=== design 1 ===
design_1/flops_by_reg.png
Other sequential cells in the stronger grey, the rest of the logic in the fainter grey.
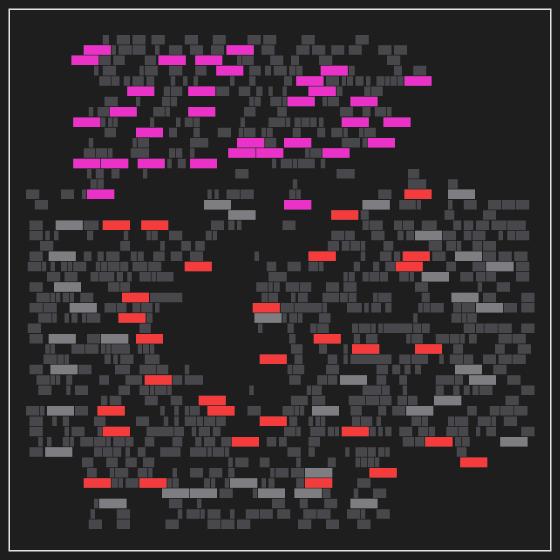

<file path="src/rtl/fetch_pc_gen.sv">
// ============================================================================
//  Module   : fetch_pc_gen
//  Purpose  : Fetch PC generator; drives program-memory address and the
//             c1 sidebands (pc, valid, error flags) aligned with instr_reg_c1.
//  Revision : 1.0  initial release
// ============================================================================
`default_nettype none

module fetch_pc_gen #(
  parameter logic [31:0] RESET_PC  = 32'h0000_0000,
  parameter int unsigned MEM_WORDS = 32768
) (
  input  logic        clk,
  input  logic        reset,
  input  logic        redirect_valid_c0,
  input  logic [31:0] redirect_pc_c0,
  input  logic        halt_c0,
  input  logic        stall_c1,
  output logic [31:0] pc_read_c0,
  output logic [31:0] pc_c1,
  output logic        valid_c1,
  output logic        misalign_c1,
  output logic        range_err_c1,
  output logic [31:0] fetch_cnt
);

  localparam logic [31:0] c_mem_words = 32'(MEM_WORDS);
  localparam logic [31:0] c_pc_step   = 32'd4;

  logic [31:0] r_pc_reg;
  logic [31:0] r_pc_c1;
  logic        r_valid_c1;
  logic        r_misalign_c1;
  logic        r_range_err_c1;
  logic [31:0] r_fetch_cnt;

  logic [31:0] w_addr;
  logic [31:0] w_redirect_addr;
  logic        w_range_err;

  assign w_redirect_addr = {redirect_pc_c0[31:2], 2'b00};

  // Stall re-reads the held word so the memory's registered output is unchanged.
  always_comb begin
    w_addr = r_pc_reg;
    if (reset)
      w_addr = RESET_PC;
    else if (redirect_valid_c0)
      w_addr = w_redirect_addr;
    else if (halt_c0)
      w_addr = r_pc_reg;
    else if (stall_c1)
      w_addr = r_pc_c1;
  end

  assign w_range_err = ({2'b00, w_addr[31:2]} >= c_mem_words);

  always_ff @(posedge clk) begin
    if (reset) begin
      r_pc_reg       <= RESET_PC;
      r_pc_c1        <= RESET_PC;
      r_valid_c1     <= 1'b0;
      r_misalign_c1  <= 1'b0;
      r_range_err_c1 <= 1'b0;
      r_fetch_cnt    <= 32'd0;
    end else begin
      r_pc_c1        <= w_addr;
      r_range_err_c1 <= w_range_err;
      r_misalign_c1  <= 1'b0;
      if (redirect_valid_c0) begin
        r_pc_reg      <= w_redirect_addr + c_pc_step;
        r_valid_c1    <= 1'b1;
        r_misalign_c1 <= |redirect_pc_c0[1:0];
        r_fetch_cnt   <= r_fetch_cnt + 32'd1;
      end else if (halt_c0) begin
        r_valid_c1    <= 1'b0;
      end else if (!stall_c1) begin
        r_pc_reg      <= r_pc_reg + c_pc_step;
        r_valid_c1    <= 1'b1;
        r_fetch_cnt   <= r_fetch_cnt + 32'd1;
      end
    end
  end

  assign pc_read_c0   = w_addr;
  assign pc_c1        = r_pc_c1;
  assign valid_c1     = r_valid_c1;
  assign misalign_c1  = r_misalign_c1;
  assign range_err_c1 = r_range_err_c1;
  assign fetch_cnt    = r_fetch_cnt;

endmodule

`default_nettype wire

</file>
<file path="config.mk">
export PLATFORM = sky130hd
export DESIGN_NAME = fetch_pc_gen
export DESIGN_NICKNAME = d
export VERILOG_FILES = /design/src/rtl/fetch_pc_gen.sv
export SDC_FILE = /design/constraint.sdc
export NUM_CORES = 1
export LEC_CHECK = 0
export CORE_MARGIN = 4
export CORE_UTILIZATION = 30
export CTS_BUF_LIST = sky130_fd_sc_hd__clkbuf_8
export DETAILED_ROUTE_END_ITERATION = 6
export PLACE_DENSITY = 0.58
export SYNTH_ARGS = -nofsm -noshare
export SYNTH_HDL_FRONTEND = slang
export SYNTH_SLANG_ARGS = --single-unit
</file>
<file path="constraint.sdc">
create_clock -name clk -period 8.3 [get_ports clk]
set_input_delay 2.075 -clock clk [delete_from_list [all_inputs] [get_ports clk]]
set_output_delay 2.075 -clock clk [all_outputs]
set_load 0.01 [all_outputs]
</file>
=== design 2 ===
`config.mk`:
```
export PLATFORM = sky130hd
export DESIGN_NAME = gtgen
export DESIGN_NICKNAME = d
export VERILOG_FILES = /design/src/rtl/gtgen.sv
export SDC_FILE = /design/constraint.sdc
export NUM_CORES = 1
export LEC_CHECK = 0
export ABC_AREA = 1
export CORE_MARGIN = 2
export CORE_UTILIZATION = 50
export DETAILED_ROUTE_END_ITERATION = 8
export GPL_ROUTABILITY_DRIVEN = 0
export PLACE_DENSITY_LB_ADDON = 0.2
export SETUP_SLACK_MARGIN = 0.3
export SYNTH_ARGS = -nofsm -noshare
export SYNTH_HDL_FRONTEND = slang
export SYNTH_SLANG_ARGS = --single-unit
```
`constraint.sdc`:
```
create_clock -name extclk -period 6 [get_ports extclk]
set_input_delay 1.2 -clock extclk [delete_from_list [all_inputs] [get_ports extclk]]
set_output_delay 1.2 -clock extclk [all_outputs]
set_load 0.01 [all_outputs]
```
`src/rtl/gtgen.sv`:
```
// Global time counter for the extclk domain, resynchronised from a serial sync frame
// (start bit, 22 data bits MSB first, even parity) received on gtsync.
module gtgen #(
    parameter int unsigned LOAD_DELAY    = 23,
    parameter int unsigned TIMEOUT_WRAPS = 4
) (
    input  logic        extclk,
    input  logic        reset,
    input  logic        gtsync,
    output logic [21:0] gt,
    output logic        wrap,
    output logic        synced,
    output logic        slip,
    output logic        perr
);

    localparam logic [21:0] LoadDelay    = 22'(LOAD_DELAY);
    localparam logic [3:0]  TimeoutWraps = 4'(TIMEOUT_WRAPS);

    typedef enum logic [1:0] {StIdle, StData, StParity} state_e;

    state_e      state_q, state_d;
    logic [21:0] shift_q, shift_d;
    logic [4:0]  cnt_q, cnt_d;
    logic [3:0]  wcnt_q, wcnt_d;
    logic [21:0] gt_q, gt_d;
    logic        wrap_q, wrap_d;
    logic        synced_q, synced_d;
    logic        slip_q, slip_d;
    logic        perr_q, perr_d;

    logic        load;
    logic        bad;
    logic [21:0] gt_inc;
    logic [21:0] load_val;

    always_comb begin
        state_d = state_q;
        shift_d = shift_q;
        cnt_d   = cnt_q;
        load    = 1'b0;
        bad     = 1'b0;
        unique case (state_q)
            StIdle: begin
                if (gtsync) begin
                    state_d = StData;
                    cnt_d   = 5'd0;
                end
            end
            StData: begin
                shift_d = {shift_q[20:0], gtsync};
                cnt_d   = cnt_q + 5'd1;
                if (cnt_q == 5'd21) begin
                    state_d = StParity;
                end
            end
            StParity: begin
                state_d = StIdle;
                if (^{shift_q, gtsync}) begin
                    bad = 1'b1;
                end else begin
                    load = 1'b1;
                end
            end
            default: state_d = StIdle;
        endcase
    end

    always_comb begin
        gt_inc   = gt_q + 22'd1;
        load_val = shift_q + LoadDelay;
        gt_d     = load ? load_val : gt_inc;
        // A load landing on the would-be wrap edge suppresses the wrap pulse.
        wrap_d   = !load && (gt_q == 22'h3FFFFF);
        slip_d   = load && (load_val != gt_inc);
        perr_d   = bad;
        wcnt_d   = wcnt_q;
        synced_d = synced_q;
        if (load) begin
            wcnt_d   = 4'd0;
            synced_d = 1'b1;
        end else begin
            if (wrap_d && (wcnt_q != 4'hF)) begin
                wcnt_d = wcnt_q + 4'd1;
            end
            if (bad) begin
                synced_d = 1'b0;
            end else if (wrap_d && synced_q && (wcnt_d == TimeoutWraps)) begin
                synced_d = 1'b0;
            end
        end
    end

    always_ff @(posedge extclk or posedge reset) begin
        if (reset) begin
            state_q  <= StIdle;
            shift_q  <= '0;
            cnt_q    <= '0;
            wcnt_q   <= '0;
            gt_q     <= '0;
            wrap_q   <= 1'b0;
            synced_q <= 1'b0;
            slip_q   <= 1'b0;
            perr_q   <= 1'b0;
        end else begin
            state_q  <= state_d;
            shift_q  <= shift_d;
            cnt_q    <= cnt_d;
            wcnt_q   <= wcnt_d;
            gt_q     <= gt_d;
            wrap_q   <= wrap_d;
            synced_q <= synced_d;
            slip_q   <= slip_d;
            perr_q   <= perr_d;
        end
    end

    assign gt     = gt_q;
    assign wrap   = wrap_q;
    assign synced = synced_q;
    assign slip   = slip_q;
    assign perr   = perr_q;

endmodule

```
design_2/logic_types.png
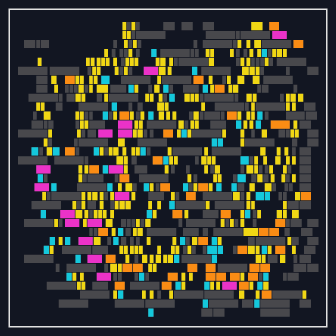
XOR/XNOR gates: shown in orange, cells 42, most used xor2_1. NAND gates: shown in yellow, cells 274, most used nand2_1, where spread over the die. inverting AOI/OAI gates: shown in cyan, cells 61, most used o21ai_0, where spread over the die. adder and majority cells: shown in magenta, cells 16, most used ha_1.
Comb/total area: 0.503
Top cell excl fill/tap: nand2_1
Non-Filler Instances: 759

==> run notes, design 2 <==
yosys + openroad results -> status=complete, no violations, Simple-Gate Fraction of Synth Area=0.351, Max-cap violations=0, port bufs=28, clk latency of the worst-skew pair=roughly 0.34 ns, Compound-Gate Fraction of Synth Area=0.0804, initial DRC count=~160, Unique cell types=33, Clock Sink Count=a little under 60, crit-path cells=clkdlybuf4s50_1 > xnor2_1 > inv_1 > nand3_1 > nand2_1 > inv_1 > nand2_1 > nand3_2 > clkinv_1 > nand3_1 > o21ai_0, # setup viols final=0, vias post-DR=3949, Top class by area=combinational gates, area fraction in xor and xnor cells=0.0887, non-clock buffer count=30, Slew headroom=0.490, hold_buf cts=0, CP max stage delay=0.59 ns, Psw=between 1 and 1.5 mW, CTS tree=built, top_reg_cell synth=dfrtp_1, met1 usage=0.318, P_leak=about 2.3 nW, Worst Hold Class=flip-flop to flip-flop, met3 Usage GRT=0.0384, die width=between 90 and 100 um, Routed Antenna Nets=0, Core Region=a little over 8000 um^2, Final Hold Violating Endpoints=0, Mapped Cells=between 600 and 700, Non-CTS inverters=81, H-tree depth=3, Synth top area share=0.349, Int Power=roughly 1.3 mW, Synth top cell by count=nand2_1, yosys stat area=between 4000 and 5000 um^2, Setup WS post-layout=roughly 2.6 ns, die y size=about 96 um, Comb pwr share=0.565, Final HPWL DP=~7800 um, clk_skew=between 0.009 and 0.01 ns, RSZ-0062 raised after global routing=no, Met1 Routed Length=approximately 4700 um, Flops=around 59, critical path endpoint category=flip-flop, critical path buffer and inverter count=4, Max VDD drop=0.304 mV, Top cells by area=dfrtp_1, nand2_1, inv_1, Max clock buf depth=2, drt first pass iters=4, Sw Share=0.487, num ports=29, Async S/R FF share, synth=1.00, critical path class=primary input to flip-flop, initial antenna violation count=0, Top Consumer=combinational logic, CP startpoint kind=primary input
design 2: through the flow:
step / util / power, mW / instances
floorplan: - / 1.79 / 618
global placement: 0.562 / 2.16 / 743
detailed placement: 0.562 / 2.22 / 743
CTS: 0.584 / 2.56 / 759
global route: 0.584 / 2.82 / 759
finish: 0.584 / 2.56 / 759
design 2: sequential cells by signal, summed over array words and instances, names as in the netlist:
register  flops
perr          1
wrap          1
cnt_q         5
wcnt_q        4
slip          1
gt           22
state_q       2
shift_q      22
synced        1
design 2: path summary, 6_finish.rpt:
path	from	endpoint	slack [ns]	cells past startpoint
min in group asynchronous	reset	cnt_q[4]$_DFFE_PP0P_	1.40	3
worst max register to register	shift_q[4]$_DFFE_PP0P_	gt[8]$_DFF_PP0_	2.98	15
worst min-delay path	shift_q[1]$_DFFE_PP0P_	shift_q[2]$_DFFE_PP0P_	0.50	2
worst max-delay path	gtsync	gt[8]$_DFF_PP0_	2.65	11
worst min register to register	shift_q[1]$_DFFE_PP0P_	shift_q[2]$_DFFE_PP0P_	0.50	2
max in group asynchronous	reset	gt[4]$_DFF_PP0_	4.11	3
design_1/placement_by_type.png
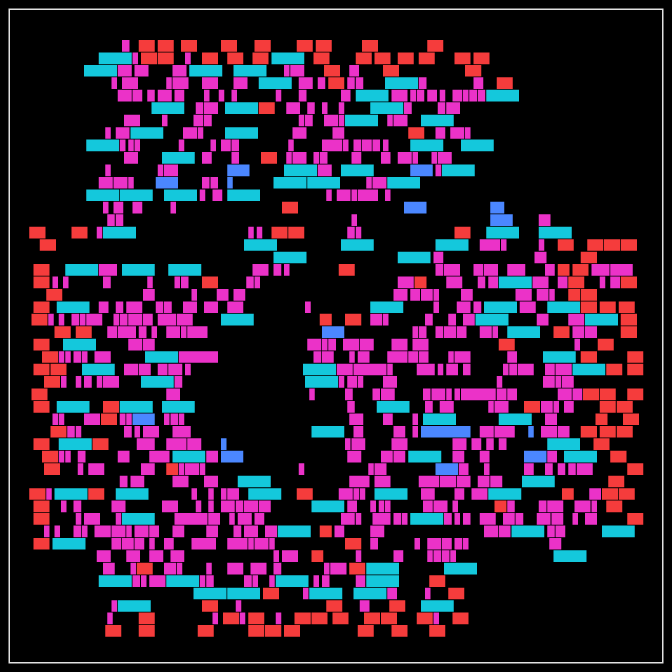
flops: shown in cyan, cells 97, share of their area 28%. combinational and other logic: shown in magenta, cells 511, share of their area 48%. clock drivers and dummy loads: shown in blue, cells 15, share of their area 2.7%. other buffers and delay cells: shown in red, cells 143, share of their area 21%.

design_1/clocks.png
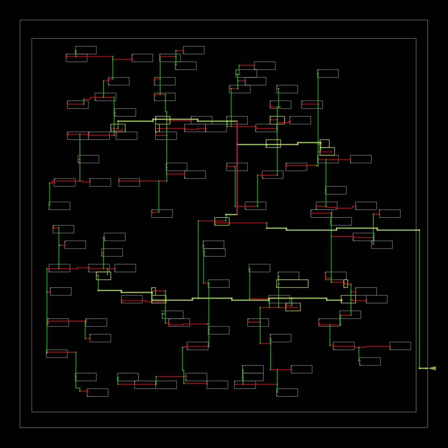
Clock Sink Count: 97
clock group power: 309 uW
Clock Buffer Count: 10
clk_skew: 0.0132 ns

About design_1/flops_by_reg.png:
fetch_cnt: shown in magenta, flops 32. r_pc_reg: shown in red, flops 30.
Another 35 sequential cells are not coloured.
FF+latch area: 1940 um^2
Seq area share: 0.273
Sequential Power: 507 uW

==> run notes, design 1 <==
yosys + openroad results -> status=complete, no violations, area grow syn2layout=31.2%, yosys stat area=about 5400 um^2, crit path DRT=6.23 ns, Seq pwr share=0.503, met1 usage=0.211, non-clock buffer count=143, post-CTS setup buffers=0, WHS Endpoint=pc_c1[0]$_SDFF_PP0_, P_leak=about 2.5 nW, CP Max Fanout=18, drt wl/cell=about 16 um, initial DRC count=between 200 and 300, area fraction in xor and xnor cells=0.0985, post-route cell area=7120 um^2, Synth top cells by count=nor2_1, dfxtp_1, nand2_1, mux2i_1, a21oi_1, highest routed metal layer=met4, overall power=between 1 and 1.5 mW, Flops=roughly 97, Reg2Reg Setup Slack=5.88 ns, Comb/total area=0.460, port bufs=around 140, met3 Usage GRT=0.0447, most used cell, CP=clkdlybuf4s50_1, Top cells by area=dfxtp_1, nor2_1, mux2i_1, Top non-seq family=simple AND/OR/NAND/NOR gates, Worst R2R End=r_pc_reg[22]$_SDFFE_PP0P_, Synth Seq Share=0.358, CTS tree=built, vias in the first global route=roughly 4800, Data buffer area share=0.198, Synth top area share=0.358, filler cell count=between 1500 and 2000, top_reg_cell synth=dfxtp_1, Sw Share=0.281, Max clock buf depth=2, metal3 WL=roughly 1100 um, Slowest cell on crit path=nor2b_4, Routed Antenna Nets=0, pwr/cell area=~140 nW/um^2
==> design 1: cell usage in the layout (no fill, tap or decap), types with 4 or more instances in the layout <==
master and count:
o22ai_1 5, a21oi_1 33, clkbuf_8 10, mux2i_1 36, buf_4 10, nor3_2 7, nor4_1 5, o21ai_0 18
nor2_1 106, inv_1 9, or3_1 6, a211oi_1 31, a22oi_1 4, and2_1 14, nand2_1 54, xnor2_1 32
and3_1 13, nand3_1 26, mux2_2 7, xor2_1 29, clkdlybuf4s50_1 133, nor3_1 7, nand4b_1 7, dfxtp_1 97
nand4_1 12
==> design 1: cell families (layout without fill, tap and decap cells) <==
group,count (synthesis),in the layout
AND/OR/NAND/NOR,284,284
AND-OR/OR-AND,115,115
flip-flops,97,97
XOR/XNOR,61,61
buffers and inverters,48,164
multiplexers,43,43
adder cells (fa/ha/maj),2,2
other,0,1
==> design 1: power groups by stage <==
| stage | clock (mW) | sequential, mW | combinational (mW) |
|---|---|---|---|
| floorplan | 0 | 0.518 | 0.103 |
| global placement | 0 | 0.518 | 0.193 |
| CTS | 0.325 | 0.507 | 0.194 |
| global route | 0.344 | 0.510 | 0.211 |
| detailed placement | 0 | 0.518 | 0.193 |
| finish | 0.309 | 0.507 | 0.192 |

==> screenshots <==
Routed clock nets over the placement.
picture 1
Scale bar: 20 um.
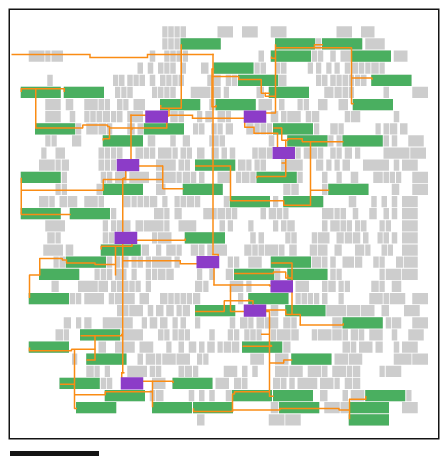
picture 2
Scale bar: 50 um.
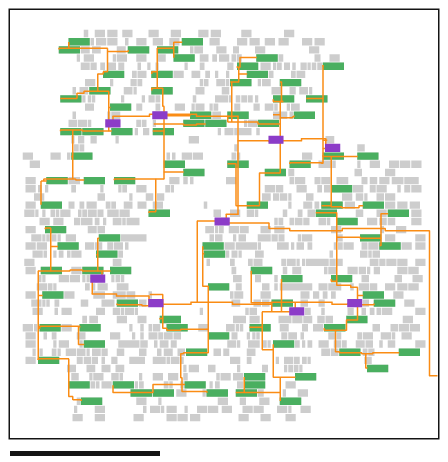
For design 1, see picture 2.
For design 2, see picture 1.
Of these, most sequential cells: picture 2
Of these, largest die: picture 2


=== design 3 ===
design_3/clk_routes.png
Scale bar: 20 um.
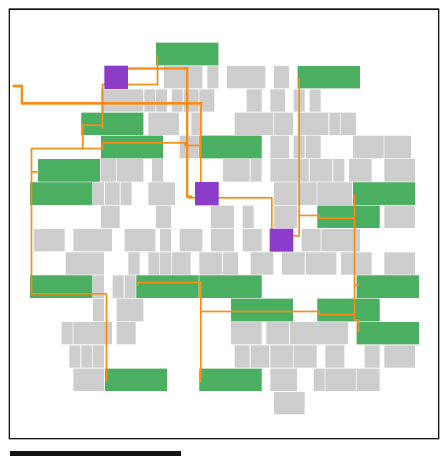

==> src/rtl/block_sync_rx_pkg.sv <==
// Shared PCS definitions for the clause-49 block-lock receiver.
// Holds the lock FSM state encoding, the window defaults and the legal
// 64b/66b sync-header encodings.
package block_sync_rx_pkg;

  typedef enum logic [1:0] {
    ST_TEST      = 2'd0,
    ST_SLIP      = 2'd1,
    ST_SLIP_WAIT = 2'd2
  } sync_state_t;

  localparam int SH_CNT_MAX_DEF     = 64;
  localparam int SH_INVALID_MAX_DEF = 16;

  localparam logic [1:0] SH_DATA = 2'b01;
  localparam logic [1:0] SH_CTRL = 2'b10;

  // A sync header is legal only if it is one of the two transition patterns.
  function automatic logic sh_is_valid(input logic [1:0] sh);
    return (sh == SH_DATA) || (sh == SH_CTRL);
  endfunction

endpackage

==> src/rtl/block_sync_rx_sh_window_cnt.sv <==
// Sync-header test-window counters for block_sync_rx.
// Counts headers and invalid headers within one test window and flags the
// header that completes the window and the one that hits the invalid limit.
module sh_window_cnt
  import block_sync_rx_pkg::*;
#(
  parameter int SH_CNT_MAX     = SH_CNT_MAX_DEF,
  parameter int SH_INVALID_MAX = SH_INVALID_MAX_DEF
) (
  input  logic clk,
  input  logic reset,
  input  logic clear,
  input  logic inc,
  input  logic invalid,
  output logic window_done,
  output logic inv_limit,
  output logic inv_clean
);

  localparam int CNT_W = $clog2(SH_CNT_MAX + 1);
  localparam int INV_W = $clog2(SH_INVALID_MAX + 1);

  logic [CNT_W-1:0] sh_cnt;
  logic [INV_W-1:0] sh_inv_cnt;

  // Flags describe what the header presented this cycle does to the window.
  always_comb begin
    window_done = inc && (sh_cnt == CNT_W'(SH_CNT_MAX - 1));
    inv_limit   = inc && invalid && (sh_inv_cnt == INV_W'(SH_INVALID_MAX - 1));
    inv_clean   = (sh_inv_cnt == '0) && !invalid;
  end

  // Saturating window counters; a clear from the FSM wins over counting.
  always_ff @(posedge clk) begin
    if (reset || clear) begin
      sh_cnt     <= '0;
      sh_inv_cnt <= '0;
    end else if (inc) begin
      if (sh_cnt != CNT_W'(SH_CNT_MAX)) begin
        sh_cnt <= sh_cnt + CNT_W'(1);
      end
      if (invalid && (sh_inv_cnt != INV_W'(SH_INVALID_MAX))) begin
        sh_inv_cnt <= sh_inv_cnt + INV_W'(1);
      end
    end
  end

endmodule

==> src/rtl/block_sync_rx.sv <==
// Clause-49 block-lock receiver: tests sync headers from the gearbox,
// requests bit slips until a clean window is seen, and reports block lock.
// Optional feature: define BLOCK_SYNC_SLIP_CNT_EN to add slip_cnt_o, a
// saturating 8-bit count of slip pulses since reset.
module block_sync_rx
  import block_sync_rx_pkg::*;
#(
  parameter int HEAD_W         = 2,
  parameter int SH_CNT_MAX     = SH_CNT_MAX_DEF,
  parameter int SH_INVALID_MAX = SH_INVALID_MAX_DEF,
  parameter int SLIP_WAIT_N    = 2
) (
  input  logic              clk,
  input  logic              reset,
  input  logic              valid_i,
  input  logic [HEAD_W-1:0] head_i,
  output logic              slip_v_o,
  output logic              lock_v_o
`ifdef BLOCK_SYNC_SLIP_CNT_EN
  ,
  output logic [7:0]        slip_cnt_o
`endif
);

  localparam int WAIT_W = (SLIP_WAIT_N > 0) ? $clog2(SLIP_WAIT_N + 1) : 1;

  sync_state_t       state, state_n;
  logic              lock_n, slip_n;
  logic [WAIT_W-1:0] wait_cnt, wait_n;
  logic              cnt_clear, cnt_inc;
  logic              head_bad;
  logic              window_done, inv_limit, inv_clean;

  assign head_bad = !sh_is_valid(head_i[1:0]);

  sh_window_cnt #(
    .SH_CNT_MAX    (SH_CNT_MAX),
    .SH_INVALID_MAX(SH_INVALID_MAX)
  ) u_window (
    .clk        (clk),
    .reset      (reset),
    .clear      (cnt_clear),
    .inc        (cnt_inc),
    .invalid    (head_bad),
    .window_done(window_done),
    .inv_limit  (inv_limit),
    .inv_clean  (inv_clean)
  );

  // Next-state and registered-output decisions for the lock FSM.
  always_comb begin
    state_n   = state;
    lock_n    = lock_v_o;
    slip_n    = 1'b0;
    wait_n    = wait_cnt;
    cnt_clear = 1'b0;
    cnt_inc   = 1'b0;
    unique case (state)
      ST_TEST: begin
        if (valid_i) begin
          cnt_inc = 1'b1;
          if (head_bad && (!lock_v_o || inv_limit)) begin
            state_n   = ST_SLIP;
            lock_n    = 1'b0;
            slip_n    = 1'b1;
            cnt_clear = 1'b1;
          end else if (window_done) begin
            cnt_clear = 1'b1;
            if (inv_clean) begin
              lock_n = 1'b1;
            end
          end
        end
      end
      ST_SLIP: begin
        wait_n  = '0;
        state_n = (SLIP_WAIT_N == 0) ? ST_TEST : ST_SLIP_WAIT;
      end
      ST_SLIP_WAIT: begin
        if (valid_i) begin
          if (wait_cnt == WAIT_W'(SLIP_WAIT_N - 1)) begin
            state_n = ST_TEST;
            wait_n  = '0;
          end else begin
            wait_n = wait_cnt + WAIT_W'(1);
          end
        end
      end
      default: begin
        state_n = ST_TEST;
      end
    endcase
  end

  // State and output registers; reset drops lock and any pending slip.
  always_ff @(posedge clk) begin
    if (reset) begin
      state    <= ST_TEST;
      lock_v_o <= 1'b0;
      slip_v_o <= 1'b0;
      wait_cnt <= '0;
    end else begin
      state    <= state_n;
      lock_v_o <= lock_n;
      slip_v_o <= slip_n;
      wait_cnt <= wait_n;
    end
  end

`ifdef BLOCK_SYNC_SLIP_CNT_EN
  // Saturating count of slip pulses, advancing on the edge that raises slip.
  always_ff @(posedge clk) begin
    if (reset) begin
      slip_cnt_o <= 8'd0;
    end else if (slip_n && (slip_cnt_o != 8'hFF)) begin
      slip_cnt_o <= slip_cnt_o + 8'd1;
    end
  end
`endif

endmodule

==> config.mk <==
export PLATFORM = sky130hd
export DESIGN_NAME = block_sync_rx
export DESIGN_NICKNAME = d
export VERILOG_FILES = /design/src/rtl/block_sync_rx_pkg.sv /design/src/rtl/block_sync_rx_sh_window_cnt.sv /design/src/rtl/block_sync_rx.sv
export SDC_FILE = /design/constraint.sdc
export NUM_CORES = 1
export LEC_CHECK = 0
export CAP_MARGIN = 20
export CELL_PAD_IN_SITES_DETAIL_PLACEMENT = 0
export CELL_PAD_IN_SITES_GLOBAL_PLACEMENT = 1
export CORE_MARGIN = 1.5
export CORE_UTILIZATION = 42
export CTS_CLUSTER_DIAMETER = 30
export DETAILED_ROUTE_END_ITERATION = 10
export PLACE_DENSITY = 0.8
export SKIP_LAST_GASP = 1
export SYNTH_ARGS = -nofsm -noshare
export SYNTH_HDL_FRONTEND = slang
export SYNTH_HIERARCHICAL = 1
export SYNTH_SLANG_ARGS = --single-unit
==> constraint.sdc <==
create_clock -name clk -period 2.4 [get_ports clk]
set_input_delay 0.6 -clock clk [delete_from_list [all_inputs] [get_ports clk]]
set_output_delay 0.6 -clock clk [all_outputs]
set_load 0.02 [all_outputs]
=== design 4 ===
**src/rtl/fb_arbiter.sv**
```systemverilog
// Framebuffer SRAM arbiter: fixed beam-timed video fetch slot,
// leftover RAM cycles go to a req/ack host port.
module fb_arbiter #(
  parameter int HSTART = 64,
  parameter int VSTART = 48,
  parameter int ACT_W  = 256,
  parameter int ACT_H  = 192,
  parameter int AW     = 13
) (
  input  logic          clk7,
  input  logic          rst_n,
  input  logic [8:0]    hc,
  input  logic [8:0]    vc,
  output logic [7:0]    vid_byte,
  output logic          vid_valid,
  input  logic          host_req,
  input  logic          host_we,
  input  logic [AW-1:0] host_addr,
  input  logic [7:0]    host_wdata,
  output logic          host_ack,
  output logic [7:0]    host_rdata,
  output logic [AW-1:0] mem_addr,
  output logic          mem_we,
  output logic [7:0]    mem_wdata,
  input  logic [7:0]    mem_rdata
);

  localparam logic [9:0] L_H0 = 10'(HSTART - 8);
  localparam logic [9:0] L_H1 = 10'(HSTART + ACT_W - 8);
  localparam logic [9:0] L_V0 = 10'(VSTART);
  localparam logic [9:0] L_V1 = 10'(VSTART + ACT_H);

  typedef enum logic {
    S_IDLE,
    S_DONE
  } state_t;

  state_t        r_state;
  logic          r_ack;
  logic [7:0]    r_rdata;
  logic          r_we;
  logic          r_vpend;
  logic          r_vvalid;
  logic [7:0]    r_vbyte;

  logic [9:0]    w_hc10;
  logic [9:0]    w_vc10;
  logic          w_vslot;
  logic [9:0]    w_row;
  logic [9:0]    w_col;
  logic [AW-1:0] w_vaddr;
  logic          w_host_go;

  assign w_hc10 = {1'b0, hc};
  assign w_vc10 = {1'b0, vc};

  // Wrap of the beam counters needs no state: the range compare covers it
  assign w_vslot = (w_vc10 >= L_V0) && (w_vc10 < L_V1) &&
                   (w_hc10 >= L_H0) && (w_hc10 < L_H1) &&
                   (hc[2:0] == 3'd0);

  assign w_row   = w_vc10 - L_V0;
  assign w_col   = (w_hc10 - L_H0) >> 3;
  assign w_vaddr = AW'(32'(w_row) * (ACT_W / 8) + 32'(w_col));

  assign w_host_go = (r_state == S_IDLE) && host_req && !w_vslot;

  assign mem_addr  = w_vslot ? w_vaddr : host_addr;
  assign mem_we    = rst_n && w_host_go && host_we;
  assign mem_wdata = host_wdata;

  always_ff @(posedge clk7) begin
    if (!rst_n) begin
      r_state <= S_IDLE;
      r_ack   <= 1'b0;
      r_rdata <= 8'h00;
      r_we    <= 1'b0;
    end else begin
      r_ack <= 1'b0;
      unique case (r_state)
        S_IDLE: begin
          if (w_host_go) begin
            r_we    <= host_we;
            r_state <= S_DONE;
          end
        end
        S_DONE: begin
          r_ack   <= 1'b1;
          if (!r_we) r_rdata <= mem_rdata;
          r_state <= S_IDLE;
        end
      endcase
    end
  end

  // RAM data for a slot arrives one cycle after its address
  always_ff @(posedge clk7) begin
    if (!rst_n) begin
      r_vpend  <= 1'b0;
      r_vvalid <= 1'b0;
      r_vbyte  <= 8'h00;
    end else begin
      r_vpend  <= w_vslot;
      r_vvalid <= r_vpend;
      if (r_vpend) r_vbyte <= mem_rdata;
    end
  end

  assign host_ack   = r_ack;
  assign host_rdata = r_rdata;
  assign vid_valid  = r_vvalid;
  assign vid_byte   = r_vbyte;

endmodule
```
**config.mk**
```make
export PLATFORM = sky130hd
export DESIGN_NAME = fb_arbiter
export DESIGN_NICKNAME = d
export VERILOG_FILES = /design/src/rtl/fb_arbiter.sv
export SDC_FILE = /design/constraint.sdc
export NUM_CORES = 1
export LEC_CHECK = 0
export ABC_AREA = 1
export ABC_CLOCK_PERIOD_IN_PS = 2400
export CORE_ASPECT_RATIO = 0.5
export CORE_MARGIN = 2
export CORE_UTILIZATION = 30
export DETAILED_ROUTE_END_ITERATION = 10
export GPL_ROUTABILITY_DRIVEN = 1
export PLACE_DENSITY = 0.69
export SLEW_MARGIN = 20
export SYNTH_ARGS = -nofsm -noshare
export SYNTH_HDL_FRONTEND = slang
export SYNTH_SLANG_ARGS = --single-unit
```
**constraint.sdc**
```tcl
create_clock -name clk7 -period 2.4 [get_ports clk7]
set_input_delay 0.48 -clock clk7 [delete_from_list [all_inputs] [get_ports clk7]]
set_output_delay 0.48 -clock clk7 [all_outputs]
set_load 0.05 [all_outputs]
```
=== design 5 ===
$ cat src/rtl/div_pkg.sv
// Shared definitions for the divider / multiplier pair.
//   DIV_WIDTH   : operand width used by both arithmetic blocks
//   mul_state_t : shift-and-add multiplier control states
package div_pkg;

    localparam int unsigned DIV_WIDTH = 16;

    typedef enum logic {
        IDLE = 1'b0,
        MULT = 1'b1
    } mul_state_t;

endpackage : div_pkg

$ cat src/rtl/shift_add_multiplier.sv
// Sequential shift-and-add multiplier: product = multiplicand * multiplier + addend,
// one multiplier bit per clock. Used to rebuild dividend = quotient*divisor + remainder
// so divider results can be self-checked on the board.
//
// Ports:
//   clk          clock
//   rst          asynchronous, active-high reset
//   start        request, sampled only while idle
//   multiplicand operand A (WIDTH bits)
//   multiplier   operand B (WIDTH bits), scanned LSB first
//   addend       zero-extended addend (WIDTH bits)
//   busy         high while multiplying
//   valid        one-cycle pulse when product/overflow have just been updated
//   product      2*WIDTH-bit result, held until the next completion
//   overflow     product upper half is non-zero
//
// Build option:
//   EARLY_EXIT_EN  finish as soon as the remaining multiplier bits are all zero.
//                  Results are identical with or without it; only latency changes.
module shift_add_multiplier
    import div_pkg::*;
#(
    parameter int unsigned WIDTH = DIV_WIDTH
) (
    input  logic               clk,
    input  logic               rst,
    input  logic               start,
    input  logic [WIDTH-1:0]   multiplicand,
    input  logic [WIDTH-1:0]   multiplier,
    input  logic [WIDTH-1:0]   addend,
    output logic               busy,
    output logic               valid,
    output logic [2*WIDTH-1:0] product,
    output logic               overflow
);

    localparam int unsigned CW = (WIDTH > 1) ? $clog2(WIDTH) : 1;

    mul_state_t          state, state_next;
    logic [2*WIDTH-1:0]  acc, acc_next;
    logic [2*WIDTH-1:0]  mc_sh, mc_sh_next;
    logic [WIDTH-1:0]    mp_sh, mp_sh_next;
    logic [CW-1:0]       count, count_next;
    logic [2*WIDTH-1:0]  product_next;
    logic                overflow_next;
    logic                valid_next;

    logic [2*WIDTH-1:0]  sum;
    logic                exit_early;

    // Max result (2^W-1)^2 + (2^W-1) fits in 2W bits, so the adder needs no carry out.
    assign sum = mp_sh[0] ? (acc + mc_sh) : acc;

`ifdef EARLY_EXIT_EN
    assign exit_early = (mp_sh == '0);
`else
    assign exit_early = 1'b0;
`endif

    assign busy = (state == MULT);

    always_ff @(posedge clk or posedge rst) begin
        if (rst) begin
            state    <= IDLE;
            acc      <= '0;
            mc_sh    <= '0;
            mp_sh    <= '0;
            count    <= '0;
            product  <= '0;
            overflow <= 1'b0;
            valid    <= 1'b0;
        end else begin
            state    <= state_next;
            acc      <= acc_next;
            mc_sh    <= mc_sh_next;
            mp_sh    <= mp_sh_next;
            count    <= count_next;
            product  <= product_next;
            overflow <= overflow_next;
            valid    <= valid_next;
        end
    end

    always_comb begin
        state_next    = state;
        acc_next      = acc;
        mc_sh_next    = mc_sh;
        mp_sh_next    = mp_sh;
        count_next    = count;
        product_next  = product;
        overflow_next = overflow;
        valid_next    = 1'b0;

        unique case (state)
            IDLE: begin
                if (start) begin
                    acc_next   = {{WIDTH{1'b0}}, addend};
                    mc_sh_next = {{WIDTH{1'b0}}, multiplicand};
                    mp_sh_next = multiplier;
                    count_next = '0;
                    state_next = MULT;
                end
            end

            MULT: begin
                if (exit_early) begin
                    // Nothing left to add: the accumulator already holds the result.
                    state_next    = IDLE;
                    product_next  = acc;
                    overflow_next = |acc[2*WIDTH-1:WIDTH];
                    valid_next    = 1'b1;
                end else begin
                    acc_next   = sum;
                    mc_sh_next = mc_sh << 1;
                    mp_sh_next = mp_sh >> 1;
                    count_next = count + 1'b1;
                    // Last bit: publish the sum including this edge's partial product.
                    if (count == CW'(WIDTH - 1)) begin
                        state_next    = IDLE;
                        product_next  = sum;
                        overflow_next = |sum[2*WIDTH-1:WIDTH];
                        valid_next    = 1'b1;
                    end
                end
            end

            default: state_next = IDLE;
        endcase
    end

endmodule : shift_add_multiplier
$ cat config.mk
export PLATFORM = sky130hd
export DESIGN_NAME = shift_add_multiplier
export DESIGN_NICKNAME = d
export VERILOG_FILES = /design/src/rtl/div_pkg.sv /design/src/rtl/shift_add_multiplier.sv
export SDC_FILE = /design/constraint.sdc
export NUM_CORES = 1
export LEC_CHECK = 0
export CAP_MARGIN = 20
export CORE_ASPECT_RATIO = 1.2
export CORE_UTILIZATION = 40
export CTS_CLUSTER_DIAMETER = 200
export DETAILED_ROUTE_END_ITERATION = 12
export PLACE_DENSITY_LB_ADDON = 0.15
export SYNTH_ARGS = -nofsm -noshare
export SYNTH_HDL_FRONTEND = slang
export SYNTH_SLANG_ARGS = --single-unit
$ cat constraint.sdc
create_clock -name clk -period 4.9 [get_ports clk]
set_input_delay 0.98 -clock clk [delete_from_list [all_inputs] [get_ports clk]]
set_output_delay 0.98 -clock clk [all_outputs]
set_load 0.01 [all_outputs]

==> layout pictures side by side <==
Placement by cell class.
image #1
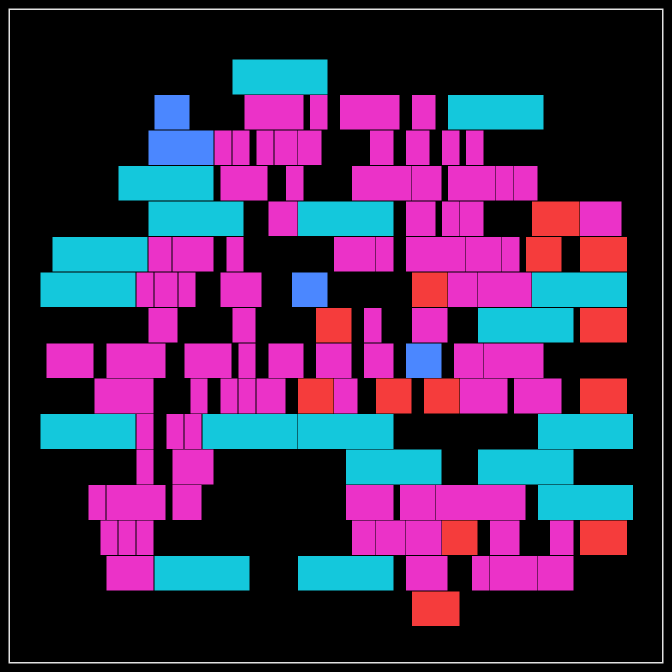
image #2
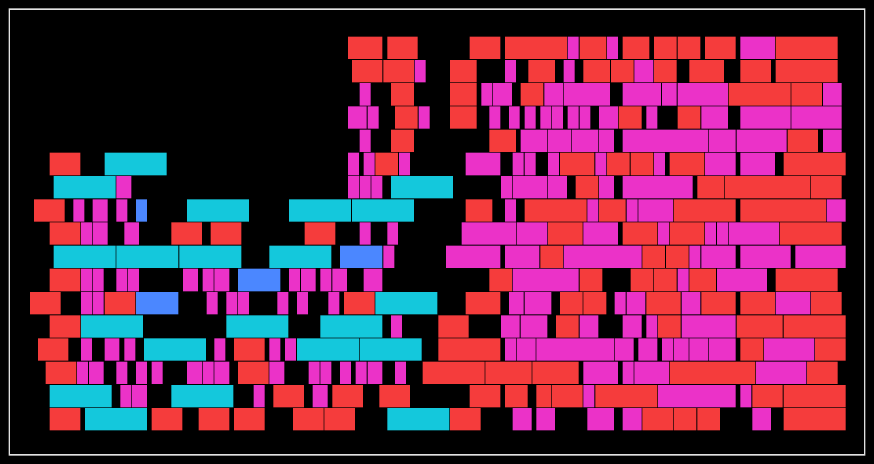
image #3
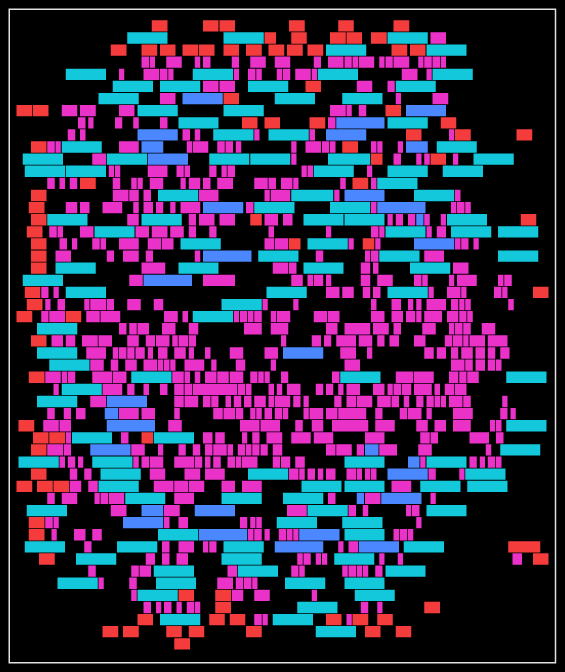
design 4: image #2
design 3: image #1
design 5: image #3

design_4/io_fan.png
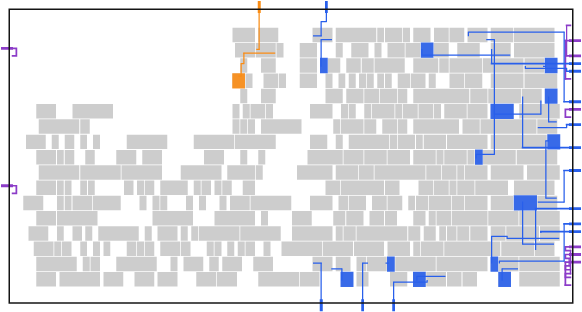
host_addr: shown in blue, direction input, end cells 13, wire 286 um. mem_wdata: shown in purple, direction output, end cells 0, wire 45.1 um. host_we: shown in orange, direction input, end cells 1, wire 17.7 um.

design_4/clocks.png
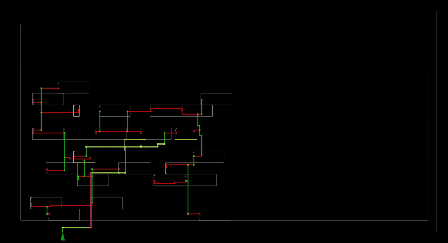
Clock Buffer Count: 4
clk_skew: 0.00188 ns
Flops: 21
Clock Sink Count: 21

==> run notes, design 4 <==
yosys + openroad results -> status=finished with violations, violated checks=setup timing, crit-path cells=buf_8 > nor2_4 > nand2_2 > inv_2 > nand2_2 > nand2_2 > ha_4 > inv_2 > fa_2 > nor2_4 > nand3_2 > xor2_2 > o21ai_4 > buf_12, post-cts resize count=slightly above 90, P_leak=1.37 nW, Async S/R FF share, synth=0, GPL Wtd Cong=0.812, area fraction in xor and xnor cells=0.0569, initial DRC count=24, Yosys top cell by area=dfxtp_1, Comb pwr share=0.454, Setup WS post-layout=-0.296 ns, fin util=0.681, Residual DRC=0, TNS Setup=-1.89 ns, Max-cap violations=0, port bufs=74, post-route cell area=~3000 um^2, Simple-Gate Fraction of Synth Area=0.322, CP max stage delay=0.37 ns, Tcrit/Tclk final=1.12, global-route usage over all layers=0.187, Synth top cell by count=nor2_1, metal3 WL=approximately 320 um, Max VDD drop=between 0.4 and 0.5 mV, die y size=around 52 um, Sequential Power=370 uW, flops out of synthesis=21, # setup viols final=14, Mean Syn Cell Area=~6.8 um^2, CTS tree=built, Unique cell types=24, Reg2Reg Setup Slack=1.07 ns, HP Start=r_state$_SDFF_PP0_
## design 4: worst max-delay path, delay by kind of cell
family / cells / cell delay (ns)
simple gates: 6 / 0.51
fa+ha+maj: 2 / 0.51
buf+inv: 4 / 0.36
xor+xnor: 1 / 0.17
compound gates: 1 / 0.17
## design 4: cell usage in the layout (no fill, tap or decap), drive strengths merged
cell	synthesis	routed
nand3	8	8
inv	24	25
nand2	42	42
a21oi	1	1
ha	5	5
o21ai	27	27
xor2	6	6
xnor2	3	3
dlygate4sd2	0	12
nand3b	1	1
nor2	49	49
clkdlybuf4s50	0	42
clkbuf	3	4
dfxtp	21	21
nand4	3	3
buf	10	62
fa	1	1
## design 4: flip-flops by register name (all words and copies together), names as in the netlist
name,cells
host_rdata,8
vid_byte,8
r_state,1
vid_valid,1
host_ack,1
r_vpend,1
r_we,1
## design 4: area by class of cell
cell class              instances  area (um^2)
multi-input cells             146         1070
flip-flops and latches         21          420
inverters                      25          106
fillers                       313         1410
repair buffers                116         1300
well taps                      57         71.3
clock buffers                   4         45.0
## design 4: cell families (layout without fill, tap and decap cells)
kind of cell,Yosys count,in the layout
compound gates,28,28
xor+xnor,9,9
fa+ha+maj,6,6
buf+inv,38,145
flops,21,21
simple gates,103,103
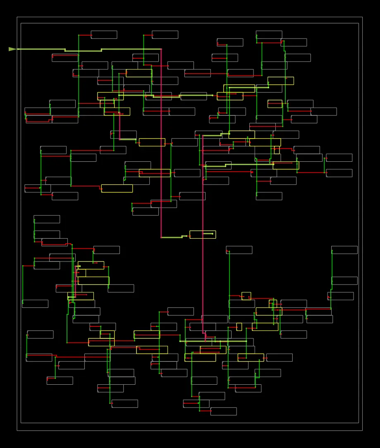
design_5/clocks.png
clk_skew: 0.0106 ns
CTS Buf Count: 17

==> run notes, design 5 <==
yosys + openroad results -> status=complete, no violations, largest net degree at the start of global routing=roughly 120, fin util=0.510, Final Slew Violations=0, initial antenna violation count=0, Mapped Cells=766, vias post-DR=about 5900, fraction of layout cells with a size suffix above 1=0.0747, Rows=52, FA/HA/MAJ Cells, Area Fraction=0.0605, CTS tree=built, antenna cells=0, Compound-Gate Fraction of Synth Area=0.194, Tool Warnings=28, Psw=between 2 and 2.5 mW, crit path to=overflow$_DFFE_PP0P_, Synth top cell by count=nand2_1, Synth top cells by count=nand2_1, dfrtp_1, o21ai_0, mux2i_1, a21oi_1, Seq pwr share=0.282, critical path endpoint category=flip-flop, die area=approximately 18000 um^2, Clock Power Share=0.242, # setup viols final=0, clk latency of the worst-skew pair=about 0.42 ns, Synth top area share=0.429, worst-case reg-to-reg path depth=12, most used cell, CP=a31oi_1, hold-critical path depth=2, Min Clock Period, post-route=around 3.6 ns, Core Region=approximately 17000 um^2, yosys stat area=about 7000 um^2, CP arrival=around 3.8 ns, worst r2r src=acc[0]$_DFFE_PP0P_, drt first pass iters=5, nets@finish=between 900 and 1000, Simple-Gate Fraction of Synth Area=0.161, Clock Sink Count=119, clock group power=1.50 mW, Top Consumer=combinational logic, cell count after placement=1027, clk root buf=clkbuf_16, crit path from=acc[0]$_DFFE_PP0P_, post-place setup slack=roughly 1.4 ns, yosys cell count=~770, Yosys top cell by area=dfrtp_1, overall power=a little over 6 mW, Worst Hold Class=flip-flop to flip-flop, H-tree depth=4, area fraction in xor and xnor cells=0.0376, Slew headroom=0.452, Final HPWL DP=roughly 13000 um, Tcrit/Tclk final=0.725
==> design 5: per-layer routing <==
metal	up-vias	global-route usage	part of all wire	wire length (um)
met1	2906	0.254	0.42	7700
met3	38	0.0449	0.031	570
met4	0	0.106	0.030	547
met2	145	0.373	0.52	9470
met5	-	0	0	0
li1	2860	-	-	-
==> design 5: per-stage QoR <==
step | hold slack (ns) | area, um^2
final | 0.477 | 8630
after global routing | 0.507 | 8630
after CTS | 0.483 | 8630
after detailed placement | 0.468 | 7920
after global placement | 0.461 | 7920
after floorplan | 0.452 | 6950
==> design 5: cell type report <==
| class | instances | area (um^2) | area share |
|---|---|---|---|
| Multi-Input combinational cell | 592 | 3730 | 0.432 |
| Sequential cell | 119 | 2980 | 0.345 |
| Timing Repair Buffer | 91 | 906 | 0.105 |
| Clock buffer | 20 | 467 | 0.0541 |
| Tap cell | 216 | 270 | 0.0313 |
| Clock inverter | 12 | 245 | 0.0284 |
| Inverter | 9 | 36.3 | 0.00420 |
==> design 5: registers in the layout, summed over array words and instances (netlist names) <==
name and count:
acc 32, mc_sh 32, product 32, mp_sh 16, count 4, busy 1, overflow 1, valid 1
design_3/flops_by_reg.png
Other sequential cells in the stronger grey, the rest of the logic in the fainter grey.
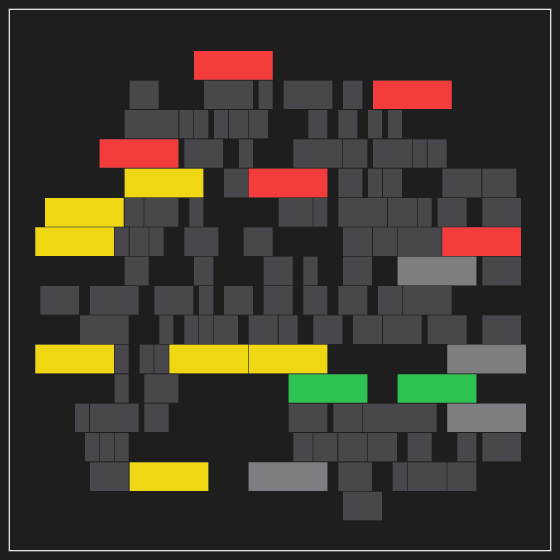
state: shown in green, flops 2. u_window/sh_cnt: shown in yellow, flops 7. u_window/sh_inv_cnt: shown in red, flops 5.

About design_3/clk_routes.png:
clock drivers: shown in purple, count 3. flip-flops: shown in green, count 18. clock wires: shown in orange, length 232 um.
There are 4 routed clock nets.

==> run notes, design 3 <==
yosys + openroad results -> Clock Sink Count=18, Final Hold Violating Endpoints=0, total gr overflow=0, # setup viols final=0, Clock Power Share=0.313, die width=about 50 um, CTS Buf Count=3, P_leak=0.420 nW, clk root buf=clkbuf_4, Synth top cells by count=dfxtp_1, nand2_1, inv_1, a21oi_1, power in combinational cells=87.7 uW, RSZ-0062 raised after global routing=no, Non-Filler Instances=about 150, Tcrit/Tclk final=0.885, status=complete, no violations, CP Max Fanout=7, pwr/cell area=537 nW/um^2, initial antenna violation count=0
[design 3: sequential cells by signal (all words and copies together), names as in the netlist]
| register | count |
|---|---|
| u_window/sh_inv_cnt | 5 |
| wait_cnt | 2 |
| slip_v_o | 1 |
| u_window/sh_cnt | 7 |
| state | 2 |
| lock_v_o | 1 |
[design 3: cells by family after synthesis]
logic type               synth area share
buffers and inverters              0.0404
multiplexers                       0.0323
AND/OR/NAND/NOR                     0.286
AND-OR/OR-AND                       0.158
XOR/XNOR                           0.0283
flip-flops                          0.388
adder cells (fa/ha/maj)            0.0674
[design 3: final cells by class]
| type | instances | area (um^2) |
|---|---|---|
| well taps | 27 | 33.8 |
| flip-flops and latches | 18 | 360 |
| inverters | 9 | 33.8 |
| fillers | 189 | 915 |
| multi-input cells | 75 | 531 |
| clock buffers | 4 | 36.3 |
| repair buffers | 13 | 113 |
[design 3: routing by layer]
layer,vias up,GRT usage
li1,399,-
met1,332,0.186
met2,18,0.232
met3,2,0.0636
met4,0,0.0694
met5,-,0
[design 3: worst max-delay path, delay by kind of cell]
kind	cells	cell delay (ns)
compound gates	1	0.19
buf+inv	2	0.64
mux	1	0.06
simple gates	5	0.82

=== design 6 ===
design_6/logic_types.png
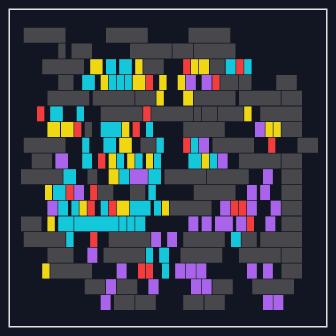

$ cat src/rtl/adc_pipe_pkg.sv
// ----------------------------------------------------------------------------
// adc_pipe_pkg
// Shared definitions for the pipelined-ADC stage sequencer:
//   - seq_state_t : sequencer FSM state encoding
//   - CODE_*      : the three legal one-hot comparator codes
//   - *_DEF       : default dwell lengths for the switch phases and gaps
//   - code_legal(): true when a 3-bit comparator code is one of the legal codes
// ----------------------------------------------------------------------------
package adc_pipe_pkg;

    typedef enum logic [2:0] {
        ST_IDLE  = 3'd0,
        ST_PH1   = 3'd1,
        ST_GAP1  = 3'd2,
        ST_PH2   = 3'd3,
        ST_GAP2  = 3'd4,
        ST_FLUSH = 3'd5
    } seq_state_t;

    localparam logic [2:0] CODE_LO  = 3'b001;
    localparam logic [2:0] CODE_MID = 3'b010;
    localparam logic [2:0] CODE_HI  = 3'b100;

    localparam int PHASE_CYCLES_DEF = 2;
    localparam int NONOV_CYCLES_DEF = 1;

    function automatic logic code_legal(input logic [2:0] code);
        return (code == CODE_LO) || (code == CODE_MID) || (code == CODE_HI);
    endfunction

endpackage

$ cat src/rtl/adc_pipe_phase_gen.sv
// ----------------------------------------------------------------------------
// adc_pipe_phase_gen
// Dwell counter for the sequencer. The FSM tells it what the next state is
// (active or not, switch phase or non-overlap gap); it answers with a
// registered flag marking the last cycle of the current state and a
// registered latch strobe on the last cycle of every switch phase.
//
// Ports:
//   clock        in   rising-edge clock
//   reset        in   synchronous active-high reset
//   idle         in   current FSM state is IDLE (holds the counter at zero)
//   next_active  in   next FSM state is not IDLE
//   next_phase   in   next FSM state drives a switch phase (PH1/PH2/flush PH1)
//   last         out  current cycle is the last one of the current state
//   latch        out  comparator latch strobe (last cycle of a switch phase)
// ----------------------------------------------------------------------------
module adc_pipe_phase_gen #(
    parameter int PHASE_CYCLES = 2,
    parameter int NONOV_CYCLES = 1
) (
    input  logic clock,
    input  logic reset,
    input  logic idle,
    input  logic next_active,
    input  logic next_phase,
    output logic last,
    output logic latch
);

    localparam logic [3:0] PHASE_M1 = 4'(PHASE_CYCLES - 1);
    localparam logic [3:0] NONOV_M1 = 4'(NONOV_CYCLES - 1);

    logic [3:0] cnt_r;
    logic [3:0] cnt_next_s;
    logic [3:0] dwell_m1_s;
    logic       last_r;
    logic       latch_r;
    logic       last_next_s;

    // Next dwell count: every state change happens on a last cycle, so the
    // counter restarts there (or while idle) and otherwise counts up.
    always_comb begin
        cnt_next_s  = 4'd0;
        dwell_m1_s  = 4'd0;
        last_next_s = 1'b0;
        if (idle || last_r) begin
            cnt_next_s = 4'd0;
        end else begin
            cnt_next_s = cnt_r + 4'd1;
        end
        if (next_phase) begin
            dwell_m1_s = PHASE_M1;
        end else begin
            dwell_m1_s = NONOV_M1;
        end
        last_next_s = (cnt_next_s == dwell_m1_s);
    end

    // Dwell counter plus registered last-cycle and latch flags.
    always_ff @(posedge clock) begin
        if (reset) begin
            cnt_r   <= 4'd0;
            last_r  <= 1'b0;
            latch_r <= 1'b0;
        end else begin
            cnt_r   <= cnt_next_s;
            last_r  <= last_next_s && next_active;
            latch_r <= last_next_s && next_active && next_phase;
        end
    end

    assign last  = last_r;
    assign latch = latch_r;

endmodule

$ cat src/rtl/adc_pipe_sequencer.sv
// ----------------------------------------------------------------------------
// adc_pipe_sequencer
// Sequences a three-stage pipelined ADC: generates non-overlapping switch
// phases phi1/phi2 with gaps, strobes the comparator latch, captures the
// stage codes at the end of the matching gaps and re-aligns them so one
// sample's three codes appear together with a valid strobe.
//
// Period: PH1 -> GAP1 -> PH2 -> GAP2. Stage-1 code captured at end of GAP1,
// stage-2 at end of GAP2, stage-3 at end of the following GAP1. At run end
// the period finishes, then FLUSH (one PH1 + GAP1) completes the last sample.
//
// Build option: define ADC_PIPE_SEQ_BURST_EN to enable burst_len_i and the
// saturating sample counter; without it every run is continuous until stop_i.
//
// Ports:
//   clock_i      in   clock (rising edge)
//   reset_i      in   synchronous active-high reset
//   start_i      in   start request, honoured only in IDLE
//   stop_i       in   stop request, finishes current sample then flushes
//   burst_len_i  in   [7:0] samples per run, 0 = continuous (sampled at start)
//   d1_i/d2_i    in   [2:0] stage-1 / stage-2 one-hot comparator codes
//   d3_i         in   stage-3 comparator bit
//   phi1_o/phi2_o out non-overlapping switch phases
//   latch_o      out  comparator latch strobe
//   d1_o/d2_o/d3_o out time-aligned codes of one sample
//   valid_o      out  one-cycle strobe qualifying d1_o/d2_o/d3_o
//   busy_o       out  run active
//   done_o       out  end-of-run pulse, coincident with the final valid_o
//   err_o        out  sticky illegal-code flag, cleared on accepted start
// ----------------------------------------------------------------------------
module adc_pipe_sequencer
    import adc_pipe_pkg::*;
#(
    parameter int PHASE_CYCLES = PHASE_CYCLES_DEF,
    parameter int NONOV_CYCLES = NONOV_CYCLES_DEF
) (
    input  logic       clock_i,
    input  logic       reset_i,
    input  logic       start_i,
    input  logic       stop_i,
    input  logic [7:0] burst_len_i,
    input  logic [2:0] d1_i,
    input  logic [2:0] d2_i,
    input  logic       d3_i,
    output logic       phi1_o,
    output logic       phi2_o,
    output logic       latch_o,
    output logic [2:0] d1_o,
    output logic [2:0] d2_o,
    output logic       d3_o,
    output logic       valid_o,
    output logic       busy_o,
    output logic       done_o,
    output logic       err_o
);

    seq_state_t state_r;
    seq_state_t state_next_s;
    logic       flush_gap_r;
    logic       flush_gap_next_s;
    logic       stop_req_r;

    logic       last_s;
    logic       latch_s;
    logic       idle_s;
    logic       start_acc_s;
    logic       end_run_s;
    logic       burst_hit_s;
    logic       complete_s;
    logic       next_active_s;
    logic       next_phase_s;

    logic [2:0] d1_hold_r;
    logic [2:0] d2_hold_r;
    logic       pend_r;

    logic [2:0] d1_r;
    logic [2:0] d2_r;
    logic       d3_r;
    logic       valid_r;
    logic       done_r;
    logic       err_r;
    logic       busy_r;
    logic       phi1_r;
    logic       phi2_r;

    assign idle_s      = (state_r == ST_IDLE);
    assign start_acc_s = idle_s && start_i;

`ifdef ADC_PIPE_SEQ_BURST_EN
    logic [7:0] burst_r;
    logic [7:0] smp_cnt_r;

    // Burst length is latched at start; the sample counter counts finished
    // periods and saturates so continuous runs never wrap.
    always_ff @(posedge clock_i) begin
        if (reset_i) begin
            burst_r   <= 8'd0;
            smp_cnt_r <= 8'd0;
        end else if (start_acc_s) begin
            burst_r   <= burst_len_i;
            smp_cnt_r <= 8'd0;
        end else if ((state_r == ST_GAP2) && last_s && (smp_cnt_r != 8'hFF)) begin
            smp_cnt_r <= smp_cnt_r + 8'd1;
        end else begin
            smp_cnt_r <= smp_cnt_r;
        end
    end

    // The period ending now is the last one when it brings the count to burst.
    assign burst_hit_s = (burst_r != 8'd0) &&
                         (({1'b0, smp_cnt_r} + 9'd1) == {1'b0, burst_r});
`else
    logic unused_burst_s;
    assign unused_burst_s = ^burst_len_i;
    assign burst_hit_s    = 1'b0;
`endif

    assign end_run_s = stop_i || stop_req_r || burst_hit_s;

    // Next-state logic. FLUSH has two halves (switch phase, then gap)
    // tracked by flush_gap.
    always_comb begin
        state_next_s     = state_r;
        flush_gap_next_s = 1'b0;
        case (state_r)
            ST_IDLE: begin
                if (start_i) begin
                    state_next_s = ST_PH1;
                end else begin
                    state_next_s = ST_IDLE;
                end
            end
            ST_PH1: begin
                if (last_s) begin
                    state_next_s = ST_GAP1;
                end else begin
                    state_next_s = ST_PH1;
                end
            end
            ST_GAP1: begin
                if (last_s) begin
                    state_next_s = ST_PH2;
                end else begin
                    state_next_s = ST_GAP1;
                end
            end
            ST_PH2: begin
                if (last_s) begin
                    state_next_s = ST_GAP2;
                end else begin
                    state_next_s = ST_PH2;
                end
            end
            ST_GAP2: begin
                if (last_s) begin
                    if (end_run_s) begin
                        state_next_s = ST_FLUSH;
                    end else begin
                        state_next_s = ST_PH1;
                    end
                end else begin
                    state_next_s = ST_GAP2;
                end
            end
            ST_FLUSH: begin
                if (last_s) begin
                    if (flush_gap_r) begin
                        state_next_s     = ST_IDLE;
                        flush_gap_next_s = 1'b0;
                    end else begin
                        state_next_s     = ST_FLUSH;
                        flush_gap_next_s = 1'b1;
                    end
                end else begin
                    state_next_s     = ST_FLUSH;
                    flush_gap_next_s = flush_gap_r;
                end
            end
            default: begin
                state_next_s     = ST_IDLE;
                flush_gap_next_s = 1'b0;
            end
        endcase
    end

    // Decode of the next state, used to register the phase outputs so they
    // line up exactly with the state they belong to.
    always_comb begin
        next_active_s = 1'b0;
        next_phase_s  = 1'b0;
        if (state_next_s != ST_IDLE) begin
            next_active_s = 1'b1;
        end else begin
            next_active_s = 1'b0;
        end
        if ((state_next_s == ST_PH1) || (state_next_s == ST_PH2) ||
            ((state_next_s == ST_FLUSH) && !flush_gap_next_s)) begin
            next_phase_s = 1'b1;
        end else begin
            next_phase_s = 1'b0;
        end
    end

    // A sample completes when its stage-3 bit is captured: end of the next
    // period's GAP1, or end of the FLUSH gap for the final sample.
    assign complete_s = last_s &&
                        (((state_r == ST_GAP1) && pend_r) ||
                         ((state_r == ST_FLUSH) && flush_gap_r));

    adc_pipe_phase_gen #(
        .PHASE_CYCLES (PHASE_CYCLES),
        .NONOV_CYCLES (NONOV_CYCLES)
    ) u_phase_gen (
        .clock       (clock_i),
        .reset       (reset_i),
        .idle        (idle_s),
        .next_active (next_active_s),
        .next_phase  (next_phase_s),
        .last        (last_s),
        .latch       (latch_s)
    );

    // FSM state, flush half and registered phase/busy outputs.
    always_ff @(posedge clock_i) begin
        if (reset_i) begin
            state_r     <= ST_IDLE;
            flush_gap_r <= 1'b0;
            phi1_r      <= 1'b0;
            phi2_r      <= 1'b0;
            busy_r      <= 1'b0;
        end else begin
            state_r     <= state_next_s;
            flush_gap_r <= flush_gap_next_s;
            phi1_r      <= (state_next_s == ST_PH1) ||
                           ((state_next_s == ST_FLUSH) && !flush_gap_next_s);
            phi2_r      <= (state_next_s == ST_PH2);
            busy_r      <= next_active_s;
        end
    end

    // Pending stop: remembered until the period ends; ignored in IDLE and
    // once flushing has started.
    always_ff @(posedge clock_i) begin
        if (reset_i) begin
            stop_req_r <= 1'b0;
        end else if (idle_s) begin
            stop_req_r <= 1'b0;
        end else if (stop_i && (state_r != ST_FLUSH)) begin
            stop_req_r <= 1'b1;
        end else begin
            stop_req_r <= stop_req_r;
        end
    end

    // Code capture, sample alignment, valid/done strobes and sticky error.
    // Illegal codes are still forwarded raw.
    always_ff @(posedge clock_i) begin
        if (reset_i) begin
            d1_hold_r <= 3'd0;
            d2_hold_r <= 3'd0;
            pend_r    <= 1'b0;
            d1_r      <= 3'd0;
            d2_r      <= 3'd0;
            d3_r      <= 1'b0;
            valid_r   <= 1'b0;
            done_r    <= 1'b0;
            err_r     <= 1'b0;
        end else begin
            if ((state_r == ST_GAP1) && last_s) begin
                d1_hold_r <= d1_i;
            end
            if ((state_r == ST_GAP2) && last_s) begin
                d2_hold_r <= d2_i;
                pend_r    <= 1'b1;
            end else if (complete_s) begin
                pend_r    <= 1'b0;
            end
            if (complete_s) begin
                d1_r <= d1_hold_r;
                d2_r <= d2_hold_r;
                d3_r <= d3_i;
            end
            valid_r <= complete_s;
            done_r  <= complete_s && (state_r == ST_FLUSH);
            if (start_acc_s) begin
                err_r <= 1'b0;
            end else if (complete_s &&
                         (!code_legal(d1_hold_r) || !code_legal(d2_hold_r))) begin
                err_r <= 1'b1;
            end else begin
                err_r <= err_r;
            end
        end
    end

    assign phi1_o  = phi1_r;
    assign phi2_o  = phi2_r;
    assign latch_o = latch_s;
    assign d1_o    = d1_r;
    assign d2_o    = d2_r;
    assign d3_o    = d3_r;
    assign valid_o = valid_r;
    assign busy_o  = busy_r;
    assign done_o  = done_r;
    assign err_o   = err_r;

endmodule

$ cat config.mk
export PLATFORM = sky130hd
export DESIGN_NAME = adc_pipe_sequencer
export DESIGN_NICKNAME = d
export VERILOG_FILES = /design/src/rtl/adc_pipe_pkg.sv /design/src/rtl/adc_pipe_phase_gen.sv /design/src/rtl/adc_pipe_sequencer.sv
export SDC_FILE = /design/constraint.sdc
export NUM_CORES = 1
export LEC_CHECK = 0
export ABC_AREA = 1
export CAP_MARGIN = 30
export CORE_UTILIZATION = 47
export DETAILED_ROUTE_END_ITERATION = 10
export PLACE_DENSITY = 0.77
export RECOVER_POWER = 50
export SYNTH_ARGS = -nofsm -noshare
export SYNTH_HDL_FRONTEND = slang
export SYNTH_SLANG_ARGS = --single-unit
$ cat constraint.sdc
create_clock -name clock_i -period 1.8 [get_ports clock_i]
set_input_delay 0.18 -clock clock_i [delete_from_list [all_inputs] [get_ports clock_i]]
set_output_delay 0.18 -clock clock_i [all_outputs]
set_load 0.005 [all_outputs]
=== design 7 ===
$ cat src/rtl/mem_interface_if.sv
// mem_interface bus bundle: datapath-side controls plus RAM-side port.
// master = datapath/RAM environment, slave = the mem_interface block.
interface mem_interface_if;
  logic [31:0] bus_in;
  logic        mar_in;
  logic        mdr_in;
  logic        mem_read_req;
  logic        mem_write_req;
  logic [31:0] mdr_out_data;
  logic        busy;
  logic        mem_done;
  logic [8:0]  ram_address;
  logic        ram_read;
  logic        ram_write;
  logic [31:0] ram_data_in;
  logic [31:0] ram_data_out;
  logic        addr_err;

  modport master (
    output bus_in, mar_in, mdr_in,
    output mem_read_req, mem_write_req,
    output ram_data_out,
    input  mdr_out_data, busy, mem_done,
    input  ram_address, ram_read, ram_write,
    input  ram_data_in, addr_err
  );

  modport slave (
    input  bus_in, mar_in, mdr_in,
    input  mem_read_req, mem_write_req,
    input  ram_data_out,
    output mdr_out_data, busy, mem_done,
    output ram_address, ram_read, ram_write,
    output ram_data_in, addr_err
  );
endinterface

$ cat src/rtl/mem_interface.sv
// MAR/MDR memory interface with a read/write sequencer to a sync RAM.
// Optional MAR_RANGE_CHECK_EN flags MAR loads above 9 bits.
module mem_interface (
  input logic            clock,
  input logic            clear_n,
  mem_interface_if.slave mem
);

  typedef enum logic [2:0] {
    IDLE,
    RD_ISSUE,
    RD_CAP,
    WR,
    DONE
  } state_t;

  state_t      state_q;
  state_t      state_d;
  logic [8:0]  mar_q;
  logic [31:0] mdr_q;
  logic        err_q;
  logic        idle;
  logic        req;
  logic        load_ok;

  assign idle = (state_q == IDLE);
  assign req  = mem.mem_read_req | mem.mem_write_req;
  // An accepted request wins over a same-edge load, so the
  // access runs on the MAR/MDR values held before that edge.
  assign load_ok = idle & ~req;

  assign mem.ram_address  = mar_q;
  assign mem.ram_data_in  = mdr_q;
  assign mem.mdr_out_data = mdr_q;
  assign mem.addr_err     = err_q;

  // State register.
  always_ff @(posedge clock or negedge clear_n) begin
    if (!clear_n) state_q <= IDLE;
    else          state_q <= state_d;
  end

  // Next state and strobes, decoded from the registered state only.
  always_comb begin
    state_d       = state_q;
    mem.busy      = 1'b0;
    mem.ram_read  = 1'b0;
    mem.ram_write = 1'b0;
    mem.mem_done  = 1'b0;
    unique case (state_q)
      IDLE: begin
        if (mem.mem_write_req)
          state_d = err_q ? DONE : WR;
        else if (mem.mem_read_req)
          state_d = err_q ? DONE : RD_ISSUE;
      end
      RD_ISSUE: begin
        mem.busy     = 1'b1;
        mem.ram_read = 1'b1;
        state_d      = RD_CAP;
      end
      RD_CAP: begin
        mem.busy = 1'b1;
        state_d  = DONE;
      end
      WR: begin
        mem.busy      = 1'b1;
        mem.ram_write = 1'b1;
        state_d       = DONE;
      end
      DONE: begin
        mem.busy     = 1'b1;
        mem.mem_done = 1'b1;
        state_d      = IDLE;
      end
      default: state_d = IDLE;
    endcase
  end

  // MAR: loads only while idle with no request pending.
  always_ff @(posedge clock or negedge clear_n) begin
    if (!clear_n)
      mar_q <= '0;
    else if (load_ok && mem.mar_in)
      mar_q <= mem.bus_in[8:0];
  end

  // MDR: RAM capture closes RD_CAP, bus load only when idle.
  always_ff @(posedge clock or negedge clear_n) begin
    if (!clear_n)
      mdr_q <= '0;
    else if (state_q == RD_CAP)
      mdr_q <= mem.ram_data_out;
    else if (load_ok && mem.mdr_in)
      mdr_q <= mem.bus_in;
  end

`ifdef MAR_RANGE_CHECK_EN
  // Range flag follows every accepted MAR load.
  always_ff @(posedge clock or negedge clear_n) begin
    if (!clear_n)
      err_q <= 1'b0;
    else if (load_ok && mem.mar_in)
      err_q <= |mem.bus_in[31:9];
  end
`else
  logic unused_hi_bits;
  assign unused_hi_bits = ^mem.bus_in[31:9];
  assign err_q = 1'b0;
`endif

endmodule

$ cat src/flat_wrapper.sv
// flat-port wrapper written by rule: the top's interface ports become plain ports
module mem_interface_flat 
  (clock, clear_n, mem_bus_in, mem_mar_in, mem_mdr_in, mem_mem_read_req, mem_mem_write_req, mem_ram_data_out, mem_mdr_out_data, mem_busy, mem_mem_done, mem_ram_address, mem_ram_read, mem_ram_write, mem_ram_data_in, mem_addr_err);
  mem_interface_if mem_i ();
  input logic clock;
  input logic clear_n;
  input wire logic [$bits(mem_i.bus_in)-1:0] mem_bus_in;
  input wire logic [$bits(mem_i.mar_in)-1:0] mem_mar_in;
  input wire logic [$bits(mem_i.mdr_in)-1:0] mem_mdr_in;
  input wire logic [$bits(mem_i.mem_read_req)-1:0] mem_mem_read_req;
  input wire logic [$bits(mem_i.mem_write_req)-1:0] mem_mem_write_req;
  input wire logic [$bits(mem_i.ram_data_out)-1:0] mem_ram_data_out;
  output wire logic [$bits(mem_i.mdr_out_data)-1:0] mem_mdr_out_data;
  output wire logic [$bits(mem_i.busy)-1:0] mem_busy;
  output wire logic [$bits(mem_i.mem_done)-1:0] mem_mem_done;
  output wire logic [$bits(mem_i.ram_address)-1:0] mem_ram_address;
  output wire logic [$bits(mem_i.ram_read)-1:0] mem_ram_read;
  output wire logic [$bits(mem_i.ram_write)-1:0] mem_ram_write;
  output wire logic [$bits(mem_i.ram_data_in)-1:0] mem_ram_data_in;
  output wire logic [$bits(mem_i.addr_err)-1:0] mem_addr_err;
  assign mem_i.bus_in = mem_bus_in;
  assign mem_i.mar_in = mem_mar_in;
  assign mem_i.mdr_in = mem_mdr_in;
  assign mem_i.mem_read_req = mem_mem_read_req;
  assign mem_i.mem_write_req = mem_mem_write_req;
  assign mem_i.ram_data_out = mem_ram_data_out;
  assign mem_mdr_out_data = mem_i.mdr_out_data;
  assign mem_busy = mem_i.busy;
  assign mem_mem_done = mem_i.mem_done;
  assign mem_ram_address = mem_i.ram_address;
  assign mem_ram_read = mem_i.ram_read;
  assign mem_ram_write = mem_i.ram_write;
  assign mem_ram_data_in = mem_i.ram_data_in;
  assign mem_addr_err = mem_i.addr_err;
  mem_interface u_core (.clock(clock), .clear_n(clear_n), .mem(mem_i));
endmodule
$ cat config.mk
export PLATFORM = sky130hd
export DESIGN_NAME = mem_interface_flat
export DESIGN_NICKNAME = d
export VERILOG_FILES = /design/src/rtl/mem_interface_if.sv /design/src/rtl/mem_interface.sv /design/src/flat_wrapper.sv
export SDC_FILE = /design/constraint.sdc
export NUM_CORES = 1
export LEC_CHECK = 0
export ABC_AREA = 0
export CORE_MARGIN = 2
export CORE_UTILIZATION = 38
export CTS_BUF_LIST = sky130_fd_sc_hd__clkbuf_8
export DETAILED_ROUTE_END_ITERATION = 8
export PLACE_DENSITY = 0.91
export SLEW_MARGIN = 20
export SYNTH_ARGS = -nofsm -noshare
export SYNTH_HDL_FRONTEND = slang
export SYNTH_SLANG_ARGS = --single-unit
$ cat constraint.sdc
create_clock -name clock -period 2.5 [get_ports clock]
set_clock_uncertainty 0.1 [all_clocks]
set_input_delay 0.375 -clock clock [delete_from_list [all_inputs] [get_ports clock]]
set_output_delay 0.375 -clock clock [all_outputs]
set_load 0.005 [all_outputs]
=== design 8 ===
===== config.mk =====
export PLATFORM = sky130hd
export DESIGN_NAME = muldiv_unit
export DESIGN_NICKNAME = d
export VERILOG_FILES = /design/src/rtl/muldiv_pkg.sv /design/src/rtl/muldiv_divstep.sv /design/src/rtl/muldiv_unit.sv
export SDC_FILE = /design/constraint.sdc
export NUM_CORES = 1
export LEC_CHECK = 0
export ABC_AREA = 1
export CAP_MARGIN = 25
export CORE_AREA = 2 2 210 315
export CTS_BUF_LIST = sky130_fd_sc_hd__clkbuf_8 sky130_fd_sc_hd__clkbuf_16
export CTS_CLUSTER_DIAMETER = 40
export DETAILED_ROUTE_END_ITERATION = 12
export DIE_AREA = 0 0 212 317
export GPL_ROUTABILITY_DRIVEN = 0
export PLACE_DENSITY_LB_ADDON = 0.25
export SLEW_MARGIN = 5
export SYNTH_ARGS = -nofsm -noshare
export SYNTH_HDL_FRONTEND = slang
export SYNTH_SLANG_ARGS = --single-unit

===== constraint.sdc =====
create_clock -name clk -period 2.3 [get_ports clk]
set_input_delay 0.46 -clock clk [delete_from_list [all_inputs] [get_ports clk]]
set_output_delay 0.46 -clock clk [all_outputs]
set_load 0.1 [all_outputs]

===== src/rtl/muldiv_pkg.sv =====
// rtl/muldiv_pkg.sv - operation codes and FSM states for the iterative multiply/divide unit
package muldiv_pkg;

    typedef enum logic [2:0] {
        MD_MULT  = 3'd0,
        MD_MULTU = 3'd1,
        MD_DIV   = 3'd2,
        MD_DIVU  = 3'd3,
        MD_MTHI  = 3'd4,
        MD_MTLO  = 3'd5
    } md_op_t;

    typedef enum logic [1:0] {
        MD_IDLE  = 2'd0,
        MD_CALC  = 2'd1,
        MD_FIXUP = 2'd2
    } md_state_t;

endpackage


===== src/rtl/muldiv_divstep.sv =====
// rtl/muldiv_divstep.sv - one restoring-division step on unsigned magnitudes
module muldiv_divstep #(
    parameter int WIDTH = 32
) (
    input  logic [WIDTH:0]   rem_in,
    input  logic [WIDTH-1:0] quot_in,
    input  logic [WIDTH-1:0] divisor,
    output logic [WIDTH:0]   rem_out,
    output logic [WIDTH-1:0] quot_out
);

    logic [WIDTH+1:0] shifted;
    logic             fits;

    // The dividend bits live in quot_in and are pulled out MSB-first as quotient bits enter at the LSB.
    always_comb begin
        shifted  = {rem_in, quot_in[WIDTH-1]};
        fits     = shifted >= {2'b00, divisor};
        rem_out  = (WIDTH + 1)'(fits ? shifted - {2'b00, divisor} : shifted);
        quot_out = {quot_in[WIDTH-2:0], fits};
    end

endmodule


===== src/rtl/muldiv_unit.sv =====
// rtl/muldiv_unit.sv - WIDTH-cycle sequential MULT/DIV engine owning the HI/LO registers
module muldiv_unit
    import muldiv_pkg::*;
#(
    parameter int  WIDTH = 32,
    localparam int CNT_W = $clog2(WIDTH + 1)
) (
    input  logic             clk,
    input  logic             reset,
    input  logic             start,
    input  md_op_t           op,
    input  logic [WIDTH-1:0] a,
    input  logic [WIDTH-1:0] b,
    output logic             busy,
    output logic             done,
    output logic             div_zero,
    output logic [WIDTH-1:0] hi,
    output logic [WIDTH-1:0] lo
);

    md_state_t          state;
    logic [CNT_W-1:0]   count;
    logic [WIDTH:0]     acc_hi;
    logic [WIDTH-1:0]   acc_lo;
    logic [WIDTH-1:0]   opnd;
    logic               is_div;
    logic               neg_res;
    logic               neg_rem;
    logic               b_zero;

    logic               signed_op;
    logic [WIDTH-1:0]   a_mag;
    logic [WIDTH-1:0]   b_mag;
    logic [WIDTH:0]     mul_sum;
    logic [WIDTH:0]     div_rem;
    logic [WIDTH-1:0]   div_quot;
    logic [2*WIDTH-1:0] prod_mag;
    logic [2*WIDTH-1:0] prod_fix;
    logic [WIDTH-1:0]   rem_mag;
    logic [WIDTH-1:0]   rem_fix;
    logic [WIDTH-1:0]   quot_fix;

    always_comb begin
        signed_op = (op == MD_MULT) || (op == MD_DIV);
        a_mag     = (signed_op && a[WIDTH-1]) ? -a : a;
        b_mag     = (signed_op && b[WIDTH-1]) ? -b : b;
    end

    // Multiply: acc_lo holds the multiplier and is shifted out as product bits shift in.
    always_comb begin
        mul_sum = {1'b0, acc_hi[WIDTH-1:0]} + (acc_lo[0] ? {1'b0, opnd} : '0);
    end

    muldiv_divstep #(
        .WIDTH(WIDTH)
    ) u_divstep (
        .rem_in  (acc_hi),
        .quot_in (acc_lo),
        .divisor (opnd),
        .rem_out (div_rem),
        .quot_out(div_quot)
    );

    // A zero divisor leaves the raw dividend magnitude in the remainder, so sign fixup restores a.
    always_comb begin
        prod_mag = {acc_hi[WIDTH-1:0], acc_lo};
        prod_fix = neg_res ? -prod_mag : prod_mag;
        rem_mag  = acc_hi[WIDTH-1:0];
        rem_fix  = neg_rem ? -rem_mag : rem_mag;
        quot_fix = b_zero ? '1 : (neg_res ? -acc_lo : acc_lo);
    end

    always_ff @(posedge clk) begin
        if (!reset) begin
            state    <= MD_IDLE;
            count    <= '0;
            acc_hi   <= '0;
            acc_lo   <= '0;
            opnd     <= '0;
            is_div   <= 1'b0;
            neg_res  <= 1'b0;
            neg_rem  <= 1'b0;
            b_zero   <= 1'b0;
            busy     <= 1'b0;
            done     <= 1'b0;
            div_zero <= 1'b0;
            hi       <= '0;
            lo       <= '0;
        end else begin
            done <= 1'b0;
            case (state)
                MD_IDLE: begin
                    if (start) begin
                        case (op)
                            MD_MULT, MD_MULTU, MD_DIV, MD_DIVU: begin
                                is_div   <= (op == MD_DIV) || (op == MD_DIVU);
                                neg_res  <= signed_op && (a[WIDTH-1] ^ b[WIDTH-1]);
                                neg_rem  <= signed_op && a[WIDTH-1];
                                b_zero   <= (b == '0);
                                acc_hi   <= '0;
                                if ((op == MD_DIV) || (op == MD_DIVU)) begin
                                    acc_lo <= a_mag;
                                    opnd   <= b_mag;
                                end else begin
                                    acc_lo <= b_mag;
                                    opnd   <= a_mag;
                                end
                                count    <= CNT_W'(WIDTH);
                                busy     <= 1'b1;
                                div_zero <= 1'b0;
                                state    <= MD_CALC;
                            end
                            MD_MTHI: begin
                                hi       <= a;
                                done     <= 1'b1;
                                div_zero <= 1'b0;
                            end
                            MD_MTLO: begin
                                lo       <= a;
                                done     <= 1'b1;
                                div_zero <= 1'b0;
                            end
                            default: ;
                        endcase
                    end
                end
                MD_CALC: begin
                    if (is_div) begin
                        acc_hi <= div_rem;
                        acc_lo <= div_quot;
                    end else begin
                        {acc_hi, acc_lo} <= {1'b0, mul_sum, acc_lo[WIDTH-1:1]};
                    end
                    count <= count - CNT_W'(1);
                    if (count == CNT_W'(1)) begin
                        state <= MD_FIXUP;
                    end
                end
                MD_FIXUP: begin
                    if (is_div) begin
                        hi <= rem_fix;
                        lo <= quot_fix;
                    end else begin
                        hi <= prod_fix[2*WIDTH-1:WIDTH];
                        lo <= prod_fix[WIDTH-1:0];
                    end
                    div_zero <= is_div && b_zero;
                    done     <= 1'b1;
                    busy     <= 1'b0;
                    state    <= MD_IDLE;
                end
                default: state <= MD_IDLE;
            endcase
        end
    end

endmodule

=== design 9 ===
$ cat src/rtl/gshare_predictor.sv
// gshare_predictor
//   Conditional-branch direction predictor for the fetch stage. A table of
//   2**INDEX_BITS saturating counters is indexed by the PC index bits XOR'd
//   with a speculative global history register (GHR). The GHR shifts in each
//   prediction at predict time and is repaired from the carried snapshot
//   when EX reports a mispredict. After reset a sweep FSM writes every
//   counter to weakly-not-taken before the predictor goes live.
//
// Ports
//   clk, rst        clock, synchronous active-high reset
//   pred_valid      fetch requests a prediction this cycle
//   pred_pc_idx     PC index bits of the fetched branch
//   pred_taken      predicted direction (combinational, 0 while not ready)
//   pred_index      hashed table index, carried down the pipe for update
//   pred_ghr        GHR snapshot before this prediction's shift
//   upd_valid       resolved conditional branch from EX
//   upd_index       pred_index carried with that branch
//   upd_taken       actual direction
//   upd_mispredict  direction was mispredicted; repair the GHR
//   upd_ghr         pred_ghr carried with that branch
//   ready           table initialised; prediction/update active
module gshare_predictor #(
  parameter int INDEX_BITS = 6,
  parameter int CTR_BITS   = 2,
  parameter int HIST_BITS  = 6
) (
  input  logic                  clk,
  input  logic                  rst,
  input  logic                  pred_valid,
  input  logic [INDEX_BITS-1:0] pred_pc_idx,
  output logic                  pred_taken,
  output logic [INDEX_BITS-1:0] pred_index,
  output logic [HIST_BITS-1:0]  pred_ghr,
  input  logic                  upd_valid,
  input  logic [INDEX_BITS-1:0] upd_index,
  input  logic                  upd_taken,
  input  logic                  upd_mispredict,
  input  logic [HIST_BITS-1:0]  upd_ghr,
  output logic                  ready
);

  localparam int ENTRIES = 2 ** INDEX_BITS;
  localparam logic [CTR_BITS-1:0]   WEAK_NT  = CTR_BITS'((1 << (CTR_BITS - 1)) - 1);
  localparam logic [CTR_BITS-1:0]   CTR_MAX  = '1;
  localparam logic [INDEX_BITS-1:0] LAST_PTR = INDEX_BITS'(ENTRIES - 1);

  typedef enum logic {S_INIT, S_READY} state_t;

  state_t                state, state_next;
  logic [INDEX_BITS-1:0] ptr, ptr_next;
  logic [HIST_BITS-1:0]  ghr, ghr_next;
  logic [INDEX_BITS-1:0] ghr_ext;
  logic [INDEX_BITS-1:0] hash_idx;

  logic [CTR_BITS-1:0]   ctr_table [ENTRIES];
  logic                  tbl_we;
  logic [INDEX_BITS-1:0] tbl_idx;
  logic [CTR_BITS-1:0]   tbl_wdata;

  // Saturating counter step: never wraps in either direction.
  function automatic logic [CTR_BITS-1:0] sat_update(
    input logic [CTR_BITS-1:0] ctr,
    input logic                taken
  );
    logic [CTR_BITS-1:0] res;
    res = ctr;
    if (taken) begin
      if (ctr != CTR_MAX) res = ctr + 1'b1;
    end else begin
      if (ctr != '0) res = ctr - 1'b1;
    end
    return res;
  endfunction

  // Shift one outcome into a history value. Built by truncating {h, b} so
  // that the single-bit history case needs no special slice.
  function automatic logic [HIST_BITS-1:0] ghr_shift(
    input logic [HIST_BITS-1:0] h,
    input logic                 b
  );
    logic [HIST_BITS:0] t;
    t = {h, b};
    return t[HIST_BITS-1:0];
  endfunction

  // History is zero-extended up to the index width before hashing.
  always_comb begin
    ghr_ext                 = '0;
    ghr_ext[HIST_BITS-1:0]  = ghr;
    hash_idx                = pred_pc_idx ^ ghr_ext;
  end

  assign pred_index = hash_idx;
  assign pred_ghr   = ghr;
  assign ready      = (state == S_READY);
  // No bypass: a same-cycle update to this entry is seen only next cycle.
  assign pred_taken = ready & ctr_table[hash_idx][CTR_BITS-1];

  always_ff @(posedge clk) begin
    if (rst) begin
      state <= S_INIT;
      ptr   <= '0;
      ghr   <= '0;
    end else begin
      state <= state_next;
      ptr   <= ptr_next;
      ghr   <= ghr_next;
    end
  end

  always_comb begin
    state_next = state;
    ptr_next   = ptr;
    ghr_next   = ghr;
    tbl_we     = 1'b0;
    tbl_idx    = ptr;
    tbl_wdata  = WEAK_NT;
    case (state)
      S_INIT: begin
        // Sweep owns the table; predict/update requests are ignored.
        tbl_we   = 1'b1;
        ptr_next = ptr + 1'b1;
        ghr_next = '0;
        if (ptr == LAST_PTR) state_next = S_READY;
      end
      S_READY: begin
        if (upd_valid) begin
          tbl_we    = 1'b1;
          tbl_idx   = upd_index;
          tbl_wdata = sat_update(ctr_table[upd_index], upd_taken);
        end
        // Mispredict repair wins over the speculative shift of this cycle.
        if (upd_valid && upd_mispredict) begin
          ghr_next = ghr_shift(upd_ghr, upd_taken);
        end else if (pred_valid) begin
          ghr_next = ghr_shift(ghr, pred_taken);
        end
      end
      default: state_next = S_INIT;
    endcase
  end

  // Counter storage carries no reset; the sweep initialises it.
  always_ff @(posedge clk) begin
    if (tbl_we) ctr_table[tbl_idx] <= tbl_wdata;
  end

endmodule
$ cat config.mk
export PLATFORM = sky130hd
export DESIGN_NAME = gshare_predictor
export DESIGN_NICKNAME = d
export VERILOG_FILES = /design/src/rtl/gshare_predictor.sv
export SDC_FILE = /design/constraint.sdc
export NUM_CORES = 1
export LEC_CHECK = 0
export ABC_AREA = 1
export ABC_CLOCK_PERIOD_IN_PS = 4500
export CORE_ASPECT_RATIO = 1.2
export CORE_UTILIZATION = 55
export DETAILED_ROUTE_END_ITERATION = 8
export PLACE_DENSITY = 0.72
export SLEW_MARGIN = 20
export SYNTH_ARGS = -nofsm -noshare
export SYNTH_HDL_FRONTEND = slang
export SYNTH_SLANG_ARGS = --single-unit
$ cat constraint.sdc
create_clock -name clk -period 4.5 [get_ports clk]
set_clock_uncertainty 0.05 [all_clocks]
set_input_delay 0.45 -clock clk [delete_from_list [all_inputs] [get_ports clk]]
set_output_delay 0.45 -clock clk [all_outputs]
set_load 0.01 [all_outputs]
design_9/logic_types.png
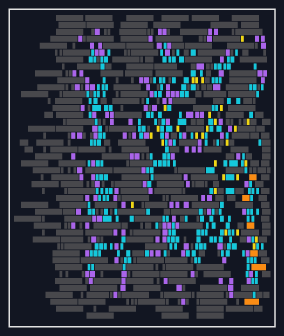
inverters: shown in yellow, cells 28, most used inv_1. inverting AOI/OAI gates: shown in purple, cells 142, most used o21ai_0. XOR/XNOR gates: shown in orange, cells 6, most used xnor2_1. NAND gates: shown in cyan, cells 228, most used nand2_1.
Comb/total area: 0.309
Top cell excl fill/tap: nor2_1
Non-Filler Instances: 941

==> run notes, design 9 <==
yosys + openroad results -> yosys stat area=6840 um^2, Worst-path clk slew=approximately 0.060 ns, fraction of layout cells with a size suffix above 1=0.0821, post-cts resize count=0, clk latency of the worst-skew pair=between 0.4 and 0.5 ns, Yosys top cell by area=edfxtp_1, TNS Setup=0 ns, cell count after placement=between 900 and 1000, yosys cell count=between 700 and 800, Tool Warnings=27, critical path buffer and inverter count=4, status=complete, no violations, initial antenna violation count=0, Final HPWL DP=about 12000 um, port bufs=36, die width=104 um, drt first pass iters=6, Max clock buf depth=2, Compound-Gate Fraction of Synth Area=0.112, Tcrit/Tclk final=0.797, Comb pwr share=0.081, die area=between 10000 and 15000 um^2, Int Power=approximately 2.5 mW, Core Region=around 12000 um^2, H-tree depth=4, Top Consumer=the clock network, top_reg_cell synth=edfxtp_1, Final Slew Violations=0, vias post-DR=5869, Post-synth EDFFs=128, Synth Seq Share=0.600, power in combinational cells=258 uW, Min Clock Period, post-route=around 3.6 ns, Mapped Cells=between 700 and 800, Unique cell types=30, Top cells excl fill/tap=nor2_1, nand2_1, edfxtp_1, Sequential Power=about 1.4 mW, nets@finish=roughly 800, first-pass GRT wire length=approximately 30000 um, crit path from=pred_pc_idx[0], GPL Wtd Cong=approximately 0.88, P_leak=between 2 and 3 nW, Max Fclk=~0.28 GHz, initial DRC count=approximately 690, Sw Share=0.225, # setup viols final=0, hold-critical path depth=2, CP Max Fanout=28, CP max stage delay=between 0.5 and 0.6 ns
## design 9: final cells by class
cell class | instances | area, um^2 | share of cell area
well taps | 161 | 201 | 0.0252
inverters | 28 | 105 | 0.0132
repair buffers | 50 | 473 | 0.0592
flip-flops and latches | 141 | 4100 | 0.514
multi-input cells | 529 | 2470 | 0.309
clock buffers | 22 | 474 | 0.0593
clock inverters | 10 | 164 | 0.0205
## design 9: per-layer routing
layer | share of wire | vias to the layer above | track usage
met5 | 0 | - | 0
met4 | 0.047 | 0 | 0.180
met3 | 0.10 | 74 | 0.0581
met2 | 0.47 | 403 | 0.522
met1 | 0.38 | 2736 | 0.385
li1 | - | 2656 | -
## design 9: worst paths after layout
kind	end	slack, ns
max	pred_taken	0.91
min reg2reg	ready$_SDFF_PP0_	0.46
min	ready$_SDFF_PP0_	0.46
max reg2reg	ctr_table[1][0]$_DFFE_PP_	1.72
## design 9: flip-flops by register name, indices dropped and copies added (netlist names)
signal,flops
ctr_table,128
pred_ghr,6
ptr,6
ready,1
## design 9: worst reg2reg max path: stages, from the launching register on
cell      delay [ns]
dfxtp_1         0.44
nand2_1         0.34
o21ai_2         0.34
clkinv_1        0.29
nor2_1          0.20
nand3_1         0.45
nor2_1          0.35
design_7/clocks.png
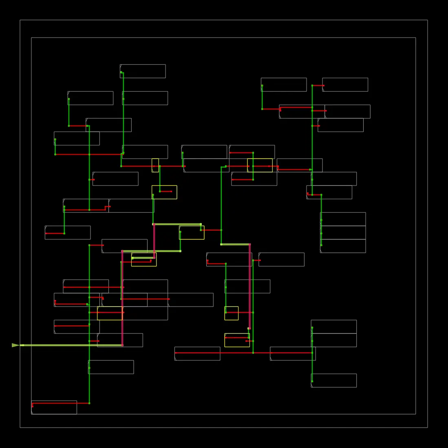
Flops: 44
Clock Buffer Count: 6
clock group power: 452 uW
CTS Buf Count: 5

design_7/flops_by_reg.png
Other cells in grey.
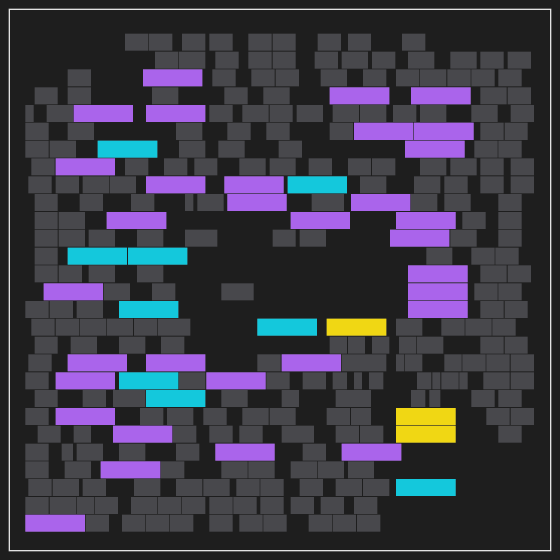
u_core.mem.mdr_out_data: shown in purple, flops 32, where spread over the die. u_core.mem.ram_address: shown in cyan, flops 9. u_core.state_q: shown in yellow, flops 3.

==> run notes, design 7 <==
yosys + openroad results -> status=complete, no violations, Synth top cells by count=mux2_2, dfrtp_1, buf_4, mux2_1, critical path class=flip-flop to output port, CP startpoint kind=flip-flop, WHS Endpoint=u_core.mem.ram_address[2]$_DFFE_PN0P_, cell family with most CP delay=buffers and inverters, met3 Usage GRT=0.0380, TNS Setup=0 ns, Core Region=5920 um^2, post-place setup slack=around 0.46 ns, worst-case reg-to-reg path depth=4, post-CTS setup buffers=0, Comb pwr share=0.578, die area=6800 um^2, Synthesis Warnings=0, nets@finish=about 360, GPL Wtd Cong=around 0.7, critical path buffer and inverter count=1, CP arrival=1.65 ns, fraction of layout cells with a size suffix above 1=0.286, Top Consumer=combinational logic, final wirelength=about 5700 um, Seq pwr share=0.318, Final Slew Violations=0, clk root buf=clkbuf_8, hold-critical path depth=1, Top cells by area=dfrtp_1, mux2_2, buf_4, die y size=roughly 82 um, Tool Warnings=26, flops out of synthesis=44, area fraction in mux cells=0.352, post-route cell area=roughly 3700 um^2, Max Fclk=about 0.47 GHz, stages on the worst setup path=3, met2 Usage GRT=0.321, Synth top area share=0.471, met1 usage=0.186, H-tree depth=2, Sequential Power=approximately 1.4 mW, CP max stage delay=between 0.5 and 0.6 ns, # setup viols final=0, Final Hold Violating Endpoints=0
design 7: layer usage:
| layer | wire, um | up-vias |
|---|---|---|
| met4 | 42 | 0 |
| met2 | 3110 | 82 |
| li1 | - | 807 |
| met3 | 525 | 6 |
| met1 | 2050 | 814 |
| met5 | 0 | - |
design 7: final cells by class:
class	count	area [um^2]
fill	490	2180
clock inverter	2	11.3
timing repair buffer	153	1510
clock buffer	6	82.6
sequential	44	1100
multi-input combinational	89	936
tap	75	93.8
design 7: flip-flops by register name, summed over array words and instances (netlist names):
name                     cells
u_core.mem.mdr_out_data     32
u_core.mem.ram_address       9
u_core.state_q               3
design 7: metrics by stage:
step           instances  hold slack, ns
6_report             369           0.412
5_1_grt              369           0.438
4_1_cts              369           0.413
3_5_place_dp         360           0.283
3_3_place_gp         360           0.273
2_1_floorplan        173         -0.0206
design 7: cell usage in the layout (no fill, tap or decap), types with 2 or more instances in the layout:
cell type	synthesis	layout
clkbuf_8	0	6
buf_4	33	6
nor2_1	4	4
mux2_1	5	5
nor3b_1	2	2
mux2_2	68	68
clkdlybuf4s50_1	0	145
dfrtp_1	44	44
and2_1	2	2
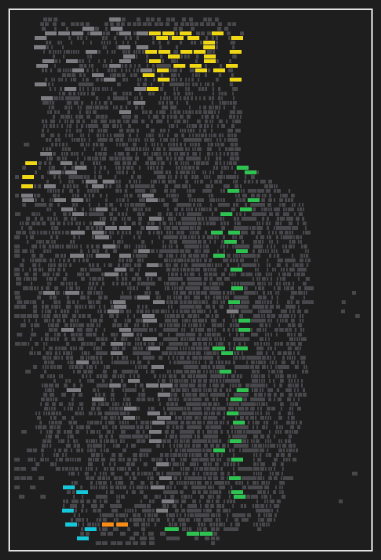
design_8/flops_by_reg.png
Other sequential cells in the stronger grey, the rest of the logic in the fainter grey.
hi: shown in yellow, flops 32, where top middle. acc_hi: shown in green, flops 33. state: shown in orange, flops 2. count: shown in cyan, flops 6, where bottom left.
Seq area share: 0.128
fin util: 0.438
Sequential Power: 4.56 mW
FF+latch area: 3600 um^2

==> run notes, design 8 <==
yosys + openroad results -> status=finished with violations, violated checks=setup timing, Synthesis Warnings=0, Synth Seq Share=0.198, Setup WS post-layout=-0.0946 ns, TNS Setup=-1.32 ns, hold_buf cts=0, drt wl/cell=~21 um, WHS Endpoint=neg_rem$_SDFFE_PN0P_, filler cell count=6715, port bufs=around 140, CP arrival=between 2 and 3 ns, global-route usage over all layers=0.295, # setup viols final=33, fraction of layout cells with a size suffix above 1=0.332, Max-cap violations=0, Top cell excl fill/tap=nand2_1, vias post-DR=between 20000 and 25000, hold-critical path depth=3, drt first pass iters=6, area fraction in xor and xnor cells=0.0354, Routed Antenna Nets=0, Yosys top cell by area=dfxtp_1, Slew headroom=0.498, Max VDD drop=~0.68 mV, syn_nets=3306, placed cell area=around 25000 um^2, Worst-path clk slew=about 0.08 ns, non-clock buffer count=around 800, post-cts resize count=296, die y size=317 um, FA/HA/MAJ Cells, Area Fraction=0.0513, CP startpoint kind=flip-flop, crit path DRT=~2.7 ns, area grow syn2layout=58.1%, Async S/R FF share, synth=0, post-route cell area=around 28000 um^2, Non-CTS inverters=~400, metal2 WL=48100 um, Comb area=14400 um^2, yosys stat area=around 18000 um^2, H-tree depth=4, worst-case reg-to-reg path depth=17, Met1 Routed Length=35200 um, GR peak layer=met2, Flops=around 180, initial antenna violation count=1, largest net degree at the start of global routing=79, HP Start=reset, P_leak=between 10 and 15 nW, Core Util at FP=0.277
-- design 8: where the power goes --
part	internal (mW)	switching, mW
logic	9.06	13.8
clock network	1.64	1.55
registers	3.80	0.758
total	14.5	16.1
-- design 8: worst max-delay path, delay by kind of cell (launching register included) --
family | cells | cell delay (ns)
adder cells (fa/ha/maj) | 1 | 0.27
AND-OR/OR-AND | 3 | 0.35
AND/OR/NAND/NOR | 9 | 0.74
flip-flops | 1 | 0.37
buffers and inverters | 4 | 0.61
-- design 8: worst max-delay path by stage --
stage | start | cells after the start | slack [ns] | end
2_1_floorplan | acc_lo[0]$_SDFFE_PN0P_ | 20 | -0.002 | acc_hi[29]$_SDFFE_PN0P_
3_3_place_gp | a[1] | 11 | -0.53 | acc_lo[18]$_SDFFE_PN0P_
3_5_place_dp | a[1] | 12 | -0.53 | acc_lo[18]$_SDFFE_PN0P_
4_1_cts | acc_lo[0]$_SDFFE_PN0P_ | 21 | -0.09 | acc_hi[21]$_SDFFE_PN0P_
5_1_grt | opnd[26]$_SDFFE_PN0P_ | 14 | -0.24 | acc_hi[29]$_SDFFE_PN0P_
6_report | acc_lo[0]$_SDFFE_PN0P_ | 17 | -0.09 | acc_hi[29]$_SDFFE_PN0P_
design_6/io_fan.png
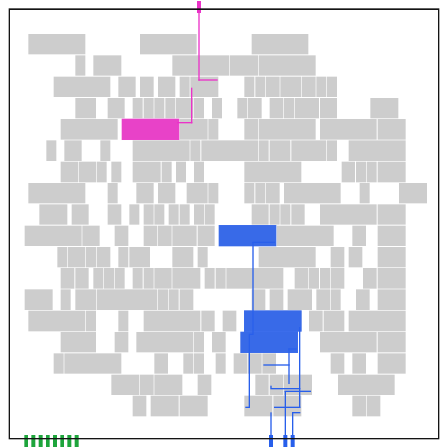
d1_o: shown in blue, direction output, end cells 3, wire 66.3 um. burst_len_i: shown in green, direction input, end cells 0. latch_o: shown in magenta, direction output, end cells 1, wire 17.3 um.

design_6/clocks.png
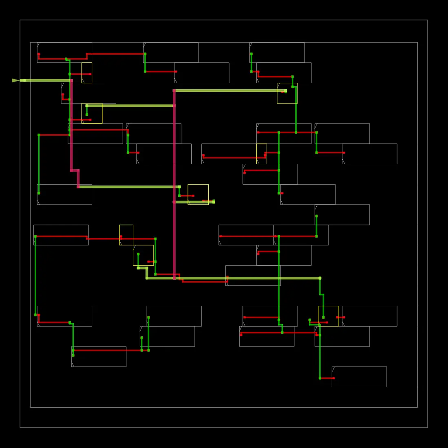
clock group power: 382 uW
CTS Buf Count: 5
clk_skew: 0.00605 ns

Notes on design_6/logic_types.png above:
inverters: shown in red, cells 21, most used inv_1. inverting AOI/OAI gates: shown in purple, cells 36, most used a21oi_1. NAND gates: shown in cyan, cells 42, most used nand2_1. NOR gates: shown in yellow, cells 28, most used nor2_1.
Comb/total area: 0.354
Non-Filler Instances: 227

==> run notes, design 6 <==
yosys + openroad results -> status=complete, no violations, Mapped Cells=around 170, crit path from=state_r[2]$_SDFF_PP0_, critical path endpoint category=flip-flop, HP Start=d3_i, num ports=33, die area=approximately 3000 um^2, area grow syn2layout=24.2%, clk root buf=clkbuf_4, FF+latch area=roughly 620 um^2, Comb pwr share=0.191, post-cts resize count=0, Seq pwr share=0.540, most used cell, CP=inv_1, final wirelength=roughly 2600 um, TNS Setup=0 ns, hold_ws=0.438 ns, Final Hold Violating Endpoints=0, Comb area=574 um^2, Max clock buf depth=2, non-clock buffer count=27, first-pass GRT wire length=between 4000 and 5000 um, max reg flops=4, hold_buf cts=0, Final Slew Violations=0, worst r2r src=state_r[2]$_SDFF_PP0_, GPL Wtd Cong=about 0.9, Data buffer area share=0.160, CTS tree=built, Max-cap violations=0, drt first pass iters=4, overall power=~1.4 mW, Tool Warnings=34, global-route usage over all layers=0.213, yosys cell count=between 150 and 200, Tapcells=30, Flops=31, Residual DRC=0, post-route cell area=approximately 1600 um^2
design 6: logic make-up after synthesis:
group | Yosys count | synth area share
AND-OR/OR-AND | 36 | 0.150
AND/OR/NAND/NOR | 71 | 0.269
flip-flops | 31 | 0.476
buffers and inverters | 25 | 0.0796
adder cells (fa/ha/maj) | 2 | 0.0192
XOR/XNOR | 1 | 0.00671
design 6: layer usage:
metal / wire length [um] / vias to the layer above / GRT usage / part of all wire
li1: - / 599 / - / -
met1: 1170 / 500 / 0.245 / 0.44
met2: 1280 / 27 / 0.347 / 0.49
met3: 147 / 6 / 0.0917 / 0.056
met4: 40 / 0 / 0.0769 / 0.015
met5: 0 / - / 0 / 0
design 6: Yosys cell counts (all sizes together):
library cell  count  share of area
a21oi            17          0.065
a31oi             1         0.0096
buf               2          0.012
clkbuf            2         0.0067
dfxtp            31           0.48
ha                2          0.019
inv              21          0.060
nand2            28          0.092
nand3            10          0.046
nand3b            1         0.0058
nand4             3          0.026
nor2             25          0.083
nor3              3          0.012
o2111ai           1         0.0067
o21ai            17          0.068
or2               1         0.0048
xor2              1         0.0067

==> notes/layouts.md <==
Pictures saved along the way, in no particular order.

Routed clock nets over the placement.
(a)
Scale bar: 20 um.
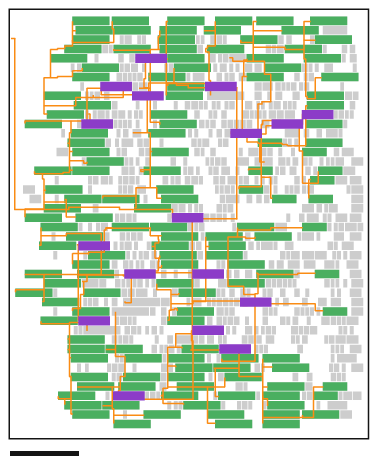
(b)
Scale bar: 20 um.
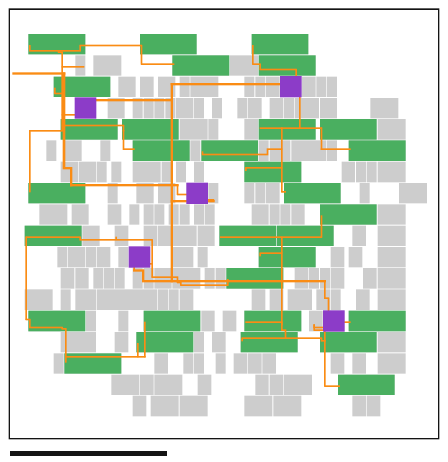
(c)
Scale bar: 50 um.
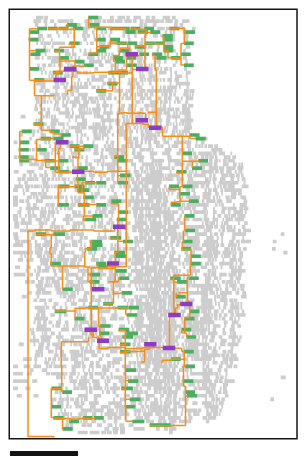
(d)
Scale bar: 20 um.
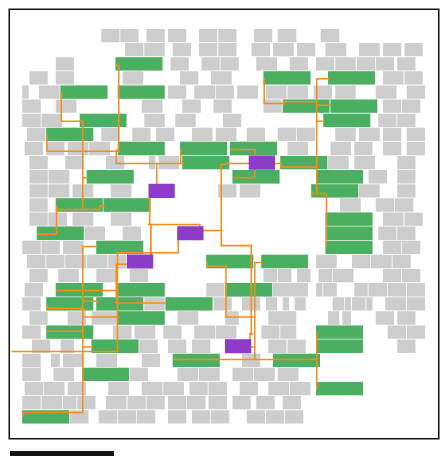
design 6 -> (b)
design 9 -> (a)
design 7 -> (d)
design 8 -> (c)



==> screenshots <==
Clock wiring as the flow saved it.
Plate I
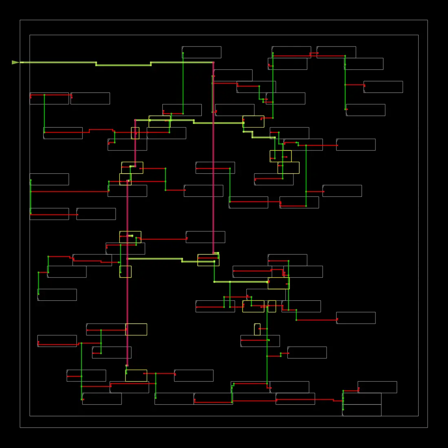
Plate II
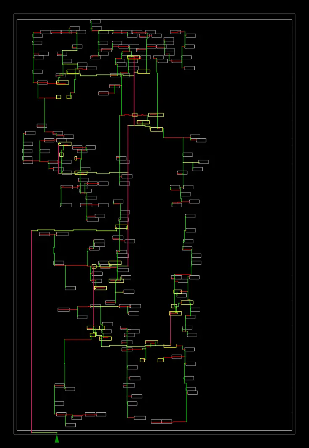
Plate III
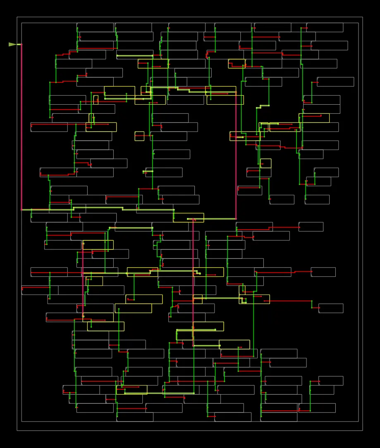
- fewest clock buffers: Plate I
- most sequential cells: Plate II
| from | picture |
|---|---|
| design 8 | Plate II |
| design 2 | Plate I |
| design 9 | Plate III |


## Gallery

Gate families picked out.
panel A
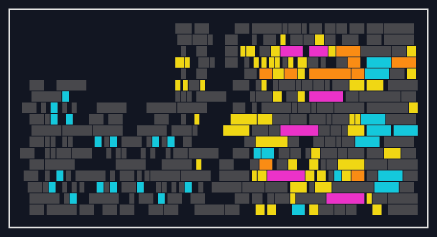
panel B
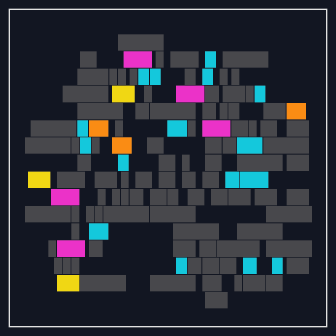
panel C
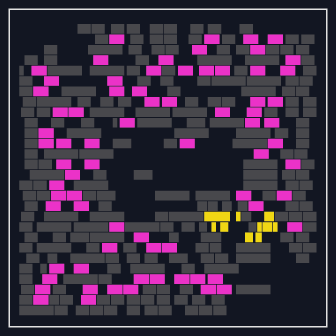
panel D
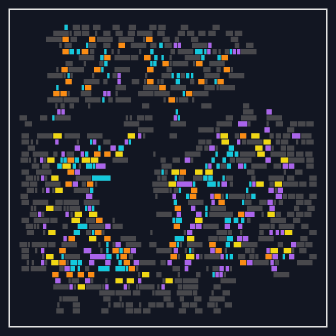
panel E
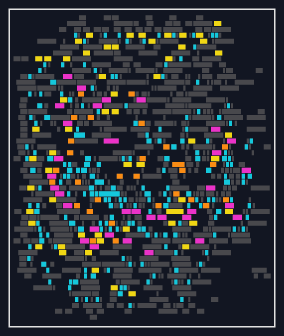
panel B: design 3
panel E: design 5
panel D: design 1
panel C: design 7
panel A: design 4

Key to panel C:
NOR gates: shown in yellow, cells 10, most used nor2_1. multiplexers: shown in magenta, cells 73, most used mux2_2, where spread over the die.

Power and IR drop assume default switching activity.
